# ---- design 1 ----
design_1/wires.png
Scale bar: 20 µm.
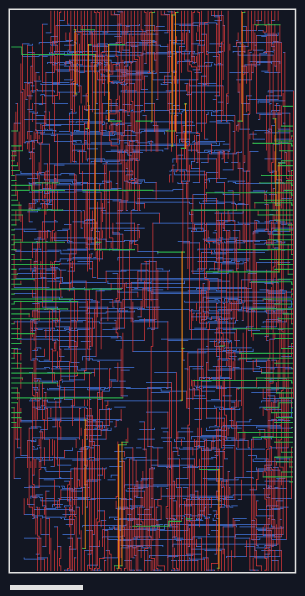

File: src/rtl/drm_port_arbiter.sv
// Dual-client arbiter in front of a simple dual-port RAM: independent round-robin
// arbitration for the write and read ports, pipelined read return with write-first forwarding.
module drm_port_arbiter #(
    parameter int unsigned ADDR_WIDTH     = 10,
    parameter int unsigned DATA_WIDTH     = 32,
    parameter int unsigned RAM_RD_LATENCY = 1
) (
    input  logic                  clk,
    input  logic                  rst,

    input  logic                  c0_wr_req,
    input  logic [ADDR_WIDTH-1:0] c0_wr_addr,
    input  logic [DATA_WIDTH-1:0] c0_wr_data,
    output logic                  c0_wr_gnt,
    input  logic                  c1_wr_req,
    input  logic [ADDR_WIDTH-1:0] c1_wr_addr,
    input  logic [DATA_WIDTH-1:0] c1_wr_data,
    output logic                  c1_wr_gnt,

    input  logic                  c0_rd_req,
    input  logic [ADDR_WIDTH-1:0] c0_rd_addr,
    output logic                  c0_rd_gnt,
    output logic                  c0_rd_valid,
    output logic [DATA_WIDTH-1:0] c0_rd_data,
    input  logic                  c1_rd_req,
    input  logic [ADDR_WIDTH-1:0] c1_rd_addr,
    output logic                  c1_rd_gnt,
    output logic                  c1_rd_valid,
    output logic [DATA_WIDTH-1:0] c1_rd_data,

    output logic                  ram_wr_en,
    output logic [ADDR_WIDTH-1:0] ram_wr_addr,
    output logic [DATA_WIDTH-1:0] ram_wr_data,
    output logic [ADDR_WIDTH-1:0] ram_rd_addr,
    input  logic [DATA_WIDTH-1:0] ram_rd_data
);

    localparam int unsigned LAT = RAM_RD_LATENCY;

    // Round-robin pointers: 1 means client 1 was granted last, so client 0 wins next.
    logic                  r_wr_last;
    logic                  r_rd_last;

    logic                  w_c0_wr_gnt;
    logic                  w_c1_wr_gnt;
    logic                  w_wr_hs;
    logic                  w_c0_rd_gnt;
    logic                  w_c1_rd_gnt;
    logic                  w_rd_hs;

    logic                  r_ram_wr_en;
    logic [ADDR_WIDTH-1:0] r_ram_wr_addr;
    logic [DATA_WIDTH-1:0] r_ram_wr_data;
    logic [ADDR_WIDTH-1:0] r_ram_rd_addr;

    // Return pipeline: stage 0 is the cycle the address sits on the RAM, stage LAT is return.
    logic [LAT:0]          r_vld;
    logic [LAT:0]          r_id;
    logic [LAT:1]          r_coll;
    logic [DATA_WIDTH-1:0] r_fwd [1:LAT];

    logic                  w_coll;
    logic                  w_ret_vld;
    logic [DATA_WIDTH-1:0] w_ret_data;

    // Write-port grant
    always_comb begin
        w_c0_wr_gnt = 1'b0;
        w_c1_wr_gnt = 1'b0;
        if (!rst) begin
            if (c0_wr_req && (!c1_wr_req || r_wr_last)) begin
                w_c0_wr_gnt = 1'b1;
            end else if (c1_wr_req) begin
                w_c1_wr_gnt = 1'b1;
            end
        end
    end

    // Read-port grant
    always_comb begin
        w_c0_rd_gnt = 1'b0;
        w_c1_rd_gnt = 1'b0;
        if (!rst) begin
            if (c0_rd_req && (!c1_rd_req || r_rd_last)) begin
                w_c0_rd_gnt = 1'b1;
            end else if (c1_rd_req) begin
                w_c1_rd_gnt = 1'b1;
            end
        end
    end

    assign w_wr_hs = w_c0_wr_gnt | w_c1_wr_gnt;
    assign w_rd_hs = w_c0_rd_gnt | w_c1_rd_gnt;

    // Registered RAM write port
    always_ff @(posedge clk) begin
        if (rst) begin
            r_wr_last     <= 1'b1;
            r_ram_wr_en   <= 1'b0;
            r_ram_wr_addr <= '0;
            r_ram_wr_data <= '0;
        end else begin
            r_ram_wr_en <= w_wr_hs;
            if (w_wr_hs) begin
                r_wr_last     <= w_c1_wr_gnt;
                r_ram_wr_addr <= w_c1_wr_gnt ? c1_wr_addr : c0_wr_addr;
                r_ram_wr_data <= w_c1_wr_gnt ? c1_wr_data : c0_wr_data;
            end
        end
    end

    // Same-cycle write and read to one address: the RAM returns old data, so bypass it.
    assign w_coll = r_vld[0] & r_ram_wr_en & (r_ram_wr_addr == r_ram_rd_addr);

    // Registered RAM read address and return pipeline
    always_ff @(posedge clk) begin
        if (rst) begin
            r_rd_last     <= 1'b1;
            r_ram_rd_addr <= '0;
            r_vld         <= '0;
            r_id          <= '0;
            r_coll        <= '0;
            for (int i = 1; i <= int'(LAT); i++) begin
                r_fwd[i] <= '0;
            end
        end else begin
            if (w_rd_hs) begin
                r_rd_last     <= w_c1_rd_gnt;
                r_ram_rd_addr <= w_c1_rd_gnt ? c1_rd_addr : c0_rd_addr;
            end
            r_vld[0]  <= w_rd_hs;
            r_id[0]   <= w_c1_rd_gnt;
            r_vld[1]  <= r_vld[0];
            r_id[1]   <= r_id[0];
            r_coll[1] <= w_coll;
            r_fwd[1]  <= r_ram_wr_data;
            for (int i = 2; i <= int'(LAT); i++) begin
                r_vld[i]  <= r_vld[i-1];
                r_id[i]   <= r_id[i-1];
                r_coll[i] <= r_coll[i-1];
                r_fwd[i]  <= r_fwd[i-1];
            end
        end
    end

    // Return stage steering
    assign w_ret_vld  = r_vld[LAT] & ~rst;
    assign w_ret_data = r_coll[LAT] ? r_fwd[LAT] : ram_rd_data;

    assign c0_wr_gnt   = w_c0_wr_gnt;
    assign c1_wr_gnt   = w_c1_wr_gnt;
    assign c0_rd_gnt   = w_c0_rd_gnt;
    assign c1_rd_gnt   = w_c1_rd_gnt;
    assign c0_rd_valid = w_ret_vld & ~r_id[LAT];
    assign c1_rd_valid = w_ret_vld &  r_id[LAT];
    assign c0_rd_data  = c0_rd_valid ? w_ret_data : '0;
    assign c1_rd_data  = c1_rd_valid ? w_ret_data : '0;

    assign ram_wr_en   = r_ram_wr_en;
    assign ram_wr_addr = r_ram_wr_addr;
    assign ram_wr_data = r_ram_wr_data;
    assign ram_rd_addr = r_ram_rd_addr;

endmodule

File: config.mk
export PLATFORM = sky130hd
export DESIGN_NAME = drm_port_arbiter
export DESIGN_NICKNAME = d
export VERILOG_FILES = /design/src/rtl/drm_port_arbiter.sv
export SDC_FILE = /design/constraint.sdc
export NUM_CORES = 1
export LEC_CHECK = 0
export CAP_MARGIN = 40
export CORE_ASPECT_RATIO = 2
export CORE_MARGIN = 1
export CORE_UTILIZATION = 38
export DETAILED_ROUTE_END_ITERATION = 10
export PLACE_DENSITY_LB_ADDON = 0.1
export SLEW_MARGIN = 20
export SYNTH_ARGS = -nofsm -noshare
export SYNTH_HDL_FRONTEND = slang
export SYNTH_SLANG_ARGS = --single-unit
export TNS_END_PERCENT = 100
File: constraint.sdc
create_clock -name clk -period 2.3 [get_ports clk]
set_input_delay 0.69 -clock clk [delete_from_list [all_inputs] [get_ports clk]]
set_output_delay 0.69 -clock clk [all_outputs]
set_load 0.005 [all_outputs]
# ---- design 2 ----
`src/rtl/and_sweep_sequencer_pkg.sv`:
```
// rtl/and_sweep_sequencer_pkg.sv - shared state encoding and sizing helpers for the AND sweep sequencer
package and_sweep_sequencer_pkg;

    typedef enum logic [1:0] {
        ST_IDLE   = 2'd0,
        ST_RUN    = 2'd1,
        ST_FINISH = 2'd2
    } sweep_state_e;

    // Dwell counter needs at least one bit even when every vector is held a single cycle.
    function automatic int unsigned dw_width(input int unsigned dwell);
        return (dwell > 1) ? $clog2(dwell) : 1;
    endfunction

endpackage

```
`src/rtl/and_sweep_sequencer_vec_counter.sv`:
```
// rtl/and_sweep_sequencer_vec_counter.sv - vector and dwell counters with last-vector and compare-strobe flags
module and_sweep_sequencer_vec_counter
    import and_sweep_sequencer_pkg::*;
#(
    parameter int WIDTH = 2,
    parameter int DWELL = 4
) (
    input  logic               clk,
    input  logic               reset,
    input  logic               load,
    input  logic               run,
    output logic [2*WIDTH-1:0] vec,
    output logic               last_vec,
    output logic               cmp_strobe
);

    localparam int unsigned VW   = 2 * WIDTH;
    localparam int unsigned DW_W = dw_width(DWELL);
    localparam logic [DW_W-1:0] DW_LAST = DW_W'(DWELL - 1);

    logic [VW-1:0]   vec_q, vec_d;
    logic [DW_W-1:0] dw_q, dw_d;

    assign vec        = vec_q;
    assign last_vec   = &vec_q;
    assign cmp_strobe = (dw_q == DW_LAST);

    // On the last vector the counters freeze; the sequencer leaves RUN on that strobe.
    always_comb begin
        vec_d = vec_q;
        dw_d  = dw_q;
        if (load) begin
            vec_d = '0;
            dw_d  = '0;
        end else if (run) begin
            if (!cmp_strobe) begin
                dw_d = dw_q + DW_W'(1);
            end else if (!last_vec) begin
                vec_d = vec_q + VW'(1);
                dw_d  = '0;
            end
        end
    end

    always_ff @(posedge clk) begin
        if (reset) begin
            vec_q <= '0;
            dw_q  <= '0;
        end else begin
            vec_q <= vec_d;
            dw_q  <= dw_d;
        end
    end

endmodule

```
`src/rtl/and_sweep_sequencer.sv`:
```
// rtl/and_sweep_sequencer.sv - sweeps {a,b} over all vectors, checks dut_out against a & b; SWEEP_ERR_LOG_EN adds a first-mismatch log
module and_sweep_sequencer
    import and_sweep_sequencer_pkg::*;
#(
    parameter int WIDTH = 2,
    parameter int DWELL = 4,
    parameter int CNT_W = 8
) (
    input  logic             clk,
    input  logic             reset,
    input  logic             start,
    output logic [WIDTH-1:0] drv_a,
    output logic [WIDTH-1:0] drv_b,
    input  logic [WIDTH-1:0] dut_out,
    output logic             busy,
    output logic             done,
    output logic             pass,
    output logic [CNT_W-1:0] err_count
`ifdef SWEEP_ERR_LOG_EN
    ,
    output logic             first_err_valid,
    output logic [WIDTH-1:0] first_err_a,
    output logic [WIDTH-1:0] first_err_b
`endif
);

    sweep_state_e     state_q, state_d;
    logic             busy_q, busy_d;
    logic             done_q, done_d;
    logic             pass_q, pass_d;
    logic [CNT_W-1:0] err_q, err_d;

    logic [2*WIDTH-1:0] vec;
    logic               last_vec;
    logic               cmp_strobe;
    logic               load;
    logic               run;
    logic               mismatch;

    assign load     = (state_q == ST_IDLE) && start;
    assign run      = (state_q == ST_RUN);
    assign drv_a    = vec[2*WIDTH-1:WIDTH];
    assign drv_b    = vec[WIDTH-1:0];
    assign mismatch = (dut_out != (drv_a & drv_b));

    and_sweep_sequencer_vec_counter #(
        .WIDTH (WIDTH),
        .DWELL (DWELL)
    ) u_vec_counter (
        .clk        (clk),
        .reset      (reset),
        .load       (load),
        .run        (run),
        .vec        (vec),
        .last_vec   (last_vec),
        .cmp_strobe (cmp_strobe)
    );

    assign busy      = busy_q;
    assign done      = done_q;
    assign pass      = pass_q;
    assign err_count = err_q;

    always_comb begin
        state_d = state_q;
        busy_d  = busy_q;
        done_d  = 1'b0;
        pass_d  = pass_q;
        err_d   = err_q;
        case (state_q)
            ST_IDLE: begin
                if (start) begin
                    state_d = ST_RUN;
                    busy_d  = 1'b1;
                    pass_d  = 1'b0;
                    err_d   = '0;
                end
            end
            ST_RUN: begin
                if (cmp_strobe) begin
                    if (mismatch && (err_q != '1)) begin
                        err_d = err_q + CNT_W'(1);
                    end
                    // pass must include the final compare, so it uses the updated count.
                    if (last_vec) begin
                        state_d = ST_FINISH;
                        busy_d  = 1'b0;
                        done_d  = 1'b1;
                        pass_d  = (err_d == '0);
                    end
                end
            end
            ST_FINISH: begin
                state_d = ST_IDLE;
            end
            default: begin
                state_d = ST_IDLE;
                busy_d  = 1'b0;
            end
        endcase
    end

    always_ff @(posedge clk) begin
        if (reset) begin
            state_q <= ST_IDLE;
            busy_q  <= 1'b0;
            done_q  <= 1'b0;
            pass_q  <= 1'b0;
            err_q   <= '0;
        end else begin
            state_q <= state_d;
            busy_q  <= busy_d;
            done_q  <= done_d;
            pass_q  <= pass_d;
            err_q   <= err_d;
        end
    end

`ifdef SWEEP_ERR_LOG_EN
    logic             fe_valid_q, fe_valid_d;
    logic [WIDTH-1:0] fe_a_q, fe_a_d;
    logic [WIDTH-1:0] fe_b_q, fe_b_d;

    assign first_err_valid = fe_valid_q;
    assign first_err_a     = fe_a_q;
    assign first_err_b     = fe_b_q;

    always_comb begin
        fe_valid_d = fe_valid_q;
        fe_a_d     = fe_a_q;
        fe_b_d     = fe_b_q;
        if (load) begin
            fe_valid_d = 1'b0;
            fe_a_d     = '0;
            fe_b_d     = '0;
        end else if (run && cmp_strobe && mismatch && !fe_valid_q) begin
            fe_valid_d = 1'b1;
            fe_a_d     = drv_a;
            fe_b_d     = drv_b;
        end
    end

    always_ff @(posedge clk) begin
        if (reset) begin
            fe_valid_q <= 1'b0;
            fe_a_q     <= '0;
            fe_b_q     <= '0;
        end else begin
            fe_valid_q <= fe_valid_d;
            fe_a_q     <= fe_a_d;
            fe_b_q     <= fe_b_d;
        end
    end
`endif

endmodule
```
`config.mk`:
```
export PLATFORM = sky130hd
export DESIGN_NAME = and_sweep_sequencer
export DESIGN_NICKNAME = d
export VERILOG_FILES = /design/src/rtl/and_sweep_sequencer_pkg.sv /design/src/rtl/and_sweep_sequencer_vec_counter.sv /design/src/rtl/and_sweep_sequencer.sv
export SDC_FILE = /design/constraint.sdc
export NUM_CORES = 1
export LEC_CHECK = 0
export CAP_MARGIN = 20
export CORE_UTILIZATION = 51
export DETAILED_ROUTE_END_ITERATION = 8
export GPL_TIMING_DRIVEN = 0
export PLACE_DENSITY_LB_ADDON = 0.08
export SYNTH_ARGS = -nofsm -noshare
export SYNTH_HDL_FRONTEND = slang
export SYNTH_HIERARCHICAL = 1
export SYNTH_SLANG_ARGS = --single-unit
```
`constraint.sdc`:
```
create_clock -name clk -period 2.22 [get_ports clk]
set_clock_uncertainty 0.05 [all_clocks]
set_input_delay 0.333 -clock clk [delete_from_list [all_inputs] [get_ports clk]]
set_output_delay 0.333 -clock clk [all_outputs]
set_load 0.1 [all_outputs]
```
# ---- design 3 ----
==> src/rtl/top_level_module_if.sv <==
// Write/read bus of the FIFO: request and data signals grouped by direction.
// The master drives the requests and W_Data; the FIFO (slave) returns data and flags.
interface top_level_module_if #(
  parameter int DATAWIDTH = 32
);
  logic [DATAWIDTH-1:0] W_Data;
  logic                 W_En;
  logic                 R_En;
  logic [DATAWIDTH-1:0] R_Data;
  logic                 Full;
  logic                 Empty;

  modport master (
    output W_Data, W_En, R_En,
    input  R_Data, Full, Empty
  );

  modport slave (
    input  W_Data, W_En, R_En,
    output R_Data, Full, Empty
  );
endinterface

==> src/rtl/top_level_module.sv <==
// Synchronous FIFO of DATADEPTH x DATAWIDTH entries with a registered read port.
// The depth may be any value >= 2; the pointers wrap explicitly rather than by overflow.
module top_level_module #(
  parameter int DATADEPTH = 45,
  parameter int DATAWIDTH = 32
) (
  input  logic                clk,
  input  logic                rst,
  top_level_module_if.slave   bus
);
  localparam int CW = $clog2(DATADEPTH + 1);
  localparam logic [CW-1:0] LAST  = CW'(DATADEPTH - 1);
  localparam logic [CW-1:0] DEPTH = CW'(DATADEPTH);

  logic [DATAWIDTH-1:0] mem [DATADEPTH];
  logic [CW-1:0]        wr_ptr;
  logic [CW-1:0]        rd_ptr;
  logic [CW-1:0]        count;
  logic [DATAWIDTH-1:0] r_data;

  logic full;
  logic empty;
  logic do_write;
  logic do_read;

  assign full     = (count == DEPTH);
  assign empty    = (count == '0);
  // Acceptance uses the flags as they stand before the edge, so a read on
  // an empty FIFO never sees the word written in the same cycle.
  assign do_write = bus.W_En && !full;
  assign do_read  = bus.R_En && !empty;

  assign bus.Full   = full;
  assign bus.Empty  = empty;
  assign bus.R_Data = r_data;

  // NOTE: storage has no reset so it maps onto plain RAM; stale contents are
  // unreachable because the pointers and count are cleared instead.
  always_ff @(posedge clk) begin
    if (do_write) mem[wr_ptr] <= bus.W_Data;
  end

  // NOTE: sequential state uses non-blocking assignments so every register
  // samples pre-edge values regardless of statement order.
  always_ff @(posedge clk or negedge rst) begin
    if (!rst) begin
      wr_ptr <= '0;
      rd_ptr <= '0;
      count  <= '0;
      r_data <= '0;
    end else begin
      if (do_write) wr_ptr <= (wr_ptr == LAST) ? '0 : wr_ptr + 1'b1;
      if (do_read) begin
        r_data <= mem[rd_ptr];
        rd_ptr <= (rd_ptr == LAST) ? '0 : rd_ptr + 1'b1;
      end
      case ({do_write, do_read})
        2'b10:   count <= count + 1'b1;
        2'b01:   count <= count - 1'b1;
        default: count <= count;
      endcase
    end
  end
endmodule

==> src/flat_wrapper.sv <==
// flat-port wrapper written by rule: the top's interface ports become plain ports
module top_level_module_flat 
#(
  parameter int DATADEPTH = 45,
  parameter int DATAWIDTH = 32
)
  (clk, rst, bus_W_Data, bus_W_En, bus_R_En, bus_R_Data, bus_Full, bus_Empty);
  top_level_module_if #(.DATAWIDTH(DATAWIDTH)) bus_i ();
  input  logic clk;
  input  logic rst;
  input wire logic [$bits(bus_i.W_Data)-1:0] bus_W_Data;
  input wire logic [$bits(bus_i.W_En)-1:0] bus_W_En;
  input wire logic [$bits(bus_i.R_En)-1:0] bus_R_En;
  output wire logic [$bits(bus_i.R_Data)-1:0] bus_R_Data;
  output wire logic [$bits(bus_i.Full)-1:0] bus_Full;
  output wire logic [$bits(bus_i.Empty)-1:0] bus_Empty;
  assign bus_i.W_Data = bus_W_Data;
  assign bus_i.W_En = bus_W_En;
  assign bus_i.R_En = bus_R_En;
  assign bus_R_Data = bus_i.R_Data;
  assign bus_Full = bus_i.Full;
  assign bus_Empty = bus_i.Empty;
  top_level_module #(.DATADEPTH(DATADEPTH), .DATAWIDTH(DATAWIDTH)) u_core (.clk(clk), .rst(rst), .bus(bus_i));
endmodule
==> config.mk <==
export PLATFORM = sky130hd
export DESIGN_NAME = top_level_module_flat
export DESIGN_NICKNAME = d
export VERILOG_FILES = /design/src/rtl/top_level_module_if.sv /design/src/rtl/top_level_module.sv /design/src/flat_wrapper.sv
export SDC_FILE = /design/constraint.sdc
export NUM_CORES = 1
export LEC_CHECK = 0
export ABC_AREA = 1
export CAP_MARGIN = 20
export CORE_ASPECT_RATIO = 1.75
export CORE_UTILIZATION = 55
export DETAILED_ROUTE_END_ITERATION = 8
export GPL_ROUTABILITY_DRIVEN = 0
export GPL_TIMING_DRIVEN = 1
export PLACE_DENSITY = 0.68
export SYNTH_ARGS = -nofsm -noshare
export SYNTH_HDL_FRONTEND = slang
export SYNTH_SLANG_ARGS = --single-unit
==> constraint.sdc <==
create_clock -name clk -period 5.7 [get_ports clk]
set_input_delay 1.71 -clock clk [delete_from_list [all_inputs] [get_ports clk]]
set_output_delay 1.71 -clock clk [all_outputs]
set_load 0.01 [all_outputs]
design_2/sizes.png
Scale bar: 10 µm.
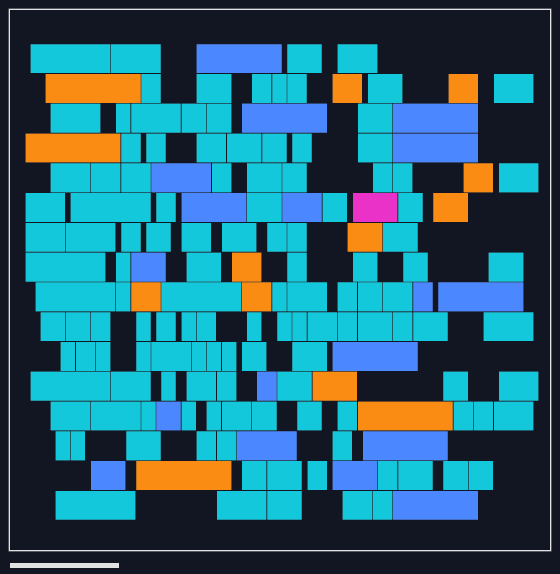
- blue: _2 cells (cells 18; most used dfxtp_2)
- magenta: _6 and larger (cells 1; most used buf_6)
- cyan: _0 and _1 cells (cells 127; most used a21oi_1)
- orange: _3 and _4 cells (cells 13; most used dfxtp_4)

==> results.yml, design 2 <==
# synthesis and place-and-route metrics
outcome:
  status: "completed"
global_route:
  grt_pass1_vias: 1033
  grt_max_degree: 12
  grt-ovfl-total: 0
run:
  max-cap-violations: 0
cells_and_area:
  layout.nonclk_buf_share_pct: 17.2
  comb-cell-share_pct: 49.4
  seq_area_um2: 405
  antenna_cells: 0
  clk_share_pct: 1.92
placed_design:
  routabilityCongestion: 0.883
floorplan:
  design.core.area_mm2: 0.00204
  die-height_um: 49.3
critical_path:
  crit_buf_inv: 1
  slowest_stage: "clkdlybuf4s50_1"
  path_max_fanout: 2
  critPathArrivalTime_ps: 1770
synthesis:
  ys_area_mm2: 0.00114
  synth-seq-cells: 19
detailed_routing:
  wirelength_um: 2680
  drtPass1Iterations: 4
  top_layer: "met4"
clock_network:
  tritoncts: "done"
design 2: cells in the mapped netlist (2+ instances only):
cell type  instances  area (µm²)
a211oi_1           5        37.5
a21o_1             2        15.0
a21oi_1           17        85.1
a311oi_1           3        26.3
a31o_1             3        26.3
a31oi_1            3        18.8
a41oi_1            4        35.0
and2_1             4        25.0
and3_1             5        31.3
buf_4              3        22.5
clkbuf_1           3        11.3
dfxtp_1           19         380
ha_1               3        37.5
inv_1              3        11.3
mux2i_1            2        20.0
nand2_1            9        33.8
nand3_1            6        30.0
nand4_1            2        12.5
nand4b_1           2        17.5
nor2_1             7        26.3
nor3_1             2        10.0
nor4_1             2        12.5
o21ai_0            6        30.0
design 2: flip-flops by register name, indices dropped and copies added, names as in the netlist:
register,flops
pass,1
u_vec_counter/vec,4
state_q,2
err_count,8
done,1
busy,1
u_vec_counter/dw_q,2
design 2: power breakdown:
group          leakage [nW]  internal (mW)  switching [mW]
combinational         0.434         0.0243          0.0434
clock                0.0177         0.0669           0.105
sequential            0.161          0.340         0.00436
total                 0.613          0.432           0.153
design 2: repair_timing:
action | CTS | global route
endpoints found under the hold margin | 0 | 0
endpoints found under the setup margin | 5 | 6
resized | 5 | 7
design_3/wires.png
Scale bar: 100 µm.
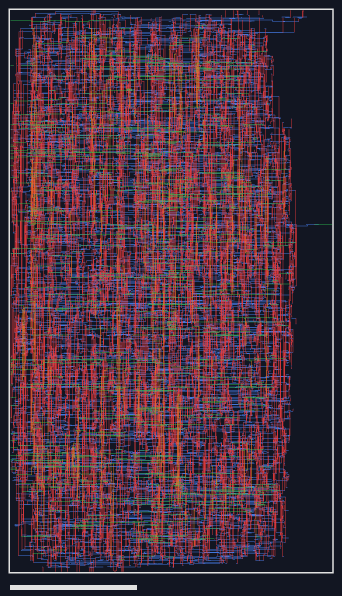
- red: metal 2 (wire length 82.7 mm)
- orange: metal 4 (wire length 6210 µm)
- green: metal 3 (wire length 10600 µm)
- blue: metal 1 (wire length 58.3 mm)

design_3/sizes.png
Scale bar: 100 µm.
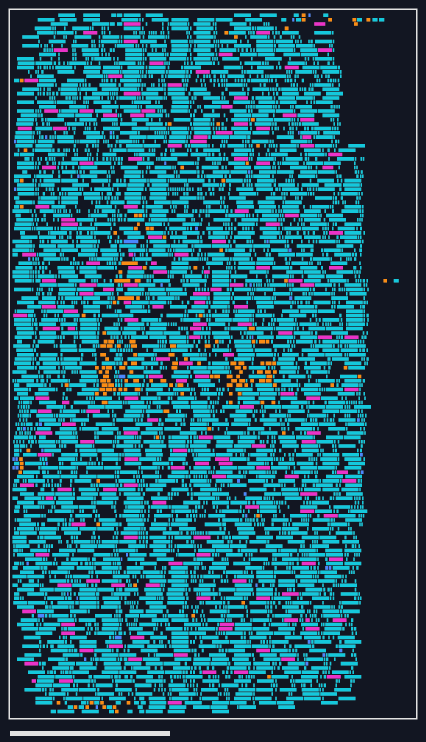
- cyan: _0 and _1 cells (cells 5006; most used edfxtp_1)
- magenta: _6 and larger (cells 173; most used clkbuf_16)
- blue: _2 cells (cells 51; most used clkinv_2)
- orange: _3 and _4 cells (cells 154; most used buf_4)

==> results.yml, design 3 <==
# synthesis and place-and-route metrics
detailed_routing:
  wirelength_um: 158000
  wl_met3_um: 10600
cells_and_area:
  seq_area_mm2: 0.0445
  num-fill-cells: 8574
  finalNetCount: 5334
clock_network:
  cts_buffers: 130
  ctsRootBufferMaster: "clkbuf_16"
synthesis:
  syn_inst: 5278
  synth_top_area_share_pct: 70.9
  synth_adder_area_share_pct: 0.217
  synth_cell_types: 33
  logic_family: "simple AND/OR/NAND/NOR gates"
  avgSynthCellArea_um2: 11.6
floorplan:
  pin_count: 70
outcome:
  status: "completed"
critical_path:
  worstReg2RegEnd: "u_core.bus.R_Data[11]"
  worstPathRequired_ps: 6150
  r2r_slack_ps: 2250
pwr:
  swShare_pct: 36.8
  power.group.top: "registers"
  power_clock_mw: 8.81
placed_design:
  dpl.cell_count: 6622
global_route:
  grt-ovfl-total: 0
sta:
  finalClockPeriodUsage_pct: 70.0
design 3: layout make-up:
| class | count | share of cell area (%) |
|---|---|---|
| flip-flops and latches | 1490 | 66.1 |
| repair buffers | 185 | 2.49 |
| clock buffers | 173 | 5.38 |
| multi-input cells | 3266 | 21.2 |
| well taps | 1467 | 2.73 |
| inverters | 215 | 1.23 |
| diodes | 2 | 0.00743 |
| clock inverters | 55 | 0.849 |
design 3: critical path: stages:
cell	delay (ps)
clkdlybuf4s50_1	450
nand2_1	200
nor2_1	310
nand3_1	610
nor2_4	770
buf_4	370
design 3: worst min-delay path by stage:
stage                     slack, ps            startpoint              endpoint  cells after the start
after global routing            510  u_core.bus.R_Data[5]  u_core.bus.R_Data[5]                      2
after detailed placement        460  u_core.bus.R_Data[1]  u_core.bus.R_Data[1]                      2
final                           490  u_core.bus.R_Data[7]  u_core.bus.R_Data[7]                      2
after CTS                       490  u_core.bus.R_Data[1]  u_core.bus.R_Data[1]                      2
after floorplan                 490       u_core.count[5]       u_core.count[5]                      2
after global placement          470  u_core.bus.R_Data[5]  u_core.bus.R_Data[5]                      2
design_1/clocks.png
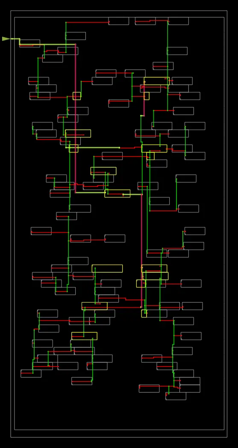
Flops: 92
# clk buffers: 9
clock sinks: 92
skew final: 8.12 ps
CTS Buf Count: 9

design_1/sizes.png
Scale bar: 20 µm.
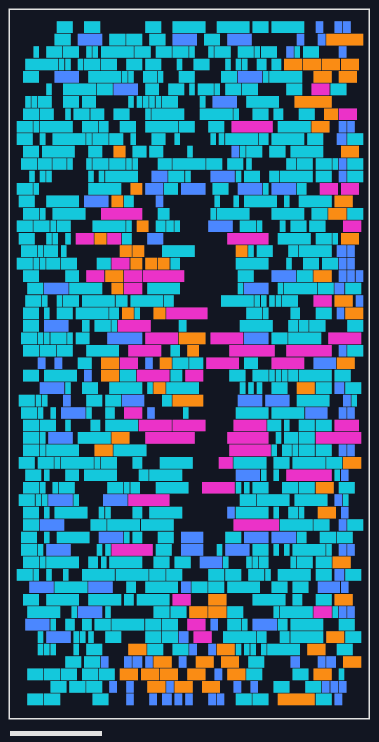
- magenta: _6 and larger (cells 48; most used buf_6)
- orange: _3 and _4 cells (cells 69; most used nor2_4)
- cyan: _0 and _1 cells (cells 550; most used clkdlybuf4s50_1)
- blue: _2 cells (cells 127; most used buf_2)
final non-filler cell area: 0.00806 mm²
count of plain and timing-repair buffers: 310

Notes on design_1/wires.png above:
- red: metal 2 (wire length 9250 µm)
- blue: metal 1 (wire length 5600 µm)
- green: metal 3 (wire length 946 µm)
- orange: metal 4 (wire length 481 µm)
WL per Instance: 17.4 µm
GRT Util Overall: 26.6%
final wirelength: 16300 µm

==> results.yml, design 1 <==
# synthesis and place-and-route metrics
synthesis:
  async_flop_share_pct: 0
  synth_nets: 652
  ys_seq_share_pct: 41.6
detailed_routing:
  drt_iter0_drc: 167
floorplan:
  rows: 55
  pin_count: 265
clock_network:
  htree_levels: 3
sta:
  fin_ws_ps: -198
  setup_violations: 62
  slew_headroom_pct: 64.6
outcome:
  status: "finished with violations"
  violations: "negative setup slack"
pwr:
  powerDensity_mw_per_mm2: 528
global_route:
  antenna_found_initial: 1
critical_path:
  r2r-start: "r_wr_last"
## design 1: cell usage after synthesis, types with 2 or more instances
| master | count |
|---|---|
| nor2_1 | 119 |
| nand2_1 | 106 |
| dfxtp_1 | 92 |
| a311oi_2 | 38 |
| nor2b_1 | 36 |
| mux2i_1 | 32 |
| buf_2 | 21 |
| a311oi_1 | 14 |
| xnor2_1 | 10 |
| clkbuf_1 | 8 |
| buf_6 | 7 |
| buf_4 | 6 |
| inv_1 | 3 |
| nand2b_1 | 2 |
| nand4_1 | 2 |
| nor3b_1 | 2 |
| o21ai_0 | 2 |
| o21ba_2 | 2 |
## design 1: cells by family after synthesis
family | after synthesis | share of synthesized area [%]
and+or+nand+nor | 271 | 25.7
buffers and inverters | 45 | 6.10
xor gates and xnor gates | 10 | 1.98
AOI/OAI and AO/OA | 60 | 17.5
DFF | 92 | 41.6
muxes | 32 | 7.23
## design 1: routing by layer
layer	wire length (µm)	share of wire, %	GRT usage [%]	vias up
met1	5600	34	26.1	2226
li1	-	-	-	2266
met5	0	0	0	-
met4	481	3.0	10.7	0
met3	945	5.8	6.25	33
met2	9250	57	51.5	181
## design 1: critical path, delay by kind of cell
family / cells / cell delay [ps]
simple gates: 2 / 480
buf+inv: 5 / 620

==> screenshots <==
Sequential cells colored by netlist name.
Plate I
Scale bar: 20 µm.
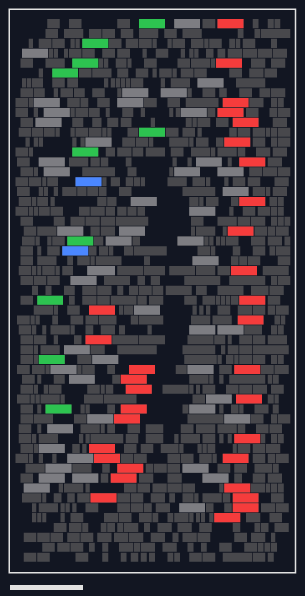
Plate II
Scale bar: 100 µm.
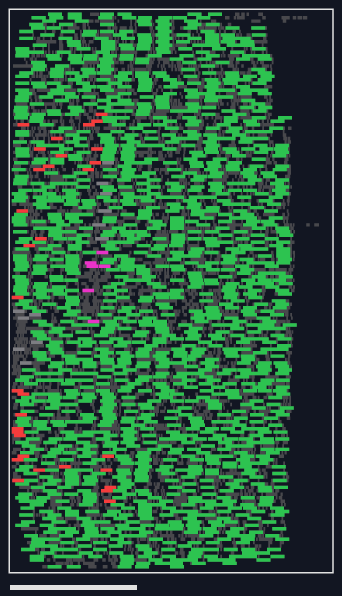
Plate III
Scale bar: 10 µm.
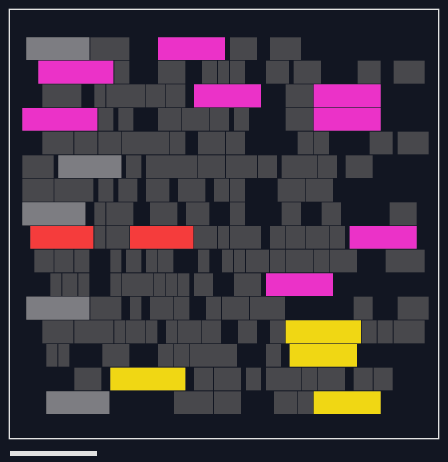
Plate I: design 1
Plate III: design 2
Plate II: design 3

Key to Plate II:
- magenta: u_core.wr_ptr (flops 6; where left middle)
- red: u_core.bus.R_Data (flops 32)
- green: u_core.mem (flops 1440; where all over the die)
- not colored: 12


# ---- design 4 ----
design_4/flops_by_reg.png
Scale bar: 20 µm.
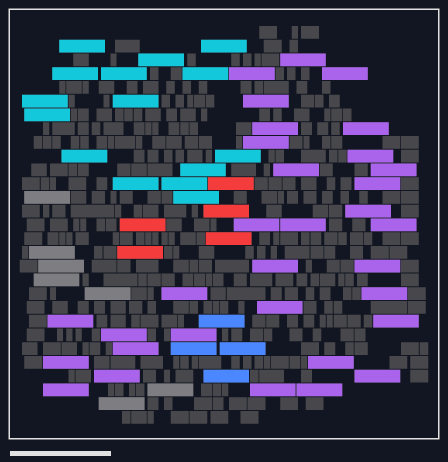

### src/rtl/fusion_frame_sched.sv
// fusion_frame_sched: frame-level fetch/run/drain scheduler for temporal fusion.
// Optional idle-beat watchdog enabled by defining FUSION_SCHED_TIMEOUT_EN.
module fusion_frame_sched #(
  parameter int IM_LEN            = 520,
  parameter int IM_WID            = 520,
  parameter int NO_IMAGES         = 16,
  parameter int LOG2_NO_OF_IMAGES = 4,
  parameter int DATA_WIDTH        = 128,
  parameter int PIPELINE_LATENCY  = 20,
  parameter int TIMEOUT_CYCLES    = 4096
) (
  input  logic                         s_axis_clk,
  input  logic                         s_axis_aresetn,
  input  logic                         start,
  input  logic                         stop,
  input  logic                         beat_fire,
  input  logic                         beat_last,
  output logic                         req_valid,
  input  logic                         req_ready,
  output logic [31:0]                  req_frame,
  output logic                         mode,
  output logic [LOG2_NO_OF_IMAGES-1:0] frame_slot,
  output logic                         wb_en,
  output logic                         in_enable,
  output logic                         frame_done,
  output logic                         busy,
  output logic                         err_len,
  output logic                         err_timeout
);

  localparam int BEATS = IM_LEN * IM_WID * 8 / DATA_WIDTH;
  localparam int BW    = (BEATS > 1) ? $clog2(BEATS) : 1;
  localparam int DW    = $clog2(PIPELINE_LATENCY + 1);
  localparam int SW    = LOG2_NO_OF_IMAGES;

  localparam logic [BW-1:0] BEAT_MAX   = BW'(BEATS - 1);
  localparam logic [DW-1:0] DRAIN_DONE = DW'(PIPELINE_LATENCY - 1);
  localparam logic [DW-1:0] DRAIN_EXIT = DW'(PIPELINE_LATENCY);
  localparam logic [SW-1:0] SLOT_MAX   = SW'(NO_IMAGES - 1);

  // Reject parameter sets the counters cannot represent.
  if ((BEATS * DATA_WIDTH != IM_LEN * IM_WID * 8) ||
      (PIPELINE_LATENCY < 1) || (TIMEOUT_CYCLES < 2) ||
      ((1 << LOG2_NO_OF_IMAGES) != NO_IMAGES)) begin : g_bad_param
    $error("fusion_frame_sched: unsupported parameters");
  end

  typedef enum logic [1:0] {
    S_IDLE,
    S_REQ,
    S_RUN,
    S_DRAIN
  } state_t;

  state_t r_state;
  state_t w_state_nx;

  logic            r_req_valid;
  logic            r_in_enable;
  logic            r_frame_done;
  logic [31:0]     r_req_frame;
  logic [SW-1:0]   r_slot;
  logic            r_mode;
  logic            r_err_len;
  logic [BW-1:0]   r_beat_cnt;
  logic [DW-1:0]   r_drain_cnt;

  logic w_go;
  logic w_hs;
  logic w_fire;
  logic w_fire_last;
  logic w_retire;
  logic w_exit;
  logic w_to;

  // State register.
  always_ff @(posedge s_axis_clk or negedge s_axis_aresetn) begin
    if (!s_axis_aresetn) begin
      r_state <= S_IDLE;
    end else begin
      r_state <= w_state_nx;
    end
  end

  // Next-state decode and per-cycle event strobes.
  always_comb begin
    w_state_nx  = r_state;
    w_go        = 1'b0;
    w_hs        = 1'b0;
    w_fire      = 1'b0;
    w_fire_last = 1'b0;
    w_retire    = 1'b0;
    w_exit      = 1'b0;
    unique case (r_state)
      S_IDLE: begin
        if (start) begin
          w_go       = 1'b1;
          w_state_nx = S_REQ;
        end
      end
      S_REQ: begin
        if (req_ready) begin
          w_hs       = 1'b1;
          w_state_nx = S_RUN;
        end
      end
      S_RUN: begin
        if (beat_fire && r_in_enable) begin
          w_fire = 1'b1;
          if (r_beat_cnt == BEAT_MAX) begin
            w_fire_last = 1'b1;
            w_state_nx  = S_DRAIN;
          end
        end else if (w_to) begin
          w_state_nx = S_IDLE;
        end
      end
      S_DRAIN: begin
        if (r_drain_cnt == DRAIN_DONE) begin
          w_retire = 1'b1;
        end
        if (r_drain_cnt == DRAIN_EXIT) begin
          w_exit     = 1'b1;
          w_state_nx = stop ? S_IDLE : S_REQ;
        end
      end
      default: begin
        w_state_nx = S_IDLE;
      end
    endcase
  end

  // Handshake/enable flags follow the next state so they are registered.
  always_ff @(posedge s_axis_clk or negedge s_axis_aresetn) begin
    if (!s_axis_aresetn) begin
      r_req_valid  <= 1'b0;
      r_in_enable  <= 1'b0;
      r_frame_done <= 1'b0;
    end else begin
      r_req_valid  <= (w_state_nx == S_REQ);
      r_in_enable  <= (w_state_nx == S_RUN);
      r_frame_done <= w_retire;
    end
  end

  // Beat and drain counters; tlast is only checked, never used to end a frame.
  always_ff @(posedge s_axis_clk or negedge s_axis_aresetn) begin
    if (!s_axis_aresetn) begin
      r_beat_cnt  <= '0;
      r_drain_cnt <= '0;
      r_err_len   <= 1'b0;
    end else begin
      if (w_go) begin
        r_err_len <= 1'b0;
      end
      if (w_hs) begin
        r_beat_cnt <= '0;
      end else if (w_fire) begin
        r_beat_cnt <= r_beat_cnt + 1'b1;
        if (beat_last != w_fire_last) begin
          r_err_len <= 1'b1;
        end
      end
      if (w_fire_last) begin
        r_drain_cnt <= '0;
      end else if (r_state == S_DRAIN) begin
        r_drain_cnt <= r_drain_cnt + 1'b1;
      end
    end
  end

  // Frame number, window slot and build/fuse mode advance at retirement.
  always_ff @(posedge s_axis_clk or negedge s_axis_aresetn) begin
    if (!s_axis_aresetn) begin
      r_req_frame <= '0;
      r_slot      <= '0;
      r_mode      <= 1'b0;
    end else if (w_go) begin
      r_req_frame <= '0;
      r_slot      <= '0;
      r_mode      <= 1'b0;
    end else if (w_retire) begin
      r_req_frame <= r_req_frame + 32'd1;
      if (r_slot == SLOT_MAX) begin
        r_slot <= '0;
        r_mode <= 1'b1;
      end else begin
        r_slot <= r_slot + 1'b1;
      end
    end
  end

`ifdef FUSION_SCHED_TIMEOUT_EN
  localparam int TW = $clog2(TIMEOUT_CYCLES);
  localparam logic [TW-1:0] TO_MAX = TW'(TIMEOUT_CYCLES - 1);

  logic [TW-1:0] r_to_cnt;
  logic          r_err_timeout;

  assign w_to = (r_state == S_RUN) && (r_to_cnt == TO_MAX);

  // Idle-beat watchdog: restarts on every accepted beat while running.
  always_ff @(posedge s_axis_clk or negedge s_axis_aresetn) begin
    if (!s_axis_aresetn) begin
      r_to_cnt      <= '0;
      r_err_timeout <= 1'b0;
    end else begin
      if (w_go) begin
        r_err_timeout <= 1'b0;
      end
      if ((r_state == S_RUN) && !w_fire) begin
        r_to_cnt <= r_to_cnt + 1'b1;
        if (w_to) begin
          r_err_timeout <= 1'b1;
        end
      end else begin
        r_to_cnt <= '0;
      end
    end
  end

  assign err_timeout = r_err_timeout;
`else
  assign w_to        = 1'b0;
  assign err_timeout = 1'b0;
`endif

  assign req_valid  = r_req_valid;
  assign in_enable  = r_in_enable;
  assign frame_done = r_frame_done;
  assign req_frame  = r_req_frame;
  assign frame_slot = r_slot;
  assign mode       = r_mode;
  assign err_len    = r_err_len;
  assign wb_en      = r_mode && (r_slot == SLOT_MAX);
  assign busy       = (r_state != S_IDLE);

endmodule

### config.mk
export PLATFORM = sky130hd
export DESIGN_NAME = fusion_frame_sched
export DESIGN_NICKNAME = d
export VERILOG_FILES = /design/src/rtl/fusion_frame_sched.sv
export SDC_FILE = /design/constraint.sdc
export NUM_CORES = 1
export LEC_CHECK = 0
export CAP_MARGIN = 25
export CORE_MARGIN = 1.5
export CORE_UTILIZATION = 50
export CTS_BUF_LIST = sky130_fd_sc_hd__clkbuf_4 sky130_fd_sc_hd__clkbuf_8
export CTS_CLUSTER_SIZE = 24
export DETAILED_ROUTE_END_ITERATION = 12
export GPL_TIMING_DRIVEN = 1
export PLACE_DENSITY = 0.83
export SLEW_MARGIN = 5
export SYNTH_ARGS = -nofsm -noshare
export SYNTH_HDL_FRONTEND = slang
export SYNTH_SLANG_ARGS = --single-unit
### constraint.sdc
create_clock -name s_axis_clk -period 2 [get_ports s_axis_clk]
set_input_delay 0.2 -clock s_axis_clk [delete_from_list [all_inputs] [get_ports s_axis_clk]]
set_output_delay 0.2 -clock s_axis_clk [all_outputs]
set_load 0.03 [all_outputs]
# ---- design 5 ----
File: src/rtl/fetch_sequencer.sv
// ============================================================================
// fetch_sequencer : single-issue instruction fetch / issue / retire sequencer
// Revision 1.0
// ============================================================================
`default_nettype none

module fetch_sequencer #(
  parameter int unsigned ADDR_W    = 16,
  parameter int unsigned DATA_W    = 32,
  parameter int unsigned MEM_DEPTH = 256,
  parameter int unsigned RESET_PC  = 0
) (
  input  logic              clk_i,
  input  logic              rst_ni,
  input  logic              start_i,
  input  logic              halt_req_i,
  output logic [ADDR_W-1:0] imem_addr_o,
  output logic              imem_rd_en_o,
  input  logic [DATA_W-1:0] imem_rdata_i,
  output logic [DATA_W-1:0] instr_o,
  output logic              instr_valid_o,
  input  logic              instr_ready_i,
  input  logic              exec_done_i,
  input  logic              jump_i,
  input  logic              branch_taken_i,
  input  logic [ADDR_W-1:0] jump_target_i,
  input  logic [ADDR_W-1:0] branch_target_i,
  output logic [ADDR_W-1:0] pc_o,
  output logic              busy_o,
  output logic              addr_err_o,
  output logic [31:0]       retired_o
);

  localparam logic [2:0] IDLE  = 3'd0;
  localparam logic [2:0] FETCH = 3'd1;
  localparam logic [2:0] LATCH = 3'd2;
  localparam logic [2:0] ISSUE = 3'd3;
  localparam logic [2:0] EXEC  = 3'd4;
  localparam logic [2:0] HALT  = 3'd5;

  localparam logic [ADDR_W-1:0] RESET_PC_C = ADDR_W'(RESET_PC);
  // One extra bit so a depth of exactly 2^ADDR_W is representable.
  localparam logic [ADDR_W:0]   DEPTH_C    = (ADDR_W+1)'(MEM_DEPTH);

  logic [2:0]        state_q, state_d;
  logic [ADDR_W-1:0] pc_q, pc_d;
  logic [DATA_W-1:0] instr_q, instr_d;
  logic              valid_q, valid_d;
  logic              err_q, err_d;
  logic [31:0]       retired_q, retired_d;

  logic [ADDR_W-1:0] next_pc;
  logic              next_oob;

  assign next_pc  = jump_i         ? jump_target_i   :
                    branch_taken_i ? branch_target_i :
                                     pc_q + ADDR_W'(1);
  assign next_oob = ({1'b0, next_pc} >= DEPTH_C);

  always_comb begin
    state_d   = state_q;
    pc_d      = pc_q;
    instr_d   = instr_q;
    valid_d   = valid_q;
    err_d     = err_q;
    retired_d = retired_q;
    case (state_q)
      IDLE, HALT: begin
        if (start_i) begin
          state_d   = FETCH;
          pc_d      = RESET_PC_C;
          retired_d = '0;
          err_d     = 1'b0;
        end
      end
      FETCH: state_d = LATCH;
      LATCH: begin
        instr_d = imem_rdata_i;
        valid_d = 1'b1;
        state_d = ISSUE;
      end
      ISSUE: begin
        if (valid_q && instr_ready_i) begin
          valid_d = 1'b0;
          state_d = EXEC;
        end
      end
      EXEC: begin
        if (exec_done_i) begin
          retired_d = retired_q + 32'd1;
          // An out-of-range target wins over halt_req and leaves pc on the faulting instruction.
          if (next_oob) begin
            err_d   = 1'b1;
            state_d = HALT;
          end else begin
            pc_d    = next_pc;
            state_d = halt_req_i ? HALT : FETCH;
          end
        end
      end
      default: state_d = IDLE;
    endcase
  end

  always_ff @(posedge clk_i or negedge rst_ni) begin
    if (!rst_ni) begin
      state_q   <= IDLE;
      pc_q      <= RESET_PC_C;
      instr_q   <= '0;
      valid_q   <= 1'b0;
      err_q     <= 1'b0;
      retired_q <= '0;
    end else begin
      state_q   <= state_d;
      pc_q      <= pc_d;
      instr_q   <= instr_d;
      valid_q   <= valid_d;
      err_q     <= err_d;
      retired_q <= retired_d;
    end
  end

  assign imem_addr_o   = pc_q;
  assign imem_rd_en_o  = (state_q == FETCH);
  assign instr_o       = instr_q;
  assign instr_valid_o = valid_q;
  assign pc_o          = pc_q;
  assign busy_o        = (state_q != IDLE) && (state_q != HALT);
  assign addr_err_o    = err_q;
  assign retired_o     = retired_q;

endmodule

`default_nettype wire

File: config.mk
export PLATFORM = sky130hd
export DESIGN_NAME = fetch_sequencer
export DESIGN_NICKNAME = d
export VERILOG_FILES = /design/src/rtl/fetch_sequencer.sv
export SDC_FILE = /design/constraint.sdc
export NUM_CORES = 1
export LEC_CHECK = 0
export CAP_MARGIN = 20
export CORE_MARGIN = 4
export CORE_UTILIZATION = 45
export DETAILED_ROUTE_END_ITERATION = 16
export PLACE_DENSITY = 0.85
export SLEW_MARGIN = 25
export SYNTH_ARGS = -nofsm -noshare
export SYNTH_HDL_FRONTEND = slang
export SYNTH_SLANG_ARGS = --single-unit
File: constraint.sdc
create_clock -name clk_i -period 7.3 [get_ports clk_i]
set_clock_uncertainty 0.1 [all_clocks]
set_input_delay 1.095 -clock clk_i [delete_from_list [all_inputs] [get_ports clk_i]]
set_output_delay 1.095 -clock clk_i [all_outputs]
set_load 0.01 [all_outputs]

==> layout pictures side by side <==
Signal wires by layer.
Scale bar: 20 µm.
panel A
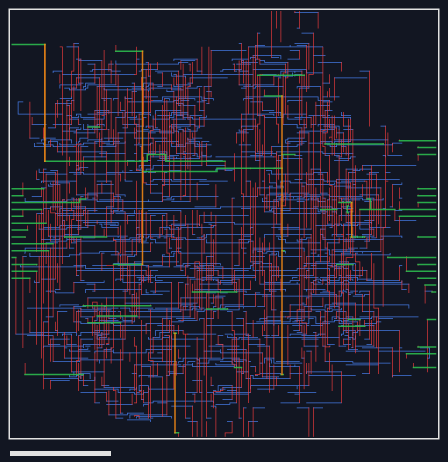
panel B
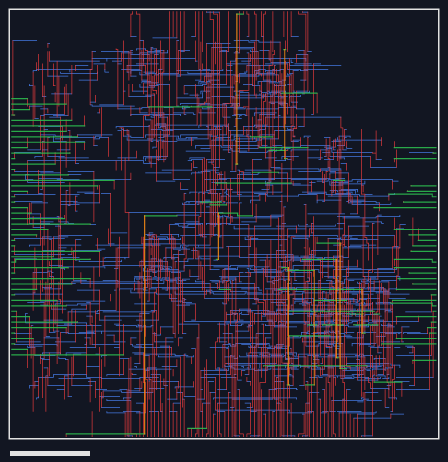
design 4: panel A
design 5: panel B
- most wire: panel B
- largest die: panel B

Key to panel B:
- orange: metal 4 (wire length 255 µm)
- green: metal 3 (wire length 961 µm)
- blue: metal 1 (wire length 4720 µm)
- red: metal 2 (wire length 6010 µm)

design_4/sizes.png
Scale bar: 20 µm.
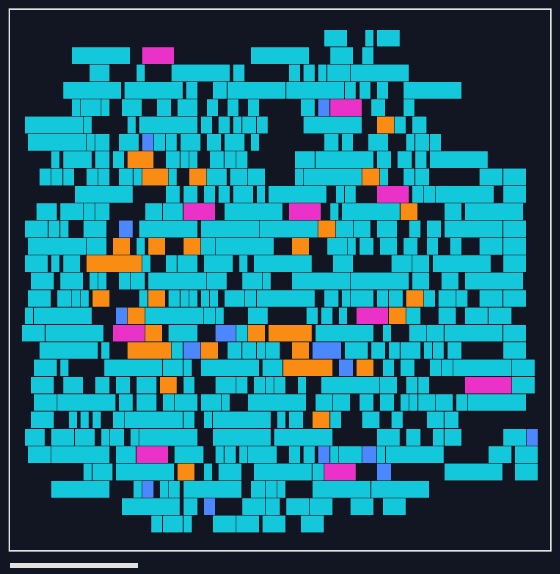
- orange: _3 and _4 cells (cells 28; most used buf_4)
- cyan: _0 and _1 cells (cells 372; most used dfrtp_1)
- blue: _2 cells (cells 14; most used clkinv_2)
- magenta: _6 and larger (cells 10; most used clkbuf_8)
count of plain and timing-repair buffers: 71
Area growth, synth to finish: 25.5%
setup slack after layout: 117 ps
final non-filler cell area: 0.00419 mm²

## Picture notes: design_4/flops_by_reg.png
- cyan: r_beat_cnt (flops 15)
- red: r_drain_cnt (flops 5; where middle)
- blue: frame_slot (flops 4; where bottom middle)
- purple: req_frame (flops 32; where all over the die)
- not colored: 7
Final Util: 65.5%
Seq area share: 37.7%

==> results.yml, design 4 <==
# synthesis and place-and-route metrics
global_route:
  grt_util_met3_pct: 4.52
detailed_routing:
  wl_met3_um: 360
  route.layer.met1.wl_um: 3460
  vias: 2989
sta:
  whs_ps: 350
  min_period_ps: 1880
critical_path:
  worstPathRequired_ps: 2260
  critical_path.top_delay_family: "simple AND/OR/NAND/NOR gates"
  r2r-start: "req_frame[1]"
  cp_cell_sequence: "ha_1 -> and3_1 -> nand4_4 -> or4_1 -> a21oi_1"
outcome:
  status: "completed"
cells_and_area:
  drive_gt1_share_pct: 12.3
floorplan:
  tapCellCount: 77
clock_network:
  cts_buffers: 9
run:
  max-cap-violations: 0
synthesis:
  aoi_share_pct: 12.1
## design 4: cells in the mapped netlist, types with 2 or more instances
cell      count  area share [%]
xnor2_1      13             3.4
o21a_1        2            0.45
mux2i_1       4             1.2
nand4b_1      2            0.53
or4_1         9             2.0
inv_1        12             1.4
or2_2         4            0.75
and2_1        2            0.38
o31ai_1      10             2.3
nand2_1      32             3.6
nor4b_1       3            0.79
nand3_1      23             3.5
nand4_1      14             2.6
o21ai_0      19             2.9
buf_6         3             1.0
o31a_1        2            0.53
ha_1          5             1.9
nor2_1       24             2.7
buf_4         2            0.45
clkbuf_1      7            0.79
buf_2         2            0.30
nor4_1        9             1.7
o211ai_1      2            0.45
nor3_1        3            0.45
a21oi_1      32             4.8
and4_1        7             1.8
dfrtp_1      63              47
nand4_2       2            0.75
or4_4         2            0.68
and3_1        6             1.1
xor2_1        5             1.3
or3_1        16             3.0
## design 4: where the power goes
group | internal (mW) | switching, mW
clock | 0.437 | 0.505
combinational | 0.747 | 1.00
sequential | 1.57 | 0.363
total | 2.75 | 1.87
## design 4: timing repair
action	4_1_cts	5_1_grt
hold buffers	1	0
resized	2	4
hold endpoints to repair	20	0
endpoints found under the setup margin	2	9
gates cloned	0	0
design_5/io_fan.png
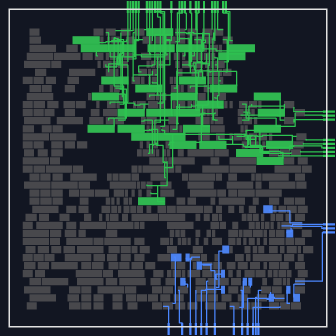
- green: retired_o (bits 32; direction output; end cells 32; wire 1510 µm)
- blue: branch_target_i (bits 16; direction input; end cells 14; wire 344 µm)

==> results.yml, design 5 <==
# synthesis and place-and-route metrics
global_route:
  grt_util_met1_pct: 25.2
  grt_max_degree: 86
min_path:
  min_from: "instr_o[23]"
sta:
  fmax_ghz: 0.274
  worst_pin_slew_ps: 838
synthesis:
  ff_type: "dfrtp_1"
detailed_routing:
  route.layer.met1.wl_um: 4720
  drc: 0
pwr:
  power.group.top: "registers"
  switchingPower_mw: 0.523
  pwr-share-seq_pct: 41.2
  combPwrFrac_pct: 39.6
clock_network:
  clock-sinks: 85
critical_path:
  worstReg2RegEnd: "imem_addr_o[7]"
cells_and_area:
  finalCoreUtilization_pct: 66.9
placed_design:
  placed_area_mm2: 0.00609
outcome:
  status: "completed"
## design 5: worst max-delay path by stage
stage | cells after the start | slack [ps] | end | startpoint
2_1_floorplan | 9 | 4530 | imem_addr_o[13] | jump_i
5_1_grt | 8 | 3530 | imem_addr_o[4] | jump_i
3_3_place_gp | 8 | 3580 | imem_addr_o[6] | jump_i
4_1_cts | 8 | 3710 | imem_addr_o[0] | jump_i
3_5_place_dp | 8 | 3360 | imem_addr_o[0] | jump_i
6_report | 8 | 3650 | imem_addr_o[7] | jump_i
## design 5: worst max-delay path, cell delays in order
cell and delay [ps]:
clkdlybuf4s50_1 820, inv_1 340, a22o_1 280, a21oi_1 140, o21ai_0 180, a2111oi_4 420, nand2_1 300, o2bb2ai_1 220
## design 5: through the flow
| step | total power, mW | std cells |
|---|---|---|
| floorplan | 0.985 | 432 |
| global placement | 1.29 | 701 |
| detailed placement | 1.31 | 701 |
| CTS | 1.63 | 717 |
| global route | 1.71 | 717 |
| finish | 1.61 | 717 |
## design 5: sequential cells by signal, indices dropped and copies added, names as in the netlist
signal,count
addr_err_o,1
instr_o,32
retired_o,32
state_q,3
imem_addr_o,16
instr_valid_o,1

# ---- design 6 ----
design_6/io_fan.png
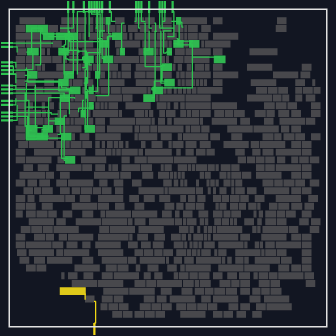

## src/rtl/mem_ctrl_pkg.sv

```systemverilog
// Shared encodings and lane helpers for the MEM-stage data-memory controller.
package mem_ctrl_pkg;

    localparam logic [1:0] ST_IDLE = 2'd0;
    localparam logic [1:0] ST_REQ  = 2'd1;
    localparam logic [1:0] ST_RESP = 2'd2;

    localparam logic [1:0] SZ_B = 2'd0;
    localparam logic [1:0] SZ_H = 2'd1;
    localparam logic [1:0] SZ_W = 2'd2;

    function automatic logic [3:0] be_gen(input logic [1:0] size, input logic [1:0] a);
        logic [3:0] be;
        case (size)
            SZ_B:    be = 4'b0001 << a;
            SZ_H:    be = a[1] ? 4'b1100 : 4'b0011;
            default: be = 4'b1111;
        endcase
        return be;
    endfunction

    function automatic logic [31:0] wdata_gen(input logic [1:0] size, input logic [31:0] wd);
        logic [31:0] w;
        case (size)
            SZ_B:    w = {4{wd[7:0]}};
            SZ_H:    w = {2{wd[15:0]}};
            default: w = wd;
        endcase
        return w;
    endfunction

    // Size code 3 is a word access, so it shares the word alignment rule.
    function automatic logic addr_misaligned(input logic [1:0] size, input logic [1:0] a);
        logic mis;
        case (size)
            SZ_B:    mis = 1'b0;
            SZ_H:    mis = a[0];
            default: mis = (a != 2'b00);
        endcase
        return mis;
    endfunction

endpackage

```

## src/rtl/mem_access_ctrl_if.sv

```systemverilog
// Word-wide data-memory req/ack bus between the MEM-stage controller and the memory.
interface mem_access_ctrl_if #(
    parameter int ADDR_W = 10
);
    logic              req;
    logic              we;
    logic [ADDR_W-1:0] addr;
    logic [31:0]       wdata;
    logic [3:0]        be;
    logic              ack;
    logic [31:0]       rdata;

    modport master (
        output req, we, addr, wdata, be,
        input  ack, rdata
    );

    modport slave (
        input  req, we, addr, wdata, be,
        output ack, rdata
    );
endinterface

```

## src/rtl/mem_access_ctrl_load_align.sv

```systemverilog
// Combinational load lane extraction with sign/zero extension (little-endian).
import mem_ctrl_pkg::*;

module load_align (
    input  logic [31:0] rdata,
    input  logic [1:0]  a,
    input  logic [1:0]  size,
    input  logic        uns,
    output logic [31:0] data
);
    logic [31:0]       shifted;
    logic signed [7:0]  lane_b;
    logic signed [15:0] lane_h;

    always_comb begin
        shifted = rdata >> {a, 3'b000};
        lane_b  = shifted[7:0];
        lane_h  = shifted[15:0];
        case (size)
            SZ_B:    data = uns ? {24'd0, lane_b} : 32'(lane_b);
            SZ_H:    data = uns ? {16'd0, lane_h} : 32'(lane_h);
            default: data = rdata;
        endcase
    end
endmodule

```

## src/rtl/mem_access_ctrl.sv

```systemverilog
// MEM-stage data-memory initiator: IDLE -> REQ -> RESP, byte lanes, load extension, stall.
// Optional REQ timeout abort is enabled by defining MEM_TIMEOUT_EN.
import mem_ctrl_pkg::*;

module mem_access_ctrl #(
    parameter int ADDR_W         = 10,
    parameter int TIMEOUT_CYCLES = 64
) (
    input  logic        clk,
    input  logic        rst_n,
    input  logic        ex_valid,
    input  logic        ex_mem_read,
    input  logic        ex_mem_write,
    input  logic        ex_mem_to_reg,
    input  logic [1:0]  ex_size,
    input  logic        ex_unsigned,
    input  logic [31:0] ex_alu_res,
    input  logic [31:0] ex_write_data,
    output logic        stall,
    output logic        out_valid,
    output logic [31:0] out_data,
    output logic        misaligned,
    output logic        err,
    mem_access_ctrl_if.master dm
);
    if (TIMEOUT_CYCLES < 1) begin : g_bad_timeout
        $error("TIMEOUT_CYCLES must be at least 1");
    end

    logic [1:0]  state;
    logic        m2r_q;
    logic        uns_q;
    logic [1:0]  size_q;
    logic [1:0]  a_q;
    logic [31:0] alu_q;
    logic [31:0] load_val;
    logic [1:0]  ex_a;
    logic        ex_is_mem;
    logic        ex_mis;

    assign ex_a      = ex_alu_res[1:0];
    assign ex_is_mem = ex_mem_read | ex_mem_write;
    assign ex_mis    = addr_misaligned(ex_size, ex_a);
    assign stall     = (state != ST_IDLE);

    // Fed straight from the bus so the ack cycle can register the final write-back value.
    load_align u_load_align (
        .rdata (dm.rdata),
        .a     (a_q),
        .size  (size_q),
        .uns   (uns_q),
        .data  (load_val)
    );

`ifdef MEM_TIMEOUT_EN
    localparam int CNT_W = (TIMEOUT_CYCLES > 1) ? $clog2(TIMEOUT_CYCLES) : 1;
    logic [CNT_W-1:0] req_cnt;
`else
    assign err = 1'b0;
`endif

    always_ff @(posedge clk or negedge rst_n) begin
        if (!rst_n) begin
            state      <= ST_IDLE;
            out_valid  <= 1'b0;
            out_data   <= '0;
            misaligned <= 1'b0;
            dm.req     <= 1'b0;
            dm.we      <= 1'b0;
            dm.addr    <= '0;
            dm.wdata   <= '0;
            dm.be      <= '0;
            m2r_q      <= 1'b0;
            uns_q      <= 1'b0;
            size_q     <= SZ_W;
            a_q        <= 2'b00;
            alu_q      <= '0;
`ifdef MEM_TIMEOUT_EN
            err        <= 1'b0;
            req_cnt    <= '0;
`endif
        end else begin
            out_valid  <= 1'b0;
            misaligned <= 1'b0;
`ifdef MEM_TIMEOUT_EN
            err        <= 1'b0;
`endif
            case (state)
                ST_IDLE: begin
                    if (ex_valid) begin
                        if (!ex_is_mem) begin
                            out_valid <= 1'b1;
                            out_data  <= ex_alu_res;
                        end else if (ex_mis) begin
                            out_valid  <= 1'b1;
                            misaligned <= 1'b1;
                            out_data   <= '0;
                        end else begin
                            state    <= ST_REQ;
                            dm.req   <= 1'b1;
                            dm.we    <= ex_mem_write;
                            dm.addr  <= ex_alu_res[ADDR_W+1:2];
                            dm.wdata <= wdata_gen(ex_size, ex_write_data);
                            dm.be    <= be_gen(ex_size, ex_a);
                            m2r_q    <= ex_mem_to_reg;
                            uns_q    <= ex_unsigned;
                            size_q   <= ex_size;
                            a_q      <= ex_a;
                            alu_q    <= ex_alu_res;
`ifdef MEM_TIMEOUT_EN
                            req_cnt  <= '0;
`endif
                        end
                    end
                end
                ST_REQ: begin
                    // Ack is checked first so an ack in the last allowed cycle beats the timeout.
                    if (dm.ack) begin
                        dm.req    <= 1'b0;
                        state     <= ST_RESP;
                        out_valid <= 1'b1;
                        out_data  <= m2r_q ? load_val : alu_q;
                    end
`ifdef MEM_TIMEOUT_EN
                    else if (req_cnt == CNT_W'(TIMEOUT_CYCLES - 1)) begin
                        dm.req    <= 1'b0;
                        state     <= ST_IDLE;
                        out_valid <= 1'b1;
                        err       <= 1'b1;
                        out_data  <= '0;
                    end else begin
                        req_cnt <= req_cnt + 1'b1;
                    end
`endif
                end
                ST_RESP: state <= ST_IDLE;
                default: state <= ST_IDLE;
            endcase
        end
    end
endmodule

```

## src/flat_wrapper.sv

```systemverilog
// flat-port wrapper written by rule: the top's interface ports become plain ports
module mem_access_ctrl_flat 
#(
    parameter int ADDR_W         = 10,
    parameter int TIMEOUT_CYCLES = 64
)
  (clk, rst_n, ex_valid, ex_mem_read, ex_mem_write, ex_mem_to_reg, ex_size, ex_unsigned, ex_alu_res, ex_write_data, stall, out_valid, out_data, misaligned, err, dm_req, dm_we, dm_addr, dm_wdata, dm_be, dm_ack, dm_rdata);
  mem_access_ctrl_if #(.ADDR_W(ADDR_W)) dm_i ();
  input  logic clk;
  input  logic rst_n;
  input  logic ex_valid;
  input  logic ex_mem_read;
  input  logic ex_mem_write;
  input  logic ex_mem_to_reg;
  input  logic [1:0] ex_size;
  input  logic ex_unsigned;
  input  logic [31:0] ex_alu_res;
  input  logic [31:0] ex_write_data;
  output logic stall;
  output logic out_valid;
  output logic [31:0] out_data;
  output logic misaligned;
  output logic err;
  output wire logic [$bits(dm_i.req)-1:0] dm_req;
  output wire logic [$bits(dm_i.we)-1:0] dm_we;
  output wire logic [$bits(dm_i.addr)-1:0] dm_addr;
  output wire logic [$bits(dm_i.wdata)-1:0] dm_wdata;
  output wire logic [$bits(dm_i.be)-1:0] dm_be;
  input wire logic [$bits(dm_i.ack)-1:0] dm_ack;
  input wire logic [$bits(dm_i.rdata)-1:0] dm_rdata;
  assign dm_req = dm_i.req;
  assign dm_we = dm_i.we;
  assign dm_addr = dm_i.addr;
  assign dm_wdata = dm_i.wdata;
  assign dm_be = dm_i.be;
  assign dm_i.ack = dm_ack;
  assign dm_i.rdata = dm_rdata;
  mem_access_ctrl #(.ADDR_W(ADDR_W), .TIMEOUT_CYCLES(TIMEOUT_CYCLES)) u_core (.clk(clk), .rst_n(rst_n), .ex_valid(ex_valid), .ex_mem_read(ex_mem_read), .ex_mem_write(ex_mem_write), .ex_mem_to_reg(ex_mem_to_reg), .ex_size(ex_size), .ex_unsigned(ex_unsigned), .ex_alu_res(ex_alu_res), .ex_write_data(ex_write_data), .stall(stall), .out_valid(out_valid), .out_data(out_data), .misaligned(misaligned), .err(err), .dm(dm_i));
endmodule
```

## config.mk

```make
export PLATFORM = sky130hd
export DESIGN_NAME = mem_access_ctrl_flat
export DESIGN_NICKNAME = d
export VERILOG_FILES = /design/src/rtl/mem_ctrl_pkg.sv /design/src/rtl/mem_access_ctrl_if.sv /design/src/rtl/mem_access_ctrl_load_align.sv /design/src/rtl/mem_access_ctrl.sv /design/src/flat_wrapper.sv
export SDC_FILE = /design/constraint.sdc
export NUM_CORES = 1
export LEC_CHECK = 0
export ABC_AREA = 0
export CAP_MARGIN = 20
export CORE_MARGIN = 1.5
export CORE_UTILIZATION = 51
export DETAILED_ROUTE_END_ITERATION = 12
export GPL_TIMING_DRIVEN = 0
export PLACE_DENSITY = 0.93
export SLEW_MARGIN = 20
export SYNTH_ARGS = -nofsm -noshare
export SYNTH_HDL_FRONTEND = slang
export SYNTH_HIERARCHICAL = 1
export SYNTH_SLANG_ARGS = --single-unit
```

## constraint.sdc

```tcl
create_clock -name clk -period 4.3 [get_ports clk]
set_input_delay 0.43 -clock clk [delete_from_list [all_inputs] [get_ports clk]]
set_output_delay 0.43 -clock clk [all_outputs]
set_load 0.05 [all_outputs]
```

# ---- design 7 ----
[src/rtl/bpf_front_check.sv]
// bpf_front_check: registered BPU sanity checker; squashes false-taken predictions, redirects fetch, queues de-train updates.
// Define BPF_DIRECT_TGT_CHECK_EN to also correct wrong targets on predicted-taken direct branches.
module bpf_front_check #(
    parameter int FETCH_WIDTH = 2,
    parameter int UPD_DEPTH   = 4,
    parameter int LPHR_W      = 5,
    parameter int LPHR_IDX_W  = 10,
    localparam int SLOT_W     = FETCH_WIDTH > 1 ? $clog2(FETCH_WIDTH) : 1
) (
    input  logic                      clk,
    input  logic                      rst_n,
    input  logic                      flush_i,
    input  logic                      in_valid_i,
    output logic                      in_ready_o,
    input  logic [31:0]               pc_i,
    input  logic [FETCH_WIDTH-1:0]    slot_vld_i,
    input  logic [FETCH_WIDTH-1:0]    is_br_i,
    input  logic [32*FETCH_WIDTH-1:0] br_tgt_i,
    input  logic [FETCH_WIDTH-1:0]    is_direct_i,
    input  logic                      pred_taken_i,
    input  logic [SLOT_W-1:0]         pred_slot_i,
    input  logic [31:0]               pred_npc_i,
    input  logic [LPHR_W-1:0]         pred_lphr_i,
    input  logic [LPHR_IDX_W-1:0]     pred_lidx_i,
    output logic                      out_valid_o,
    input  logic                      out_ready_i,
    output logic                      out_taken_o,
    output logic [31:0]               out_npc_o,
    output logic                      redirect_o,
    output logic [31:0]               redirect_pc_o,
    output logic                      upd_valid_o,
    input  logic                      upd_ready_i,
    output logic [31:0]               upd_pc_o,
    output logic [31:0]               upd_tgt_o,
    output logic [LPHR_W-1:0]         upd_lphr_o,
    output logic [LPHR_IDX_W-1:0]     upd_lidx_o,
    output logic [15:0]               fix_cnt_o
);
    localparam int PTR_W = $clog2(UPD_DEPTH);
    localparam int CNT_W = PTR_W + 1;
    localparam logic [31:0] GRP_B = 32'(FETCH_WIDTH * 4);

    typedef struct packed {
        logic [31:0]           pc;
        logic [31:0]           tgt;
        logic [LPHR_W-1:0]     lphr;
        logic [LPHR_IDX_W-1:0] lidx;
    } upd_t;

    logic                  out_valid_q, out_valid_d, out_taken_q, out_taken_d;
    logic                  redirect_q, redirect_d;
    logic [31:0]           out_npc_q, out_npc_d, redirect_pc_q, redirect_pc_d;
    logic [PTR_W-1:0]      rd_ptr_q, rd_ptr_d, wr_ptr_q, wr_ptr_d;
    logic [CNT_W-1:0]      count_q, count_d;
    logic [15:0]           fix_cnt_q, fix_cnt_d;
    upd_t                  mem_q [UPD_DEPTH];
    upd_t                  mem_d [UPD_DEPTH];
    upd_t                  head_q, head_d, new_ent;
    logic                  sel_vld, sel_br, false_taken, tgt_fault, fault, accept, push, pop;
    logic [31:0]           fallthru, fix_tgt;

    // A slot index beyond FETCH_WIDTH never matches, so it reads as an empty slot and faults.
`ifdef BPF_DIRECT_TGT_CHECK_EN
    logic                  sel_dir;
    logic [31:0]           sel_tgt;
    always_comb begin
        sel_vld = 1'b0;
        sel_br  = 1'b0;
        sel_dir = 1'b0;
        sel_tgt = '0;
        for (int i = 0; i < FETCH_WIDTH; i++) begin
            if (32'(pred_slot_i) == i) begin
                sel_vld = slot_vld_i[i];
                sel_br  = is_br_i[i];
                sel_dir = is_direct_i[i];
                sel_tgt = br_tgt_i[32*i +: 32];
            end
        end
    end
    assign tgt_fault = pred_taken_i & ~false_taken & sel_dir & (sel_tgt != pred_npc_i);
    assign fix_tgt   = false_taken ? fallthru : sel_tgt;
`else
    logic unused_direct;
    always_comb begin
        sel_vld = 1'b0;
        sel_br  = 1'b0;
        for (int i = 0; i < FETCH_WIDTH; i++) begin
            if (32'(pred_slot_i) == i) begin
                sel_vld = slot_vld_i[i];
                sel_br  = is_br_i[i];
            end
        end
    end
    assign unused_direct = ^{br_tgt_i, is_direct_i};
    assign tgt_fault     = 1'b0;
    assign fix_tgt       = fallthru;
`endif

    assign fallthru    = (pc_i & ~(GRP_B - 32'd1)) + GRP_B;
    assign false_taken = pred_taken_i & ~(sel_vld & sel_br);
    assign fault       = false_taken | tgt_fault;
    assign in_ready_o  = (~out_valid_q | out_ready_i) & (32'(count_q) < UPD_DEPTH) & ~flush_i;
    assign accept      = in_valid_i & in_ready_o;
    assign push        = accept & fault;
    assign upd_valid_o = count_q != '0;
    assign pop         = upd_valid_o & upd_ready_i;
    assign new_ent     = '{pc: pc_i, tgt: fix_tgt, lphr: pred_lphr_i, lidx: pred_lidx_i};

    always_comb begin
        out_valid_d   = out_valid_q;
        out_taken_d   = out_taken_q;
        out_npc_d     = out_npc_q;
        redirect_d    = 1'b0;
        redirect_pc_d = redirect_pc_q;
        if (flush_i) begin
            out_valid_d = 1'b0;
        end else if (accept) begin
            out_valid_d = 1'b1;
            out_taken_d = fault ? tgt_fault : pred_taken_i;
            out_npc_d   = fault ? fix_tgt : pred_npc_i;
            redirect_d  = fault;
            if (fault) redirect_pc_d = fix_tgt;
        end else if (out_ready_i) begin
            out_valid_d = 1'b0;
        end
        rd_ptr_d  = pop ? rd_ptr_q + PTR_W'(1) : rd_ptr_q;
        wr_ptr_d  = push ? wr_ptr_q + PTR_W'(1) : wr_ptr_q;
        count_d   = count_q + CNT_W'(push) - CNT_W'(pop);
        fix_cnt_d = (push && fix_cnt_q != 16'hFFFF) ? fix_cnt_q + 16'd1 : fix_cnt_q;
        mem_d     = mem_q;
        if (push) mem_d[wr_ptr_q] = new_ent;
        // Head register reads through the write, so a push into an empty FIFO is visible next cycle.
        head_d    = mem_d[rd_ptr_d];
    end

    always_ff @(posedge clk or negedge rst_n) begin
        if (!rst_n) begin
            out_valid_q   <= 1'b0;
            out_taken_q   <= 1'b0;
            out_npc_q     <= '0;
            redirect_q    <= 1'b0;
            redirect_pc_q <= '0;
            rd_ptr_q      <= '0;
            wr_ptr_q      <= '0;
            count_q       <= '0;
            fix_cnt_q     <= '0;
            mem_q         <= '{default: '0};
            head_q        <= '0;
        end else begin
            out_valid_q   <= out_valid_d;
            out_taken_q   <= out_taken_d;
            out_npc_q     <= out_npc_d;
            redirect_q    <= redirect_d;
            redirect_pc_q <= redirect_pc_d;
            rd_ptr_q      <= rd_ptr_d;
            wr_ptr_q      <= wr_ptr_d;
            count_q       <= count_d;
            fix_cnt_q     <= fix_cnt_d;
            mem_q         <= mem_d;
            head_q        <= head_d;
        end
    end

    assign out_valid_o   = out_valid_q;
    assign out_taken_o   = out_taken_q;
    assign out_npc_o     = out_npc_q;
    assign redirect_o    = redirect_q;
    assign redirect_pc_o = redirect_pc_q;
    assign upd_pc_o      = head_q.pc;
    assign upd_tgt_o     = head_q.tgt;
    assign upd_lphr_o    = head_q.lphr;
    assign upd_lidx_o    = head_q.lidx;
    assign fix_cnt_o     = fix_cnt_q;
endmodule

[config.mk]
export PLATFORM = sky130hd
export DESIGN_NAME = bpf_front_check
export DESIGN_NICKNAME = d
export VERILOG_FILES = /design/src/rtl/bpf_front_check.sv
export SDC_FILE = /design/constraint.sdc
export NUM_CORES = 1
export LEC_CHECK = 0
export ABC_AREA = 1
export CORE_MARGIN = 2
export CORE_UTILIZATION = 24
export DETAILED_ROUTE_END_ITERATION = 10
export GPL_TIMING_DRIVEN = 0
export HOLD_SLACK_MARGIN = 0.08
export PLACE_DENSITY_LB_ADDON = 0.12
export SYNTH_ARGS = -nofsm -noshare
export SYNTH_HDL_FRONTEND = slang
export SYNTH_SLANG_ARGS = --single-unit
[constraint.sdc]
create_clock -name clk -period 4.03 [get_ports clk]
set_clock_uncertainty 0.1 [all_clocks]
set_input_delay 0.403 -clock clk [delete_from_list [all_inputs] [get_ports clk]]
set_output_delay 0.403 -clock clk [all_outputs]
set_load 0.02 [all_outputs]

==> gallery <==
Signal wires by layer.
picture 1
Scale bar: 20 µm.
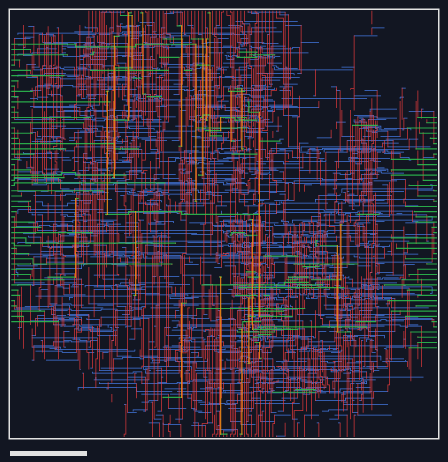
picture 2
Scale bar: 100 µm.
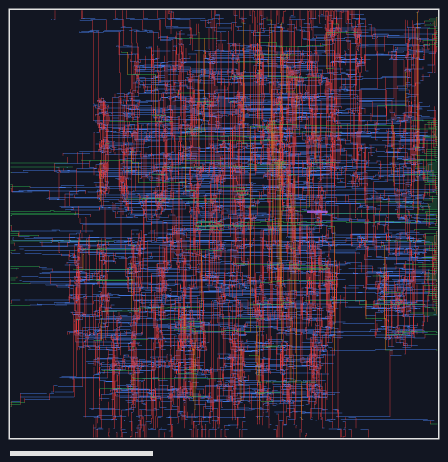
Picture 2 is design 7.
Picture 1 is design 6.
The one with the largest die is picture 2.
The one with the most wire is picture 2.

Key to picture 1:
- green: metal 3 (wire length 1290 µm)
- blue: metal 1 (wire length 7430 µm)
- red: metal 2 (wire length 8950 µm)
- orange: metal 4 (wire length 598 µm)

design_7/io_fan.png
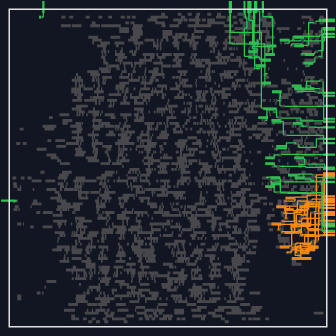
- orange: fix_cnt_o (bits 16; direction output; end cells 16; wire 1070 µm)
- green: redirect_pc_o (bits 32; direction output; end cells 32; wire 1700 µm)
PortBufs: 251
IO Pins: 321

design_7/flops_by_reg.png
Scale bar: 100 µm.
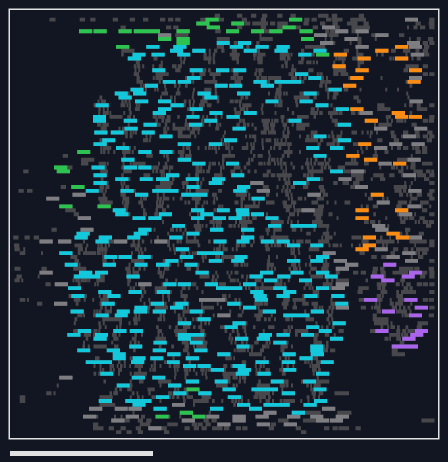
- cyan: mem_q (flops 316)
- orange: redirect_pc_o (flops 29)
- purple: fix_cnt_o (flops 16)
- green: upd_tgt_o (flops 32)
- not colored: 89
Final Util: 31.2%
Seq area share: 44.8%

==> results.yml, design 7 <==
# synthesis and place-and-route metrics
sta:
  hold_viol_final: 0
  whs_ps: 168
placed_design:
  dpl.cell_count: 3848
  placed_area_mm2: 0.0250
floorplan:
  die-height_um: 299
  fp_util_pct: 24.2
synthesis:
  ys_sh_xor_pct: 1.33
  synth_cell_types: 37
  aoi_share_pct: 10.1
clock_network:
  clock_path_buffers: 3
  clkTransAtPathRegs_ps: 60
pwr:
  powerDensity_mw_per_mm2: 813
critical_path:
  cp_cell_sequence: "nor2_1 -> nand2_1 -> nand2_1 -> inv_1 -> nand2_1 -> xor2_2 -> clkbuf_1 -> o21ai_0 -> o21ai_1"
detailed_routing:
  viasPerCell: 4.50
global_route:
  grt_util_all_layers_pct: 17.6
outcome:
  status: "completed"
cells_and_area:
  num-fill-cells: 9186
==> design 7: cells by family (layout without fill, tap and decap cells) <==
logic type      count (synthesis)  after routing
flops                         482            482
xor+xnor                       31             31
fa+ha+maj                       8              8
other cells                     1              3
simple gates                 1261           1261
buf+inv                       260            623
compound gates                393            393
==> design 7: layer usage <==
layer	GRT usage, %	vias to the layer above	share of wire (%)
met1	24.2	8749	46
li1	-	8464	-
met5	0	-	0.015
met2	28.3	480	46
met3	2.96	120	4.9
met4	5.56	2	3.1
==> design 7: worst max path at each step <==
stage,start,end,slack (ps),cells past startpoint
finish,count_q[2],upd_pc_o[29],980,9
global route,pc_i[4],upd_tgt_o[15],720,11
CTS,count_q[2],upd_pc_o[29],1000,9
detailed placement,pc_i[4],upd_tgt_o[15],340,11
global placement,rst_n,upd_tgt_o[17],-20260,1
floorplan,out_valid_o,count_q[2],1830,8
==> design 7: power breakdown <==
group / switching [mW] / internal [mW] / leakage [nW] / total [mW]
logic: 5.70 / 3.26 / 5.60 / 8.96
registers: 0.688 / 6.86 / 6.17 / 7.54
clock network: 2.19 / 3.22 / 0.963 / 5.42
total: 8.58 / 13.3 / 12.7 / 21.9
design_6/sizes.png
Scale bar: 20 µm.
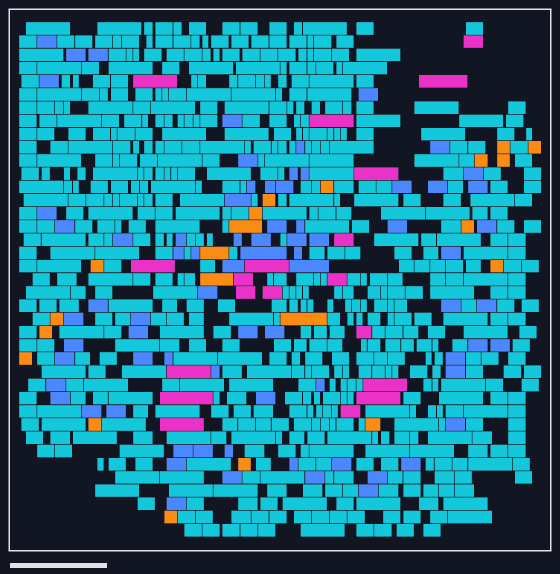
- blue: _2 cells (cells 75; most used mux2_2)
- magenta: _6 and larger (cells 19; most used clkbuf_16)
- orange: _3 and _4 cells (cells 21; most used buf_4)
- cyan: _0 and _1 cells (cells 621; most used clkdlybuf4s50_1)

## Picture notes: design_6/io_fan.png
- green: ex_write_data (bits 32; direction input; end cells 40; wire 1030 µm)
- yellow: out_valid (bits 1; direction output; end cells 1; wire 11.3 µm)
PortBufs: 188
IO Pins: 190

==> results.yml, design 6 <==
# synthesis and place-and-route metrics
critical_path:
  crit_buf_inv: 3
  critical_path.top_delay_family: "buffers and inverters"
  r2r_slack_ps: 1600
floorplan:
  tapCellCount: 143
synthesis:
  synth_cell_types: 41
  synth_area_leader_cell: "dfrtp_1"
  mux_share_pct: 25.4
  ys_seq_share_pct: 46.1
  avgSynthCellArea_um2: 11.3
  top_cell: "dfrtp_1"
  synth_simple_gate_area_share_pct: 6.85
sta:
  min_period_ps: 2700
  whs_ps: 482
  hold_viol_final: 0
cells_and_area:
  finalCoreUtilization_pct: 73.3
  nonClockInverterCount: 9
  clk_share_pct: 3.46
pwr:
  powerDensity_mw_per_mm2: 623
  p_leak_nw: 3.67
detailed_routing:
  wirelength_um: 18300
  wl_met3_um: 1290
  route.met2.wl_um: 8950
outcome:
  status: "completed"
global_route:
  grt_pass1_wl_um: 29100
  antenna_found_initial: 0
min_path:
  hold_depth: 2
  holdPathEnd: "u_core/dm.wdata[11]"
## design 6: worst max-delay path by stage
stage                                      to  slack [ps]
final                     u_core/out_data[23]        1600
after global routing      u_core/out_data[23]        1380
after CTS                 u_core/out_data[23]        1690
after detailed placement  u_core/out_data[23]        1390
after global placement    u_core/out_data[11]       -1290
after floorplan           u_core/out_data[21]        2040
## design 6: power breakdown
part / internal (mW) / total [mW] / switching (mW)
Clock: 0.451 / 0.830 / 0.379
Sequential: 1.37 / 1.57 / 0.200
Combinational: 1.07 / 2.81 / 1.74
Total: 2.90 / 5.21 / 2.31
## design 6: registers in the layout, indices dropped and copies added, names as in the netlist
| name | count |
|---|---|
| u_core/misaligned | 1 |
| u_core/dm.req | 1 |
| u_core/dm.addr | 9 |
| u_core/dm.wdata | 32 |
| u_core/out_valid | 1 |
| u_core/state | 2 |
| u_core/dm.be | 4 |
| u_core/out_data | 32 |
| u_core/uns_q | 1 |
| u_core/alu_q | 22 |
| u_core/dm.we | 1 |
| u_core/m2r_q | 1 |
| u_core/size_q | 2 |
| u_core/a_q | 1 |

# ---- design 8 ----
design_8/io_fan.png
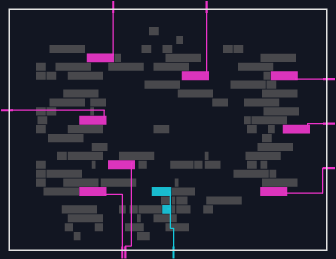

<file path="config.mk">
export PLATFORM = sky130hd
export DESIGN_NAME = piso4_8_flat
export DESIGN_NICKNAME = d
export VERILOG_FILES = /design/src/rtl/piso4_8_pkg.sv /design/src/rtl/piso4_8_if.sv /design/src/rtl/piso4_8.sv /design/src/flat_wrapper.sv
export SDC_FILE = /design/constraint.sdc
export NUM_CORES = 1
export LEC_CHECK = 0
export CORE_ASPECT_RATIO = 0.75
export CORE_MARGIN = 1.5
export CORE_UTILIZATION = 25
export CTS_CLUSTER_DIAMETER = 30
export DETAILED_ROUTE_END_ITERATION = 8
export DONT_BUFFER_PORTS = 1
export PLACE_DENSITY = 0.42
export SYNTH_ARGS = -nofsm -noshare
export SYNTH_HDL_FRONTEND = slang
export SYNTH_SLANG_ARGS = --single-unit
</file>
<file path="constraint.sdc">
create_clock -name clk -period 1.9 [get_ports clk]
set_input_delay 0.38 -clock clk [delete_from_list [all_inputs] [get_ports clk]]
set_output_delay 0.38 -clock clk [all_outputs]
set_load 0.01 [all_outputs]
</file>
<file path="src/rtl/piso4_8_pkg.sv">
// Shared constants and FSM state type for the piso4_8 parallel-in/serial-out block.
package piso_pkg;

    localparam int WIDTH_DEF   = 8;
    localparam int NUM_REG_DEF = 4;

    typedef enum logic {
        IDLE,
        SHIFT
    } state_t;

endpackage

</file>
<file path="src/rtl/piso4_8_if.sv">
// Load/stream handshake bundle for piso4_8; out_last exists only when PISO_LAST_EN is defined.
interface piso4_8_if #(
    parameter int WIDTH   = piso_pkg::WIDTH_DEF,
    parameter int NUM_REG = piso_pkg::NUM_REG_DEF
);

    logic [WIDTH*NUM_REG-1:0] A;
    logic                     in_valid;
    logic                     in_ready;
    logic [WIDTH-1:0]         B;
    logic                     out_valid;
    logic                     out_ready;
`ifdef PISO_LAST_EN
    logic                     out_last;
`endif

    modport master (
        output A, in_valid, out_ready,
        input  in_ready, B, out_valid
`ifdef PISO_LAST_EN
        , input out_last
`endif
    );

    modport slave (
        input  A, in_valid, out_ready,
        output in_ready, B, out_valid
`ifdef PISO_LAST_EN
        , output out_last
`endif
    );

endinterface

</file>
<file path="src/rtl/piso4_8.sv">
// Parallel-in/serial-out converter: loads NUM_REG words of WIDTH bits, emits element 0 first.
// Optional out_last flag is built only when PISO_LAST_EN is defined.
module piso4_8
    import piso_pkg::*;
#(
    parameter int WIDTH   = WIDTH_DEF,
    parameter int NUM_REG = NUM_REG_DEF
) (
    input  logic     clk,
    input  logic     reset,
    piso4_8_if.slave bus
);

    localparam int            CW   = (NUM_REG > 1) ? $clog2(NUM_REG) : 1;
    localparam logic [CW-1:0] LAST = CW'(NUM_REG - 1);

    state_t           r_state;
    logic [CW-1:0]    r_cnt;
    logic [WIDTH-1:0] r_d [NUM_REG];

    logic w_shift;
    logic w_at_last;
    logic w_load;

    assign w_shift   = (r_state == SHIFT);
    assign w_at_last = (r_cnt == LAST);

    // Accepting on the final element's handshake lets the next word follow with no bubble.
    assign bus.in_ready  = !w_shift || (w_at_last && bus.out_ready);
    assign w_load        = bus.in_valid && bus.in_ready;
    assign bus.out_valid = w_shift;
    assign bus.B         = r_d[r_cnt];

`ifdef PISO_LAST_EN
    assign bus.out_last = w_shift && w_at_last;
`endif

    always_ff @(posedge clk) begin
        if (!reset) begin
            r_state <= IDLE;
            r_cnt   <= '0;
            for (int unsigned k = 0; k < NUM_REG; k++) begin
                r_d[k] <= '0;
            end
        end else if (w_load) begin
            for (int unsigned k = 0; k < NUM_REG; k++) begin
                r_d[k] <= bus.A[k*WIDTH +: WIDTH];
            end
            r_cnt   <= '0;
            r_state <= SHIFT;
        end else if (w_shift && bus.out_ready) begin
            if (!w_at_last) begin
                r_cnt <= r_cnt + 1'b1;
            end else begin
                r_state <= IDLE;
            end
        end
    end

endmodule

</file>
<file path="src/flat_wrapper.sv">
// flat-port wrapper written by rule: the top's interface ports become plain ports
module piso4_8_flat import piso_pkg::*;
#(
    parameter int WIDTH   = WIDTH_DEF,
    parameter int NUM_REG = NUM_REG_DEF
)
  (clk, reset, bus_A, bus_in_valid, bus_out_ready, bus_in_ready, bus_B, bus_out_valid);
  piso4_8_if #(.WIDTH(WIDTH), .NUM_REG(NUM_REG)) bus_i ();
  input  logic clk;
  input  logic reset;
  input wire logic [$bits(bus_i.A)-1:0] bus_A;
  input wire logic [$bits(bus_i.in_valid)-1:0] bus_in_valid;
  input wire logic [$bits(bus_i.out_ready)-1:0] bus_out_ready;
  output wire logic [$bits(bus_i.in_ready)-1:0] bus_in_ready;
  output wire logic [$bits(bus_i.B)-1:0] bus_B;
  output wire logic [$bits(bus_i.out_valid)-1:0] bus_out_valid;
  assign bus_i.A = bus_A;
  assign bus_i.in_valid = bus_in_valid;
  assign bus_i.out_ready = bus_out_ready;
  assign bus_in_ready = bus_i.in_ready;
  assign bus_B = bus_i.B;
  assign bus_out_valid = bus_i.out_valid;
  piso4_8 #(.WIDTH(WIDTH), .NUM_REG(NUM_REG)) u_core (.clk(clk), .reset(reset), .bus(bus_i));
endmodule
</file>
# ---- design 9 ----
===== src/rtl/timer_ctrl_pkg.sv =====
// Shared types and constants for the countdown timer.
package timer_ctrl_pkg;

    localparam int unsigned SEC_W = 7;
    localparam logic [SEC_W-1:0] MAX_SEC = 7'd99;

    typedef enum logic [1:0] {
        ST_IDLE  = 2'd0,
        ST_RUN   = 2'd1,
        ST_PAUSE = 2'd2,
        ST_DONE  = 2'd3
    } state_e;

    // Clamp a requested load value to the displayable range.
    function automatic logic [SEC_W-1:0] sat_sec(input logic [SEC_W-1:0] v);
        return (v > MAX_SEC) ? MAX_SEC : v;
    endfunction

endpackage


===== src/rtl/timer_ctrl_if.sv =====
// Command/status bundle between a timer controller and its user.
interface timer_ctrl_if;

    logic                              start;
    logic                              pause;
    logic                              clear;
    logic [timer_ctrl_pkg::SEC_W-1:0]  load_sec;
    logic [timer_ctrl_pkg::SEC_W-1:0]  remaining;
    logic                              running;
    logic                              tick;
    logic                              done;
    logic                              alarm;

    modport master (
        output start, pause, clear, load_sec,
        input  remaining, running, tick, done, alarm
    );

    modport slave (
        input  start, pause, clear, load_sec,
        output remaining, running, tick, done, alarm
    );

endinterface


===== src/rtl/timer_ctrl_tick_gen.sv =====
// Clock-enable tick divider: counts 0..DIV-1 while enabled, pulses tick after the wrap.
module tick_gen #(
    parameter int unsigned DIV = 10
) (
    input  logic clk,
    input  logic rst_n,
    input  logic en,
    input  logic sync_clr,
    output logic tick,
    output logic wrap_c
);

    localparam int unsigned CNT_W = (DIV > 1) ? $clog2(DIV) : 1;

    logic [CNT_W-1:0] cnt_q, cnt_d;
    logic             tick_q, tick_d;

    // A synchronous clear also swallows a coincident wrap.
    always_comb begin
        cnt_d  = cnt_q;
        tick_d = 1'b0;
        wrap_c = en && (cnt_q == CNT_W'(DIV - 1));
        if (sync_clr) begin
            cnt_d = '0;
        end else if (en) begin
            if (wrap_c) begin
                cnt_d  = '0;
                tick_d = 1'b1;
            end else begin
                cnt_d = cnt_q + CNT_W'(1);
            end
        end
    end

    always_ff @(posedge clk or negedge rst_n) begin
        if (!rst_n) begin
            cnt_q  <= '0;
            tick_q <= 1'b0;
        end else begin
            cnt_q  <= cnt_d;
            tick_q <= tick_d;
        end
    end

    assign tick = tick_q;

endmodule


===== src/rtl/timer_ctrl.sv =====
// Seconds countdown timer: IDLE/RUN/PAUSE/DONE control around a clock-enable tick generator.
module timer_ctrl
    import timer_ctrl_pkg::*;
#(
    parameter int unsigned CLK_HZ  = 50000000,
    parameter int unsigned TICK_HZ = 1
) (
    input  logic           clk,
    input  logic           rst_n,
    timer_ctrl_if.slave    bus
);

    localparam int unsigned DIV = CLK_HZ / TICK_HZ;

    if (DIV < 2) begin : g_bad_div
        $error("timer_ctrl: CLK_HZ/TICK_HZ must be at least 2");
    end

    state_e           state_q, state_d;
    logic [SEC_W-1:0] remaining_q, remaining_d;
    logic             running_q, running_d;
    logic             done_q, done_d;
    logic             alarm_q, alarm_d;
    logic [1:0]       rst_sync_q, rst_sync_d;
    logic             ready;
    logic             cnt_clr_c;
    logic             wrap_c;
    logic             tick_s;

    // Commands are ignored until the deasserted reset has crossed two flops.
    always_comb begin
        rst_sync_d = {rst_sync_q[0], 1'b1};
    end

    assign ready = rst_sync_q[1];

    tick_gen #(.DIV(DIV)) u_tick_gen (
        .clk      (clk),
        .rst_n    (rst_n),
        .en       (state_q == ST_RUN),
        .sync_clr (cnt_clr_c),
        .tick     (tick_s),
        .wrap_c   (wrap_c)
    );

    // Command priority: clear, then (re)load or resume, then tick/pause.
    always_comb begin
        state_d     = state_q;
        remaining_d = remaining_q;
        done_d      = 1'b0;
        cnt_clr_c   = 1'b0;
        if (ready) begin
            if (bus.clear) begin
                state_d     = ST_IDLE;
                remaining_d = '0;
                cnt_clr_c   = 1'b1;
            end else if (bus.start && (state_q == ST_IDLE || state_q == ST_DONE ||
                                       (state_q == ST_PAUSE && remaining_q == '0))) begin
                remaining_d = sat_sec(bus.load_sec);
                cnt_clr_c   = 1'b1;
                if (remaining_d == '0) begin
                    state_d = ST_DONE;
                    done_d  = 1'b1;
                end else begin
                    state_d = ST_RUN;
                end
            end else if (bus.start && state_q == ST_PAUSE) begin
                state_d = ST_RUN;
            end else if (state_q == ST_RUN) begin
                if (wrap_c && remaining_q != '0) begin
                    remaining_d = remaining_q - SEC_W'(1);
                    if (remaining_d == '0) begin
                        state_d = ST_DONE;
                        done_d  = 1'b1;
                    end else if (bus.pause) begin
                        state_d = ST_PAUSE;
                    end
                end else if (bus.pause) begin
                    state_d = ST_PAUSE;
                end
            end
        end
        running_d = (state_d == ST_RUN);
        alarm_d   = (state_d == ST_DONE);
    end

    always_ff @(posedge clk or negedge rst_n) begin
        if (!rst_n) begin
            rst_sync_q  <= 2'b00;
            state_q     <= ST_IDLE;
            remaining_q <= '0;
            running_q   <= 1'b0;
            done_q      <= 1'b0;
            alarm_q     <= 1'b0;
        end else begin
            rst_sync_q  <= rst_sync_d;
            state_q     <= state_d;
            remaining_q <= remaining_d;
            running_q   <= running_d;
            done_q      <= done_d;
            alarm_q     <= alarm_d;
        end
    end

    assign bus.remaining = remaining_q;
    assign bus.running   = running_q;
    assign bus.tick      = tick_s;
    assign bus.done      = done_q;
    assign bus.alarm     = alarm_q;

endmodule

===== src/flat_wrapper.sv =====
// flat-port wrapper written by rule: the top's interface ports become plain ports
module timer_ctrl_flat import timer_ctrl_pkg::*;
#(
    parameter int unsigned CLK_HZ  = 50000000,
    parameter int unsigned TICK_HZ = 1
)
  (clk, rst_n, bus_start, bus_pause, bus_clear, bus_load_sec, bus_remaining, bus_running, bus_tick, bus_done, bus_alarm);
  timer_ctrl_if bus_i ();
  input  logic clk;
  input  logic rst_n;
  input wire logic [$bits(bus_i.start)-1:0] bus_start;
  input wire logic [$bits(bus_i.pause)-1:0] bus_pause;
  input wire logic [$bits(bus_i.clear)-1:0] bus_clear;
  input wire logic [$bits(bus_i.load_sec)-1:0] bus_load_sec;
  output wire logic [$bits(bus_i.remaining)-1:0] bus_remaining;
  output wire logic [$bits(bus_i.running)-1:0] bus_running;
  output wire logic [$bits(bus_i.tick)-1:0] bus_tick;
  output wire logic [$bits(bus_i.done)-1:0] bus_done;
  output wire logic [$bits(bus_i.alarm)-1:0] bus_alarm;
  assign bus_i.start = bus_start;
  assign bus_i.pause = bus_pause;
  assign bus_i.clear = bus_clear;
  assign bus_i.load_sec = bus_load_sec;
  assign bus_remaining = bus_i.remaining;
  assign bus_running = bus_i.running;
  assign bus_tick = bus_i.tick;
  assign bus_done = bus_i.done;
  assign bus_alarm = bus_i.alarm;
  timer_ctrl #(.CLK_HZ(CLK_HZ), .TICK_HZ(TICK_HZ)) u_core (.clk(clk), .rst_n(rst_n), .bus(bus_i));
endmodule

===== config.mk =====
export PLATFORM = sky130hd
export DESIGN_NAME = timer_ctrl_flat
export DESIGN_NICKNAME = d
export VERILOG_FILES = /design/src/rtl/timer_ctrl_pkg.sv /design/src/rtl/timer_ctrl_if.sv /design/src/rtl/timer_ctrl_tick_gen.sv /design/src/rtl/timer_ctrl.sv /design/src/flat_wrapper.sv
export SDC_FILE = /design/constraint.sdc
export NUM_CORES = 1
export LEC_CHECK = 0
export ABC_AREA = 0
export CAP_MARGIN = 15
export CORE_MARGIN = 4
export CORE_UTILIZATION = 41
export DETAILED_ROUTE_END_ITERATION = 10
export SLEW_MARGIN = 25
export SYNTH_ARGS = -nofsm -noshare
export SYNTH_HDL_FRONTEND = slang
export SYNTH_HIERARCHICAL = 1
export SYNTH_SLANG_ARGS = --single-unit

===== constraint.sdc =====
create_clock -name clk -period 3.25 [get_ports clk]
set_clock_uncertainty 0.05 [all_clocks]
set_input_delay 0.65 -clock clk [delete_from_list [all_inputs] [get_ports clk]]
set_output_delay 0.65 -clock clk [all_outputs]
set_load 0.01 [all_outputs]

design_8/flops_by_reg.png
Scale bar: 20 µm.
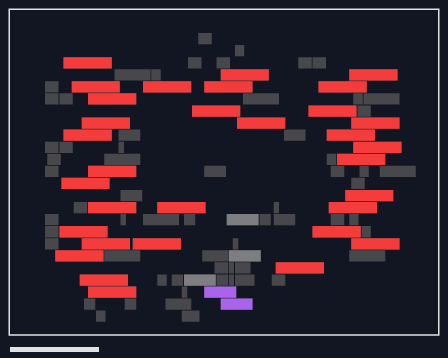
- red: u_core.r_d (flops 32)
- purple: u_core.r_cnt (flops 2)

About design_8/io_fan.png:
- cyan: bus_out_ready (bits 1; direction input; end cells 2; wire 19.5 µm)
- magenta: bus_B (bits 8; direction output; end cells 8; wire 149 µm)

==> results.yml, design 8 <==
# synthesis and place-and-route metrics
cells_and_area:
  lay_top_count: "edfxtp_1"
  syn_to_final_growth_pct: 9.78
clock_network:
  clock_path_buffers: 2
  clock-sinks: 37
synthesis:
  synth_top_area_share_pct: 58.7
  synth_area_leader_cell: "edfxtp_1"
outcome:
  status: "completed"
min_path:
  holdPathEnd: "u_core.bus.out_valid"
sta:
  min_period_ps: 1720
  finalClockPeriodUsage_pct: 90.7
  clock_skew_ps: 3.35
  slew_headroom_pct: 66.1
detailed_routing:
  drc: 0
  drtPass1Iterations: 3
global_route:
  grt_pass1_wl_um: 4170
  grt_pass1_vias: 844
  grt_use_met2_pct: 13.3
critical_path:
  path_max_fanout: 8
design 8: what timing repair did:
action	CTS	global route
setup buffers	0	0
gates resized	0	1
setup endpoints to repair	0	32
design 8: stage by stage:
stage          instance area, µm²  setup WS (ps)  std cells  utilization, %  hold WS [ps]
4_1_cts                      1790           76.3        180            28.4           230
3_5_place_dp                 1710           89.6        172            27.1           534
2_1_floorplan                1640            352         94               -           495
6_report                     1800            177        180            28.5           238
5_1_grt                      1800           99.5        180            28.5           227
3_3_place_gp                 1710            155        172            27.1           521
design 8: state kept, by name (all words and copies together), names as in the netlist, named ones only:
signal	flops
u_core.bus.out_valid	1
u_core.r_d	32
u_core.r_cnt	2
design 8: area by class of cell:
type / instances / area [µm²] / share of cell area (%)
Clock buffer: 8 / 80.1 / 4.45
Inverter: 1 / 3.75 / 0.209
Multi-Input combinational cell: 51 / 537 / 29.9
Sequential cell: 37 / 1060 / 59.0
Tap cell: 81 / 101 / 5.64
Timing Repair Buffer: 2 / 15.0 / 0.835
design 8: power breakdown:
part	internal, mW	switching, mW
Clock	0.260	0.253
Sequential	0.943	0.0151
Combinational	0.0613	0.0591
design_9/sizes.png
Scale bar: 20 µm.
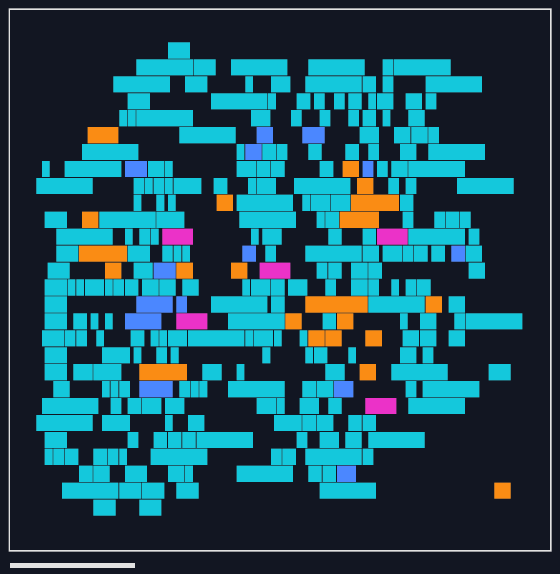
- orange: _3 and _4 cells (cells 21; most used buf_4)
- blue: _2 cells (cells 14)
- cyan: _0 and _1 cells (cells 259; most used dfrtp_1)
- magenta: _6 and larger (cells 5; most used clkbuf_8)
final non-filler cell area: 0.00295 mm²
count of plain and timing-repair buffers: 35
Area growth, synth to finish: 16.1%

design_9/flops_by_reg.png
Scale bar: 20 µm.
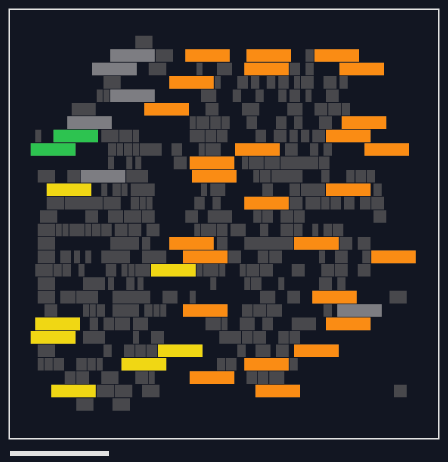
- yellow: u_core/bus.remaining (flops 7; where bottom left)
- green: u_core/rst_sync_q (flops 2)
- orange: u_core/u_tick_gen/cnt_q (flops 26)
- not colored: 6
Reg area: 0.00103 mm²
Seq area share: 34.8%
Final Util: 49.6%

==> results.yml, design 9 <==
# synthesis and place-and-route metrics
critical_path:
  startpoint_type: "flip-flop"
  crit_start: "u_core/u_tick_gen/cnt_q[7]"
  reg2reg_depth: 9
sta:
  rsz0062_at_grt: "no"
  hold_viol_final: 0
placed_design:
  dp_hpwl_um: 4180
  routabilityCongestion: 0.860
outcome:
  status: "completed"
pwr:
  total_power_mw: 1.47
cells_and_area:
  nonClockInverterCount: 7
  drive_gt1_share_pct: 13.4
  layoutNonFillerInstCount: 374
detailed_routing:
  ant_nets: 0
  viasPerCell: 5.79
clock_network:
  clkTransAtPathRegs_ps: 80
synthesis:
  syn-cell-area_mm2: 0.00254
global_route:
  antenna_found_initial: 0
design 9: worst max-delay path, cell delays in order, from the launching register on:
cell and delay, ps:
dfrtp_1 440, nor4_1 460, nand3b_1 180, nor4_1 360, nand2_1 170, nor4b_2 240, nand3_1 140, o41ai_2 460
a211o_2 190, nor2b_4 120
design 9: synth_stat cells (7+ instances only):
master    n  share of area (%)
dfrtp_1  41                 40
nand4_1  16                3.9
nor2_1   22                3.2
nand2_1  21                3.1
a21oi_1  17                3.3
o31ai_1  14                4.1
or4_1     9                2.7
inv_1     7                1.0
xor2_1   10                3.4
o21ai_0  10                2.0
nand3_1  12                2.4
design 9: logic make-up (layout without fill, tap and decap cells):
logic type                 after synthesis  in the layout  synth area share [%]
xor gates and xnor gates                13             13                  4.77
AOI/OAI and AO/OA                       61             61                  17.3
and+or+nand+nor                        127            127                  30.1
adders and majority gates                6              6                  2.95
other                                    1              1                 0.147
buffers and inverters                   20             50                  4.43
DFF                                     41             41                  40.4
design 9: metal layers:
layer  track usage (%)  routed length [µm]
met1              20.9                2570
met2              29.6                2950
met3              3.14                 217
met4              5.10                  76
met5                 0                   0


==> gallery <==
Nets reached from selected ports.
(a)
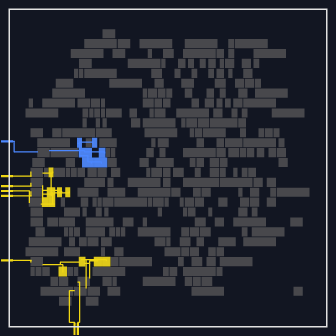
(b)
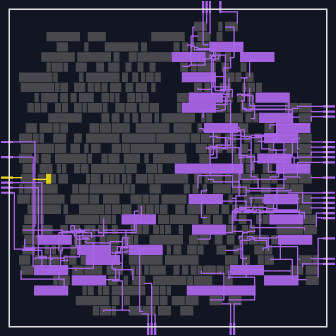
(c)
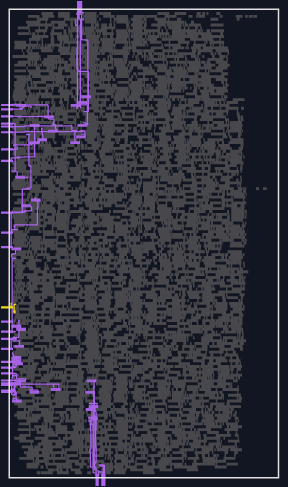
(d)
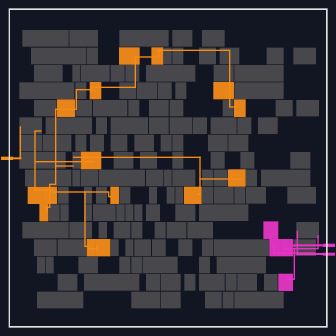
(e)
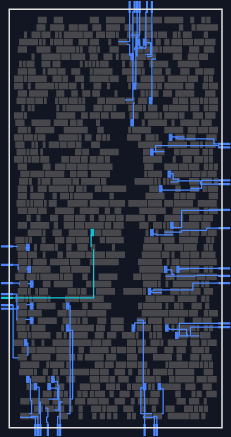
(a) comes from design 9.
(d) comes from design 2.
(e) comes from design 1.
(c) comes from design 3.
(b) comes from design 4.


==> layout pictures side by side <==
Drive-strength map.
image #1
Scale bar: 100 µm.
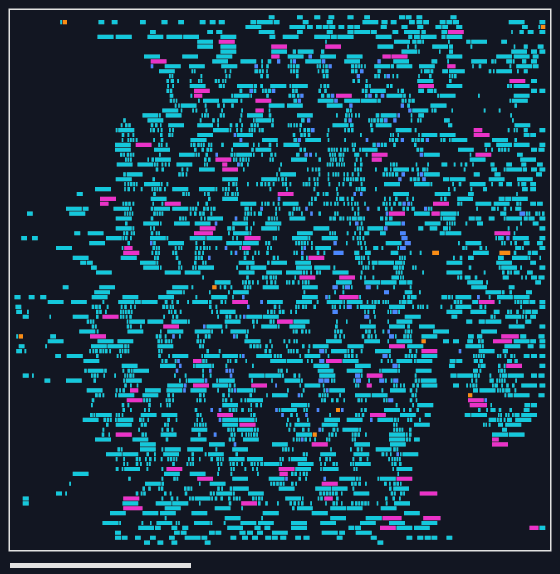
image #2
Scale bar: 20 µm.
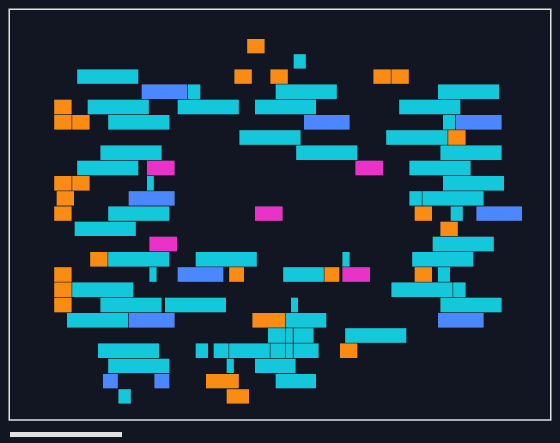
image #3
Scale bar: 20 µm.
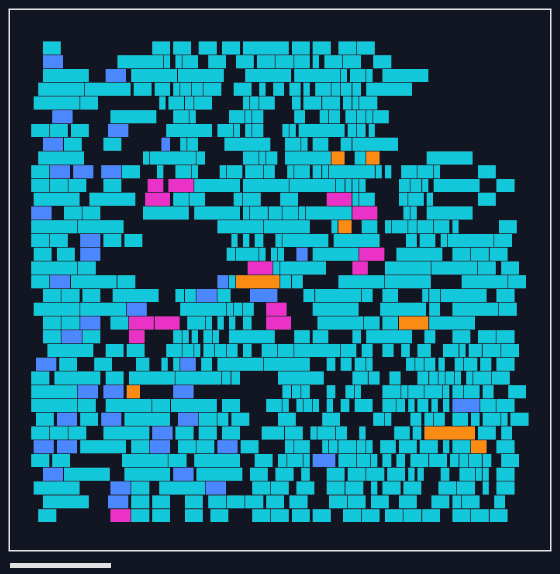
image #3 -> design 5
image #1 -> design 7
image #2 -> design 8
Of these, most cells: image #1

Key to image #2:
- magenta: _6 and larger (cells 5; most used clkbuf_8)
- orange: _3 and _4 cells (cells 26; most used and2_4)
- cyan: _0 and _1 cells (cells 58; most used edfxtp_1)
- blue: _2 cells (cells 10; most used mux4_2)

Power and IR drop assume default switching activity.
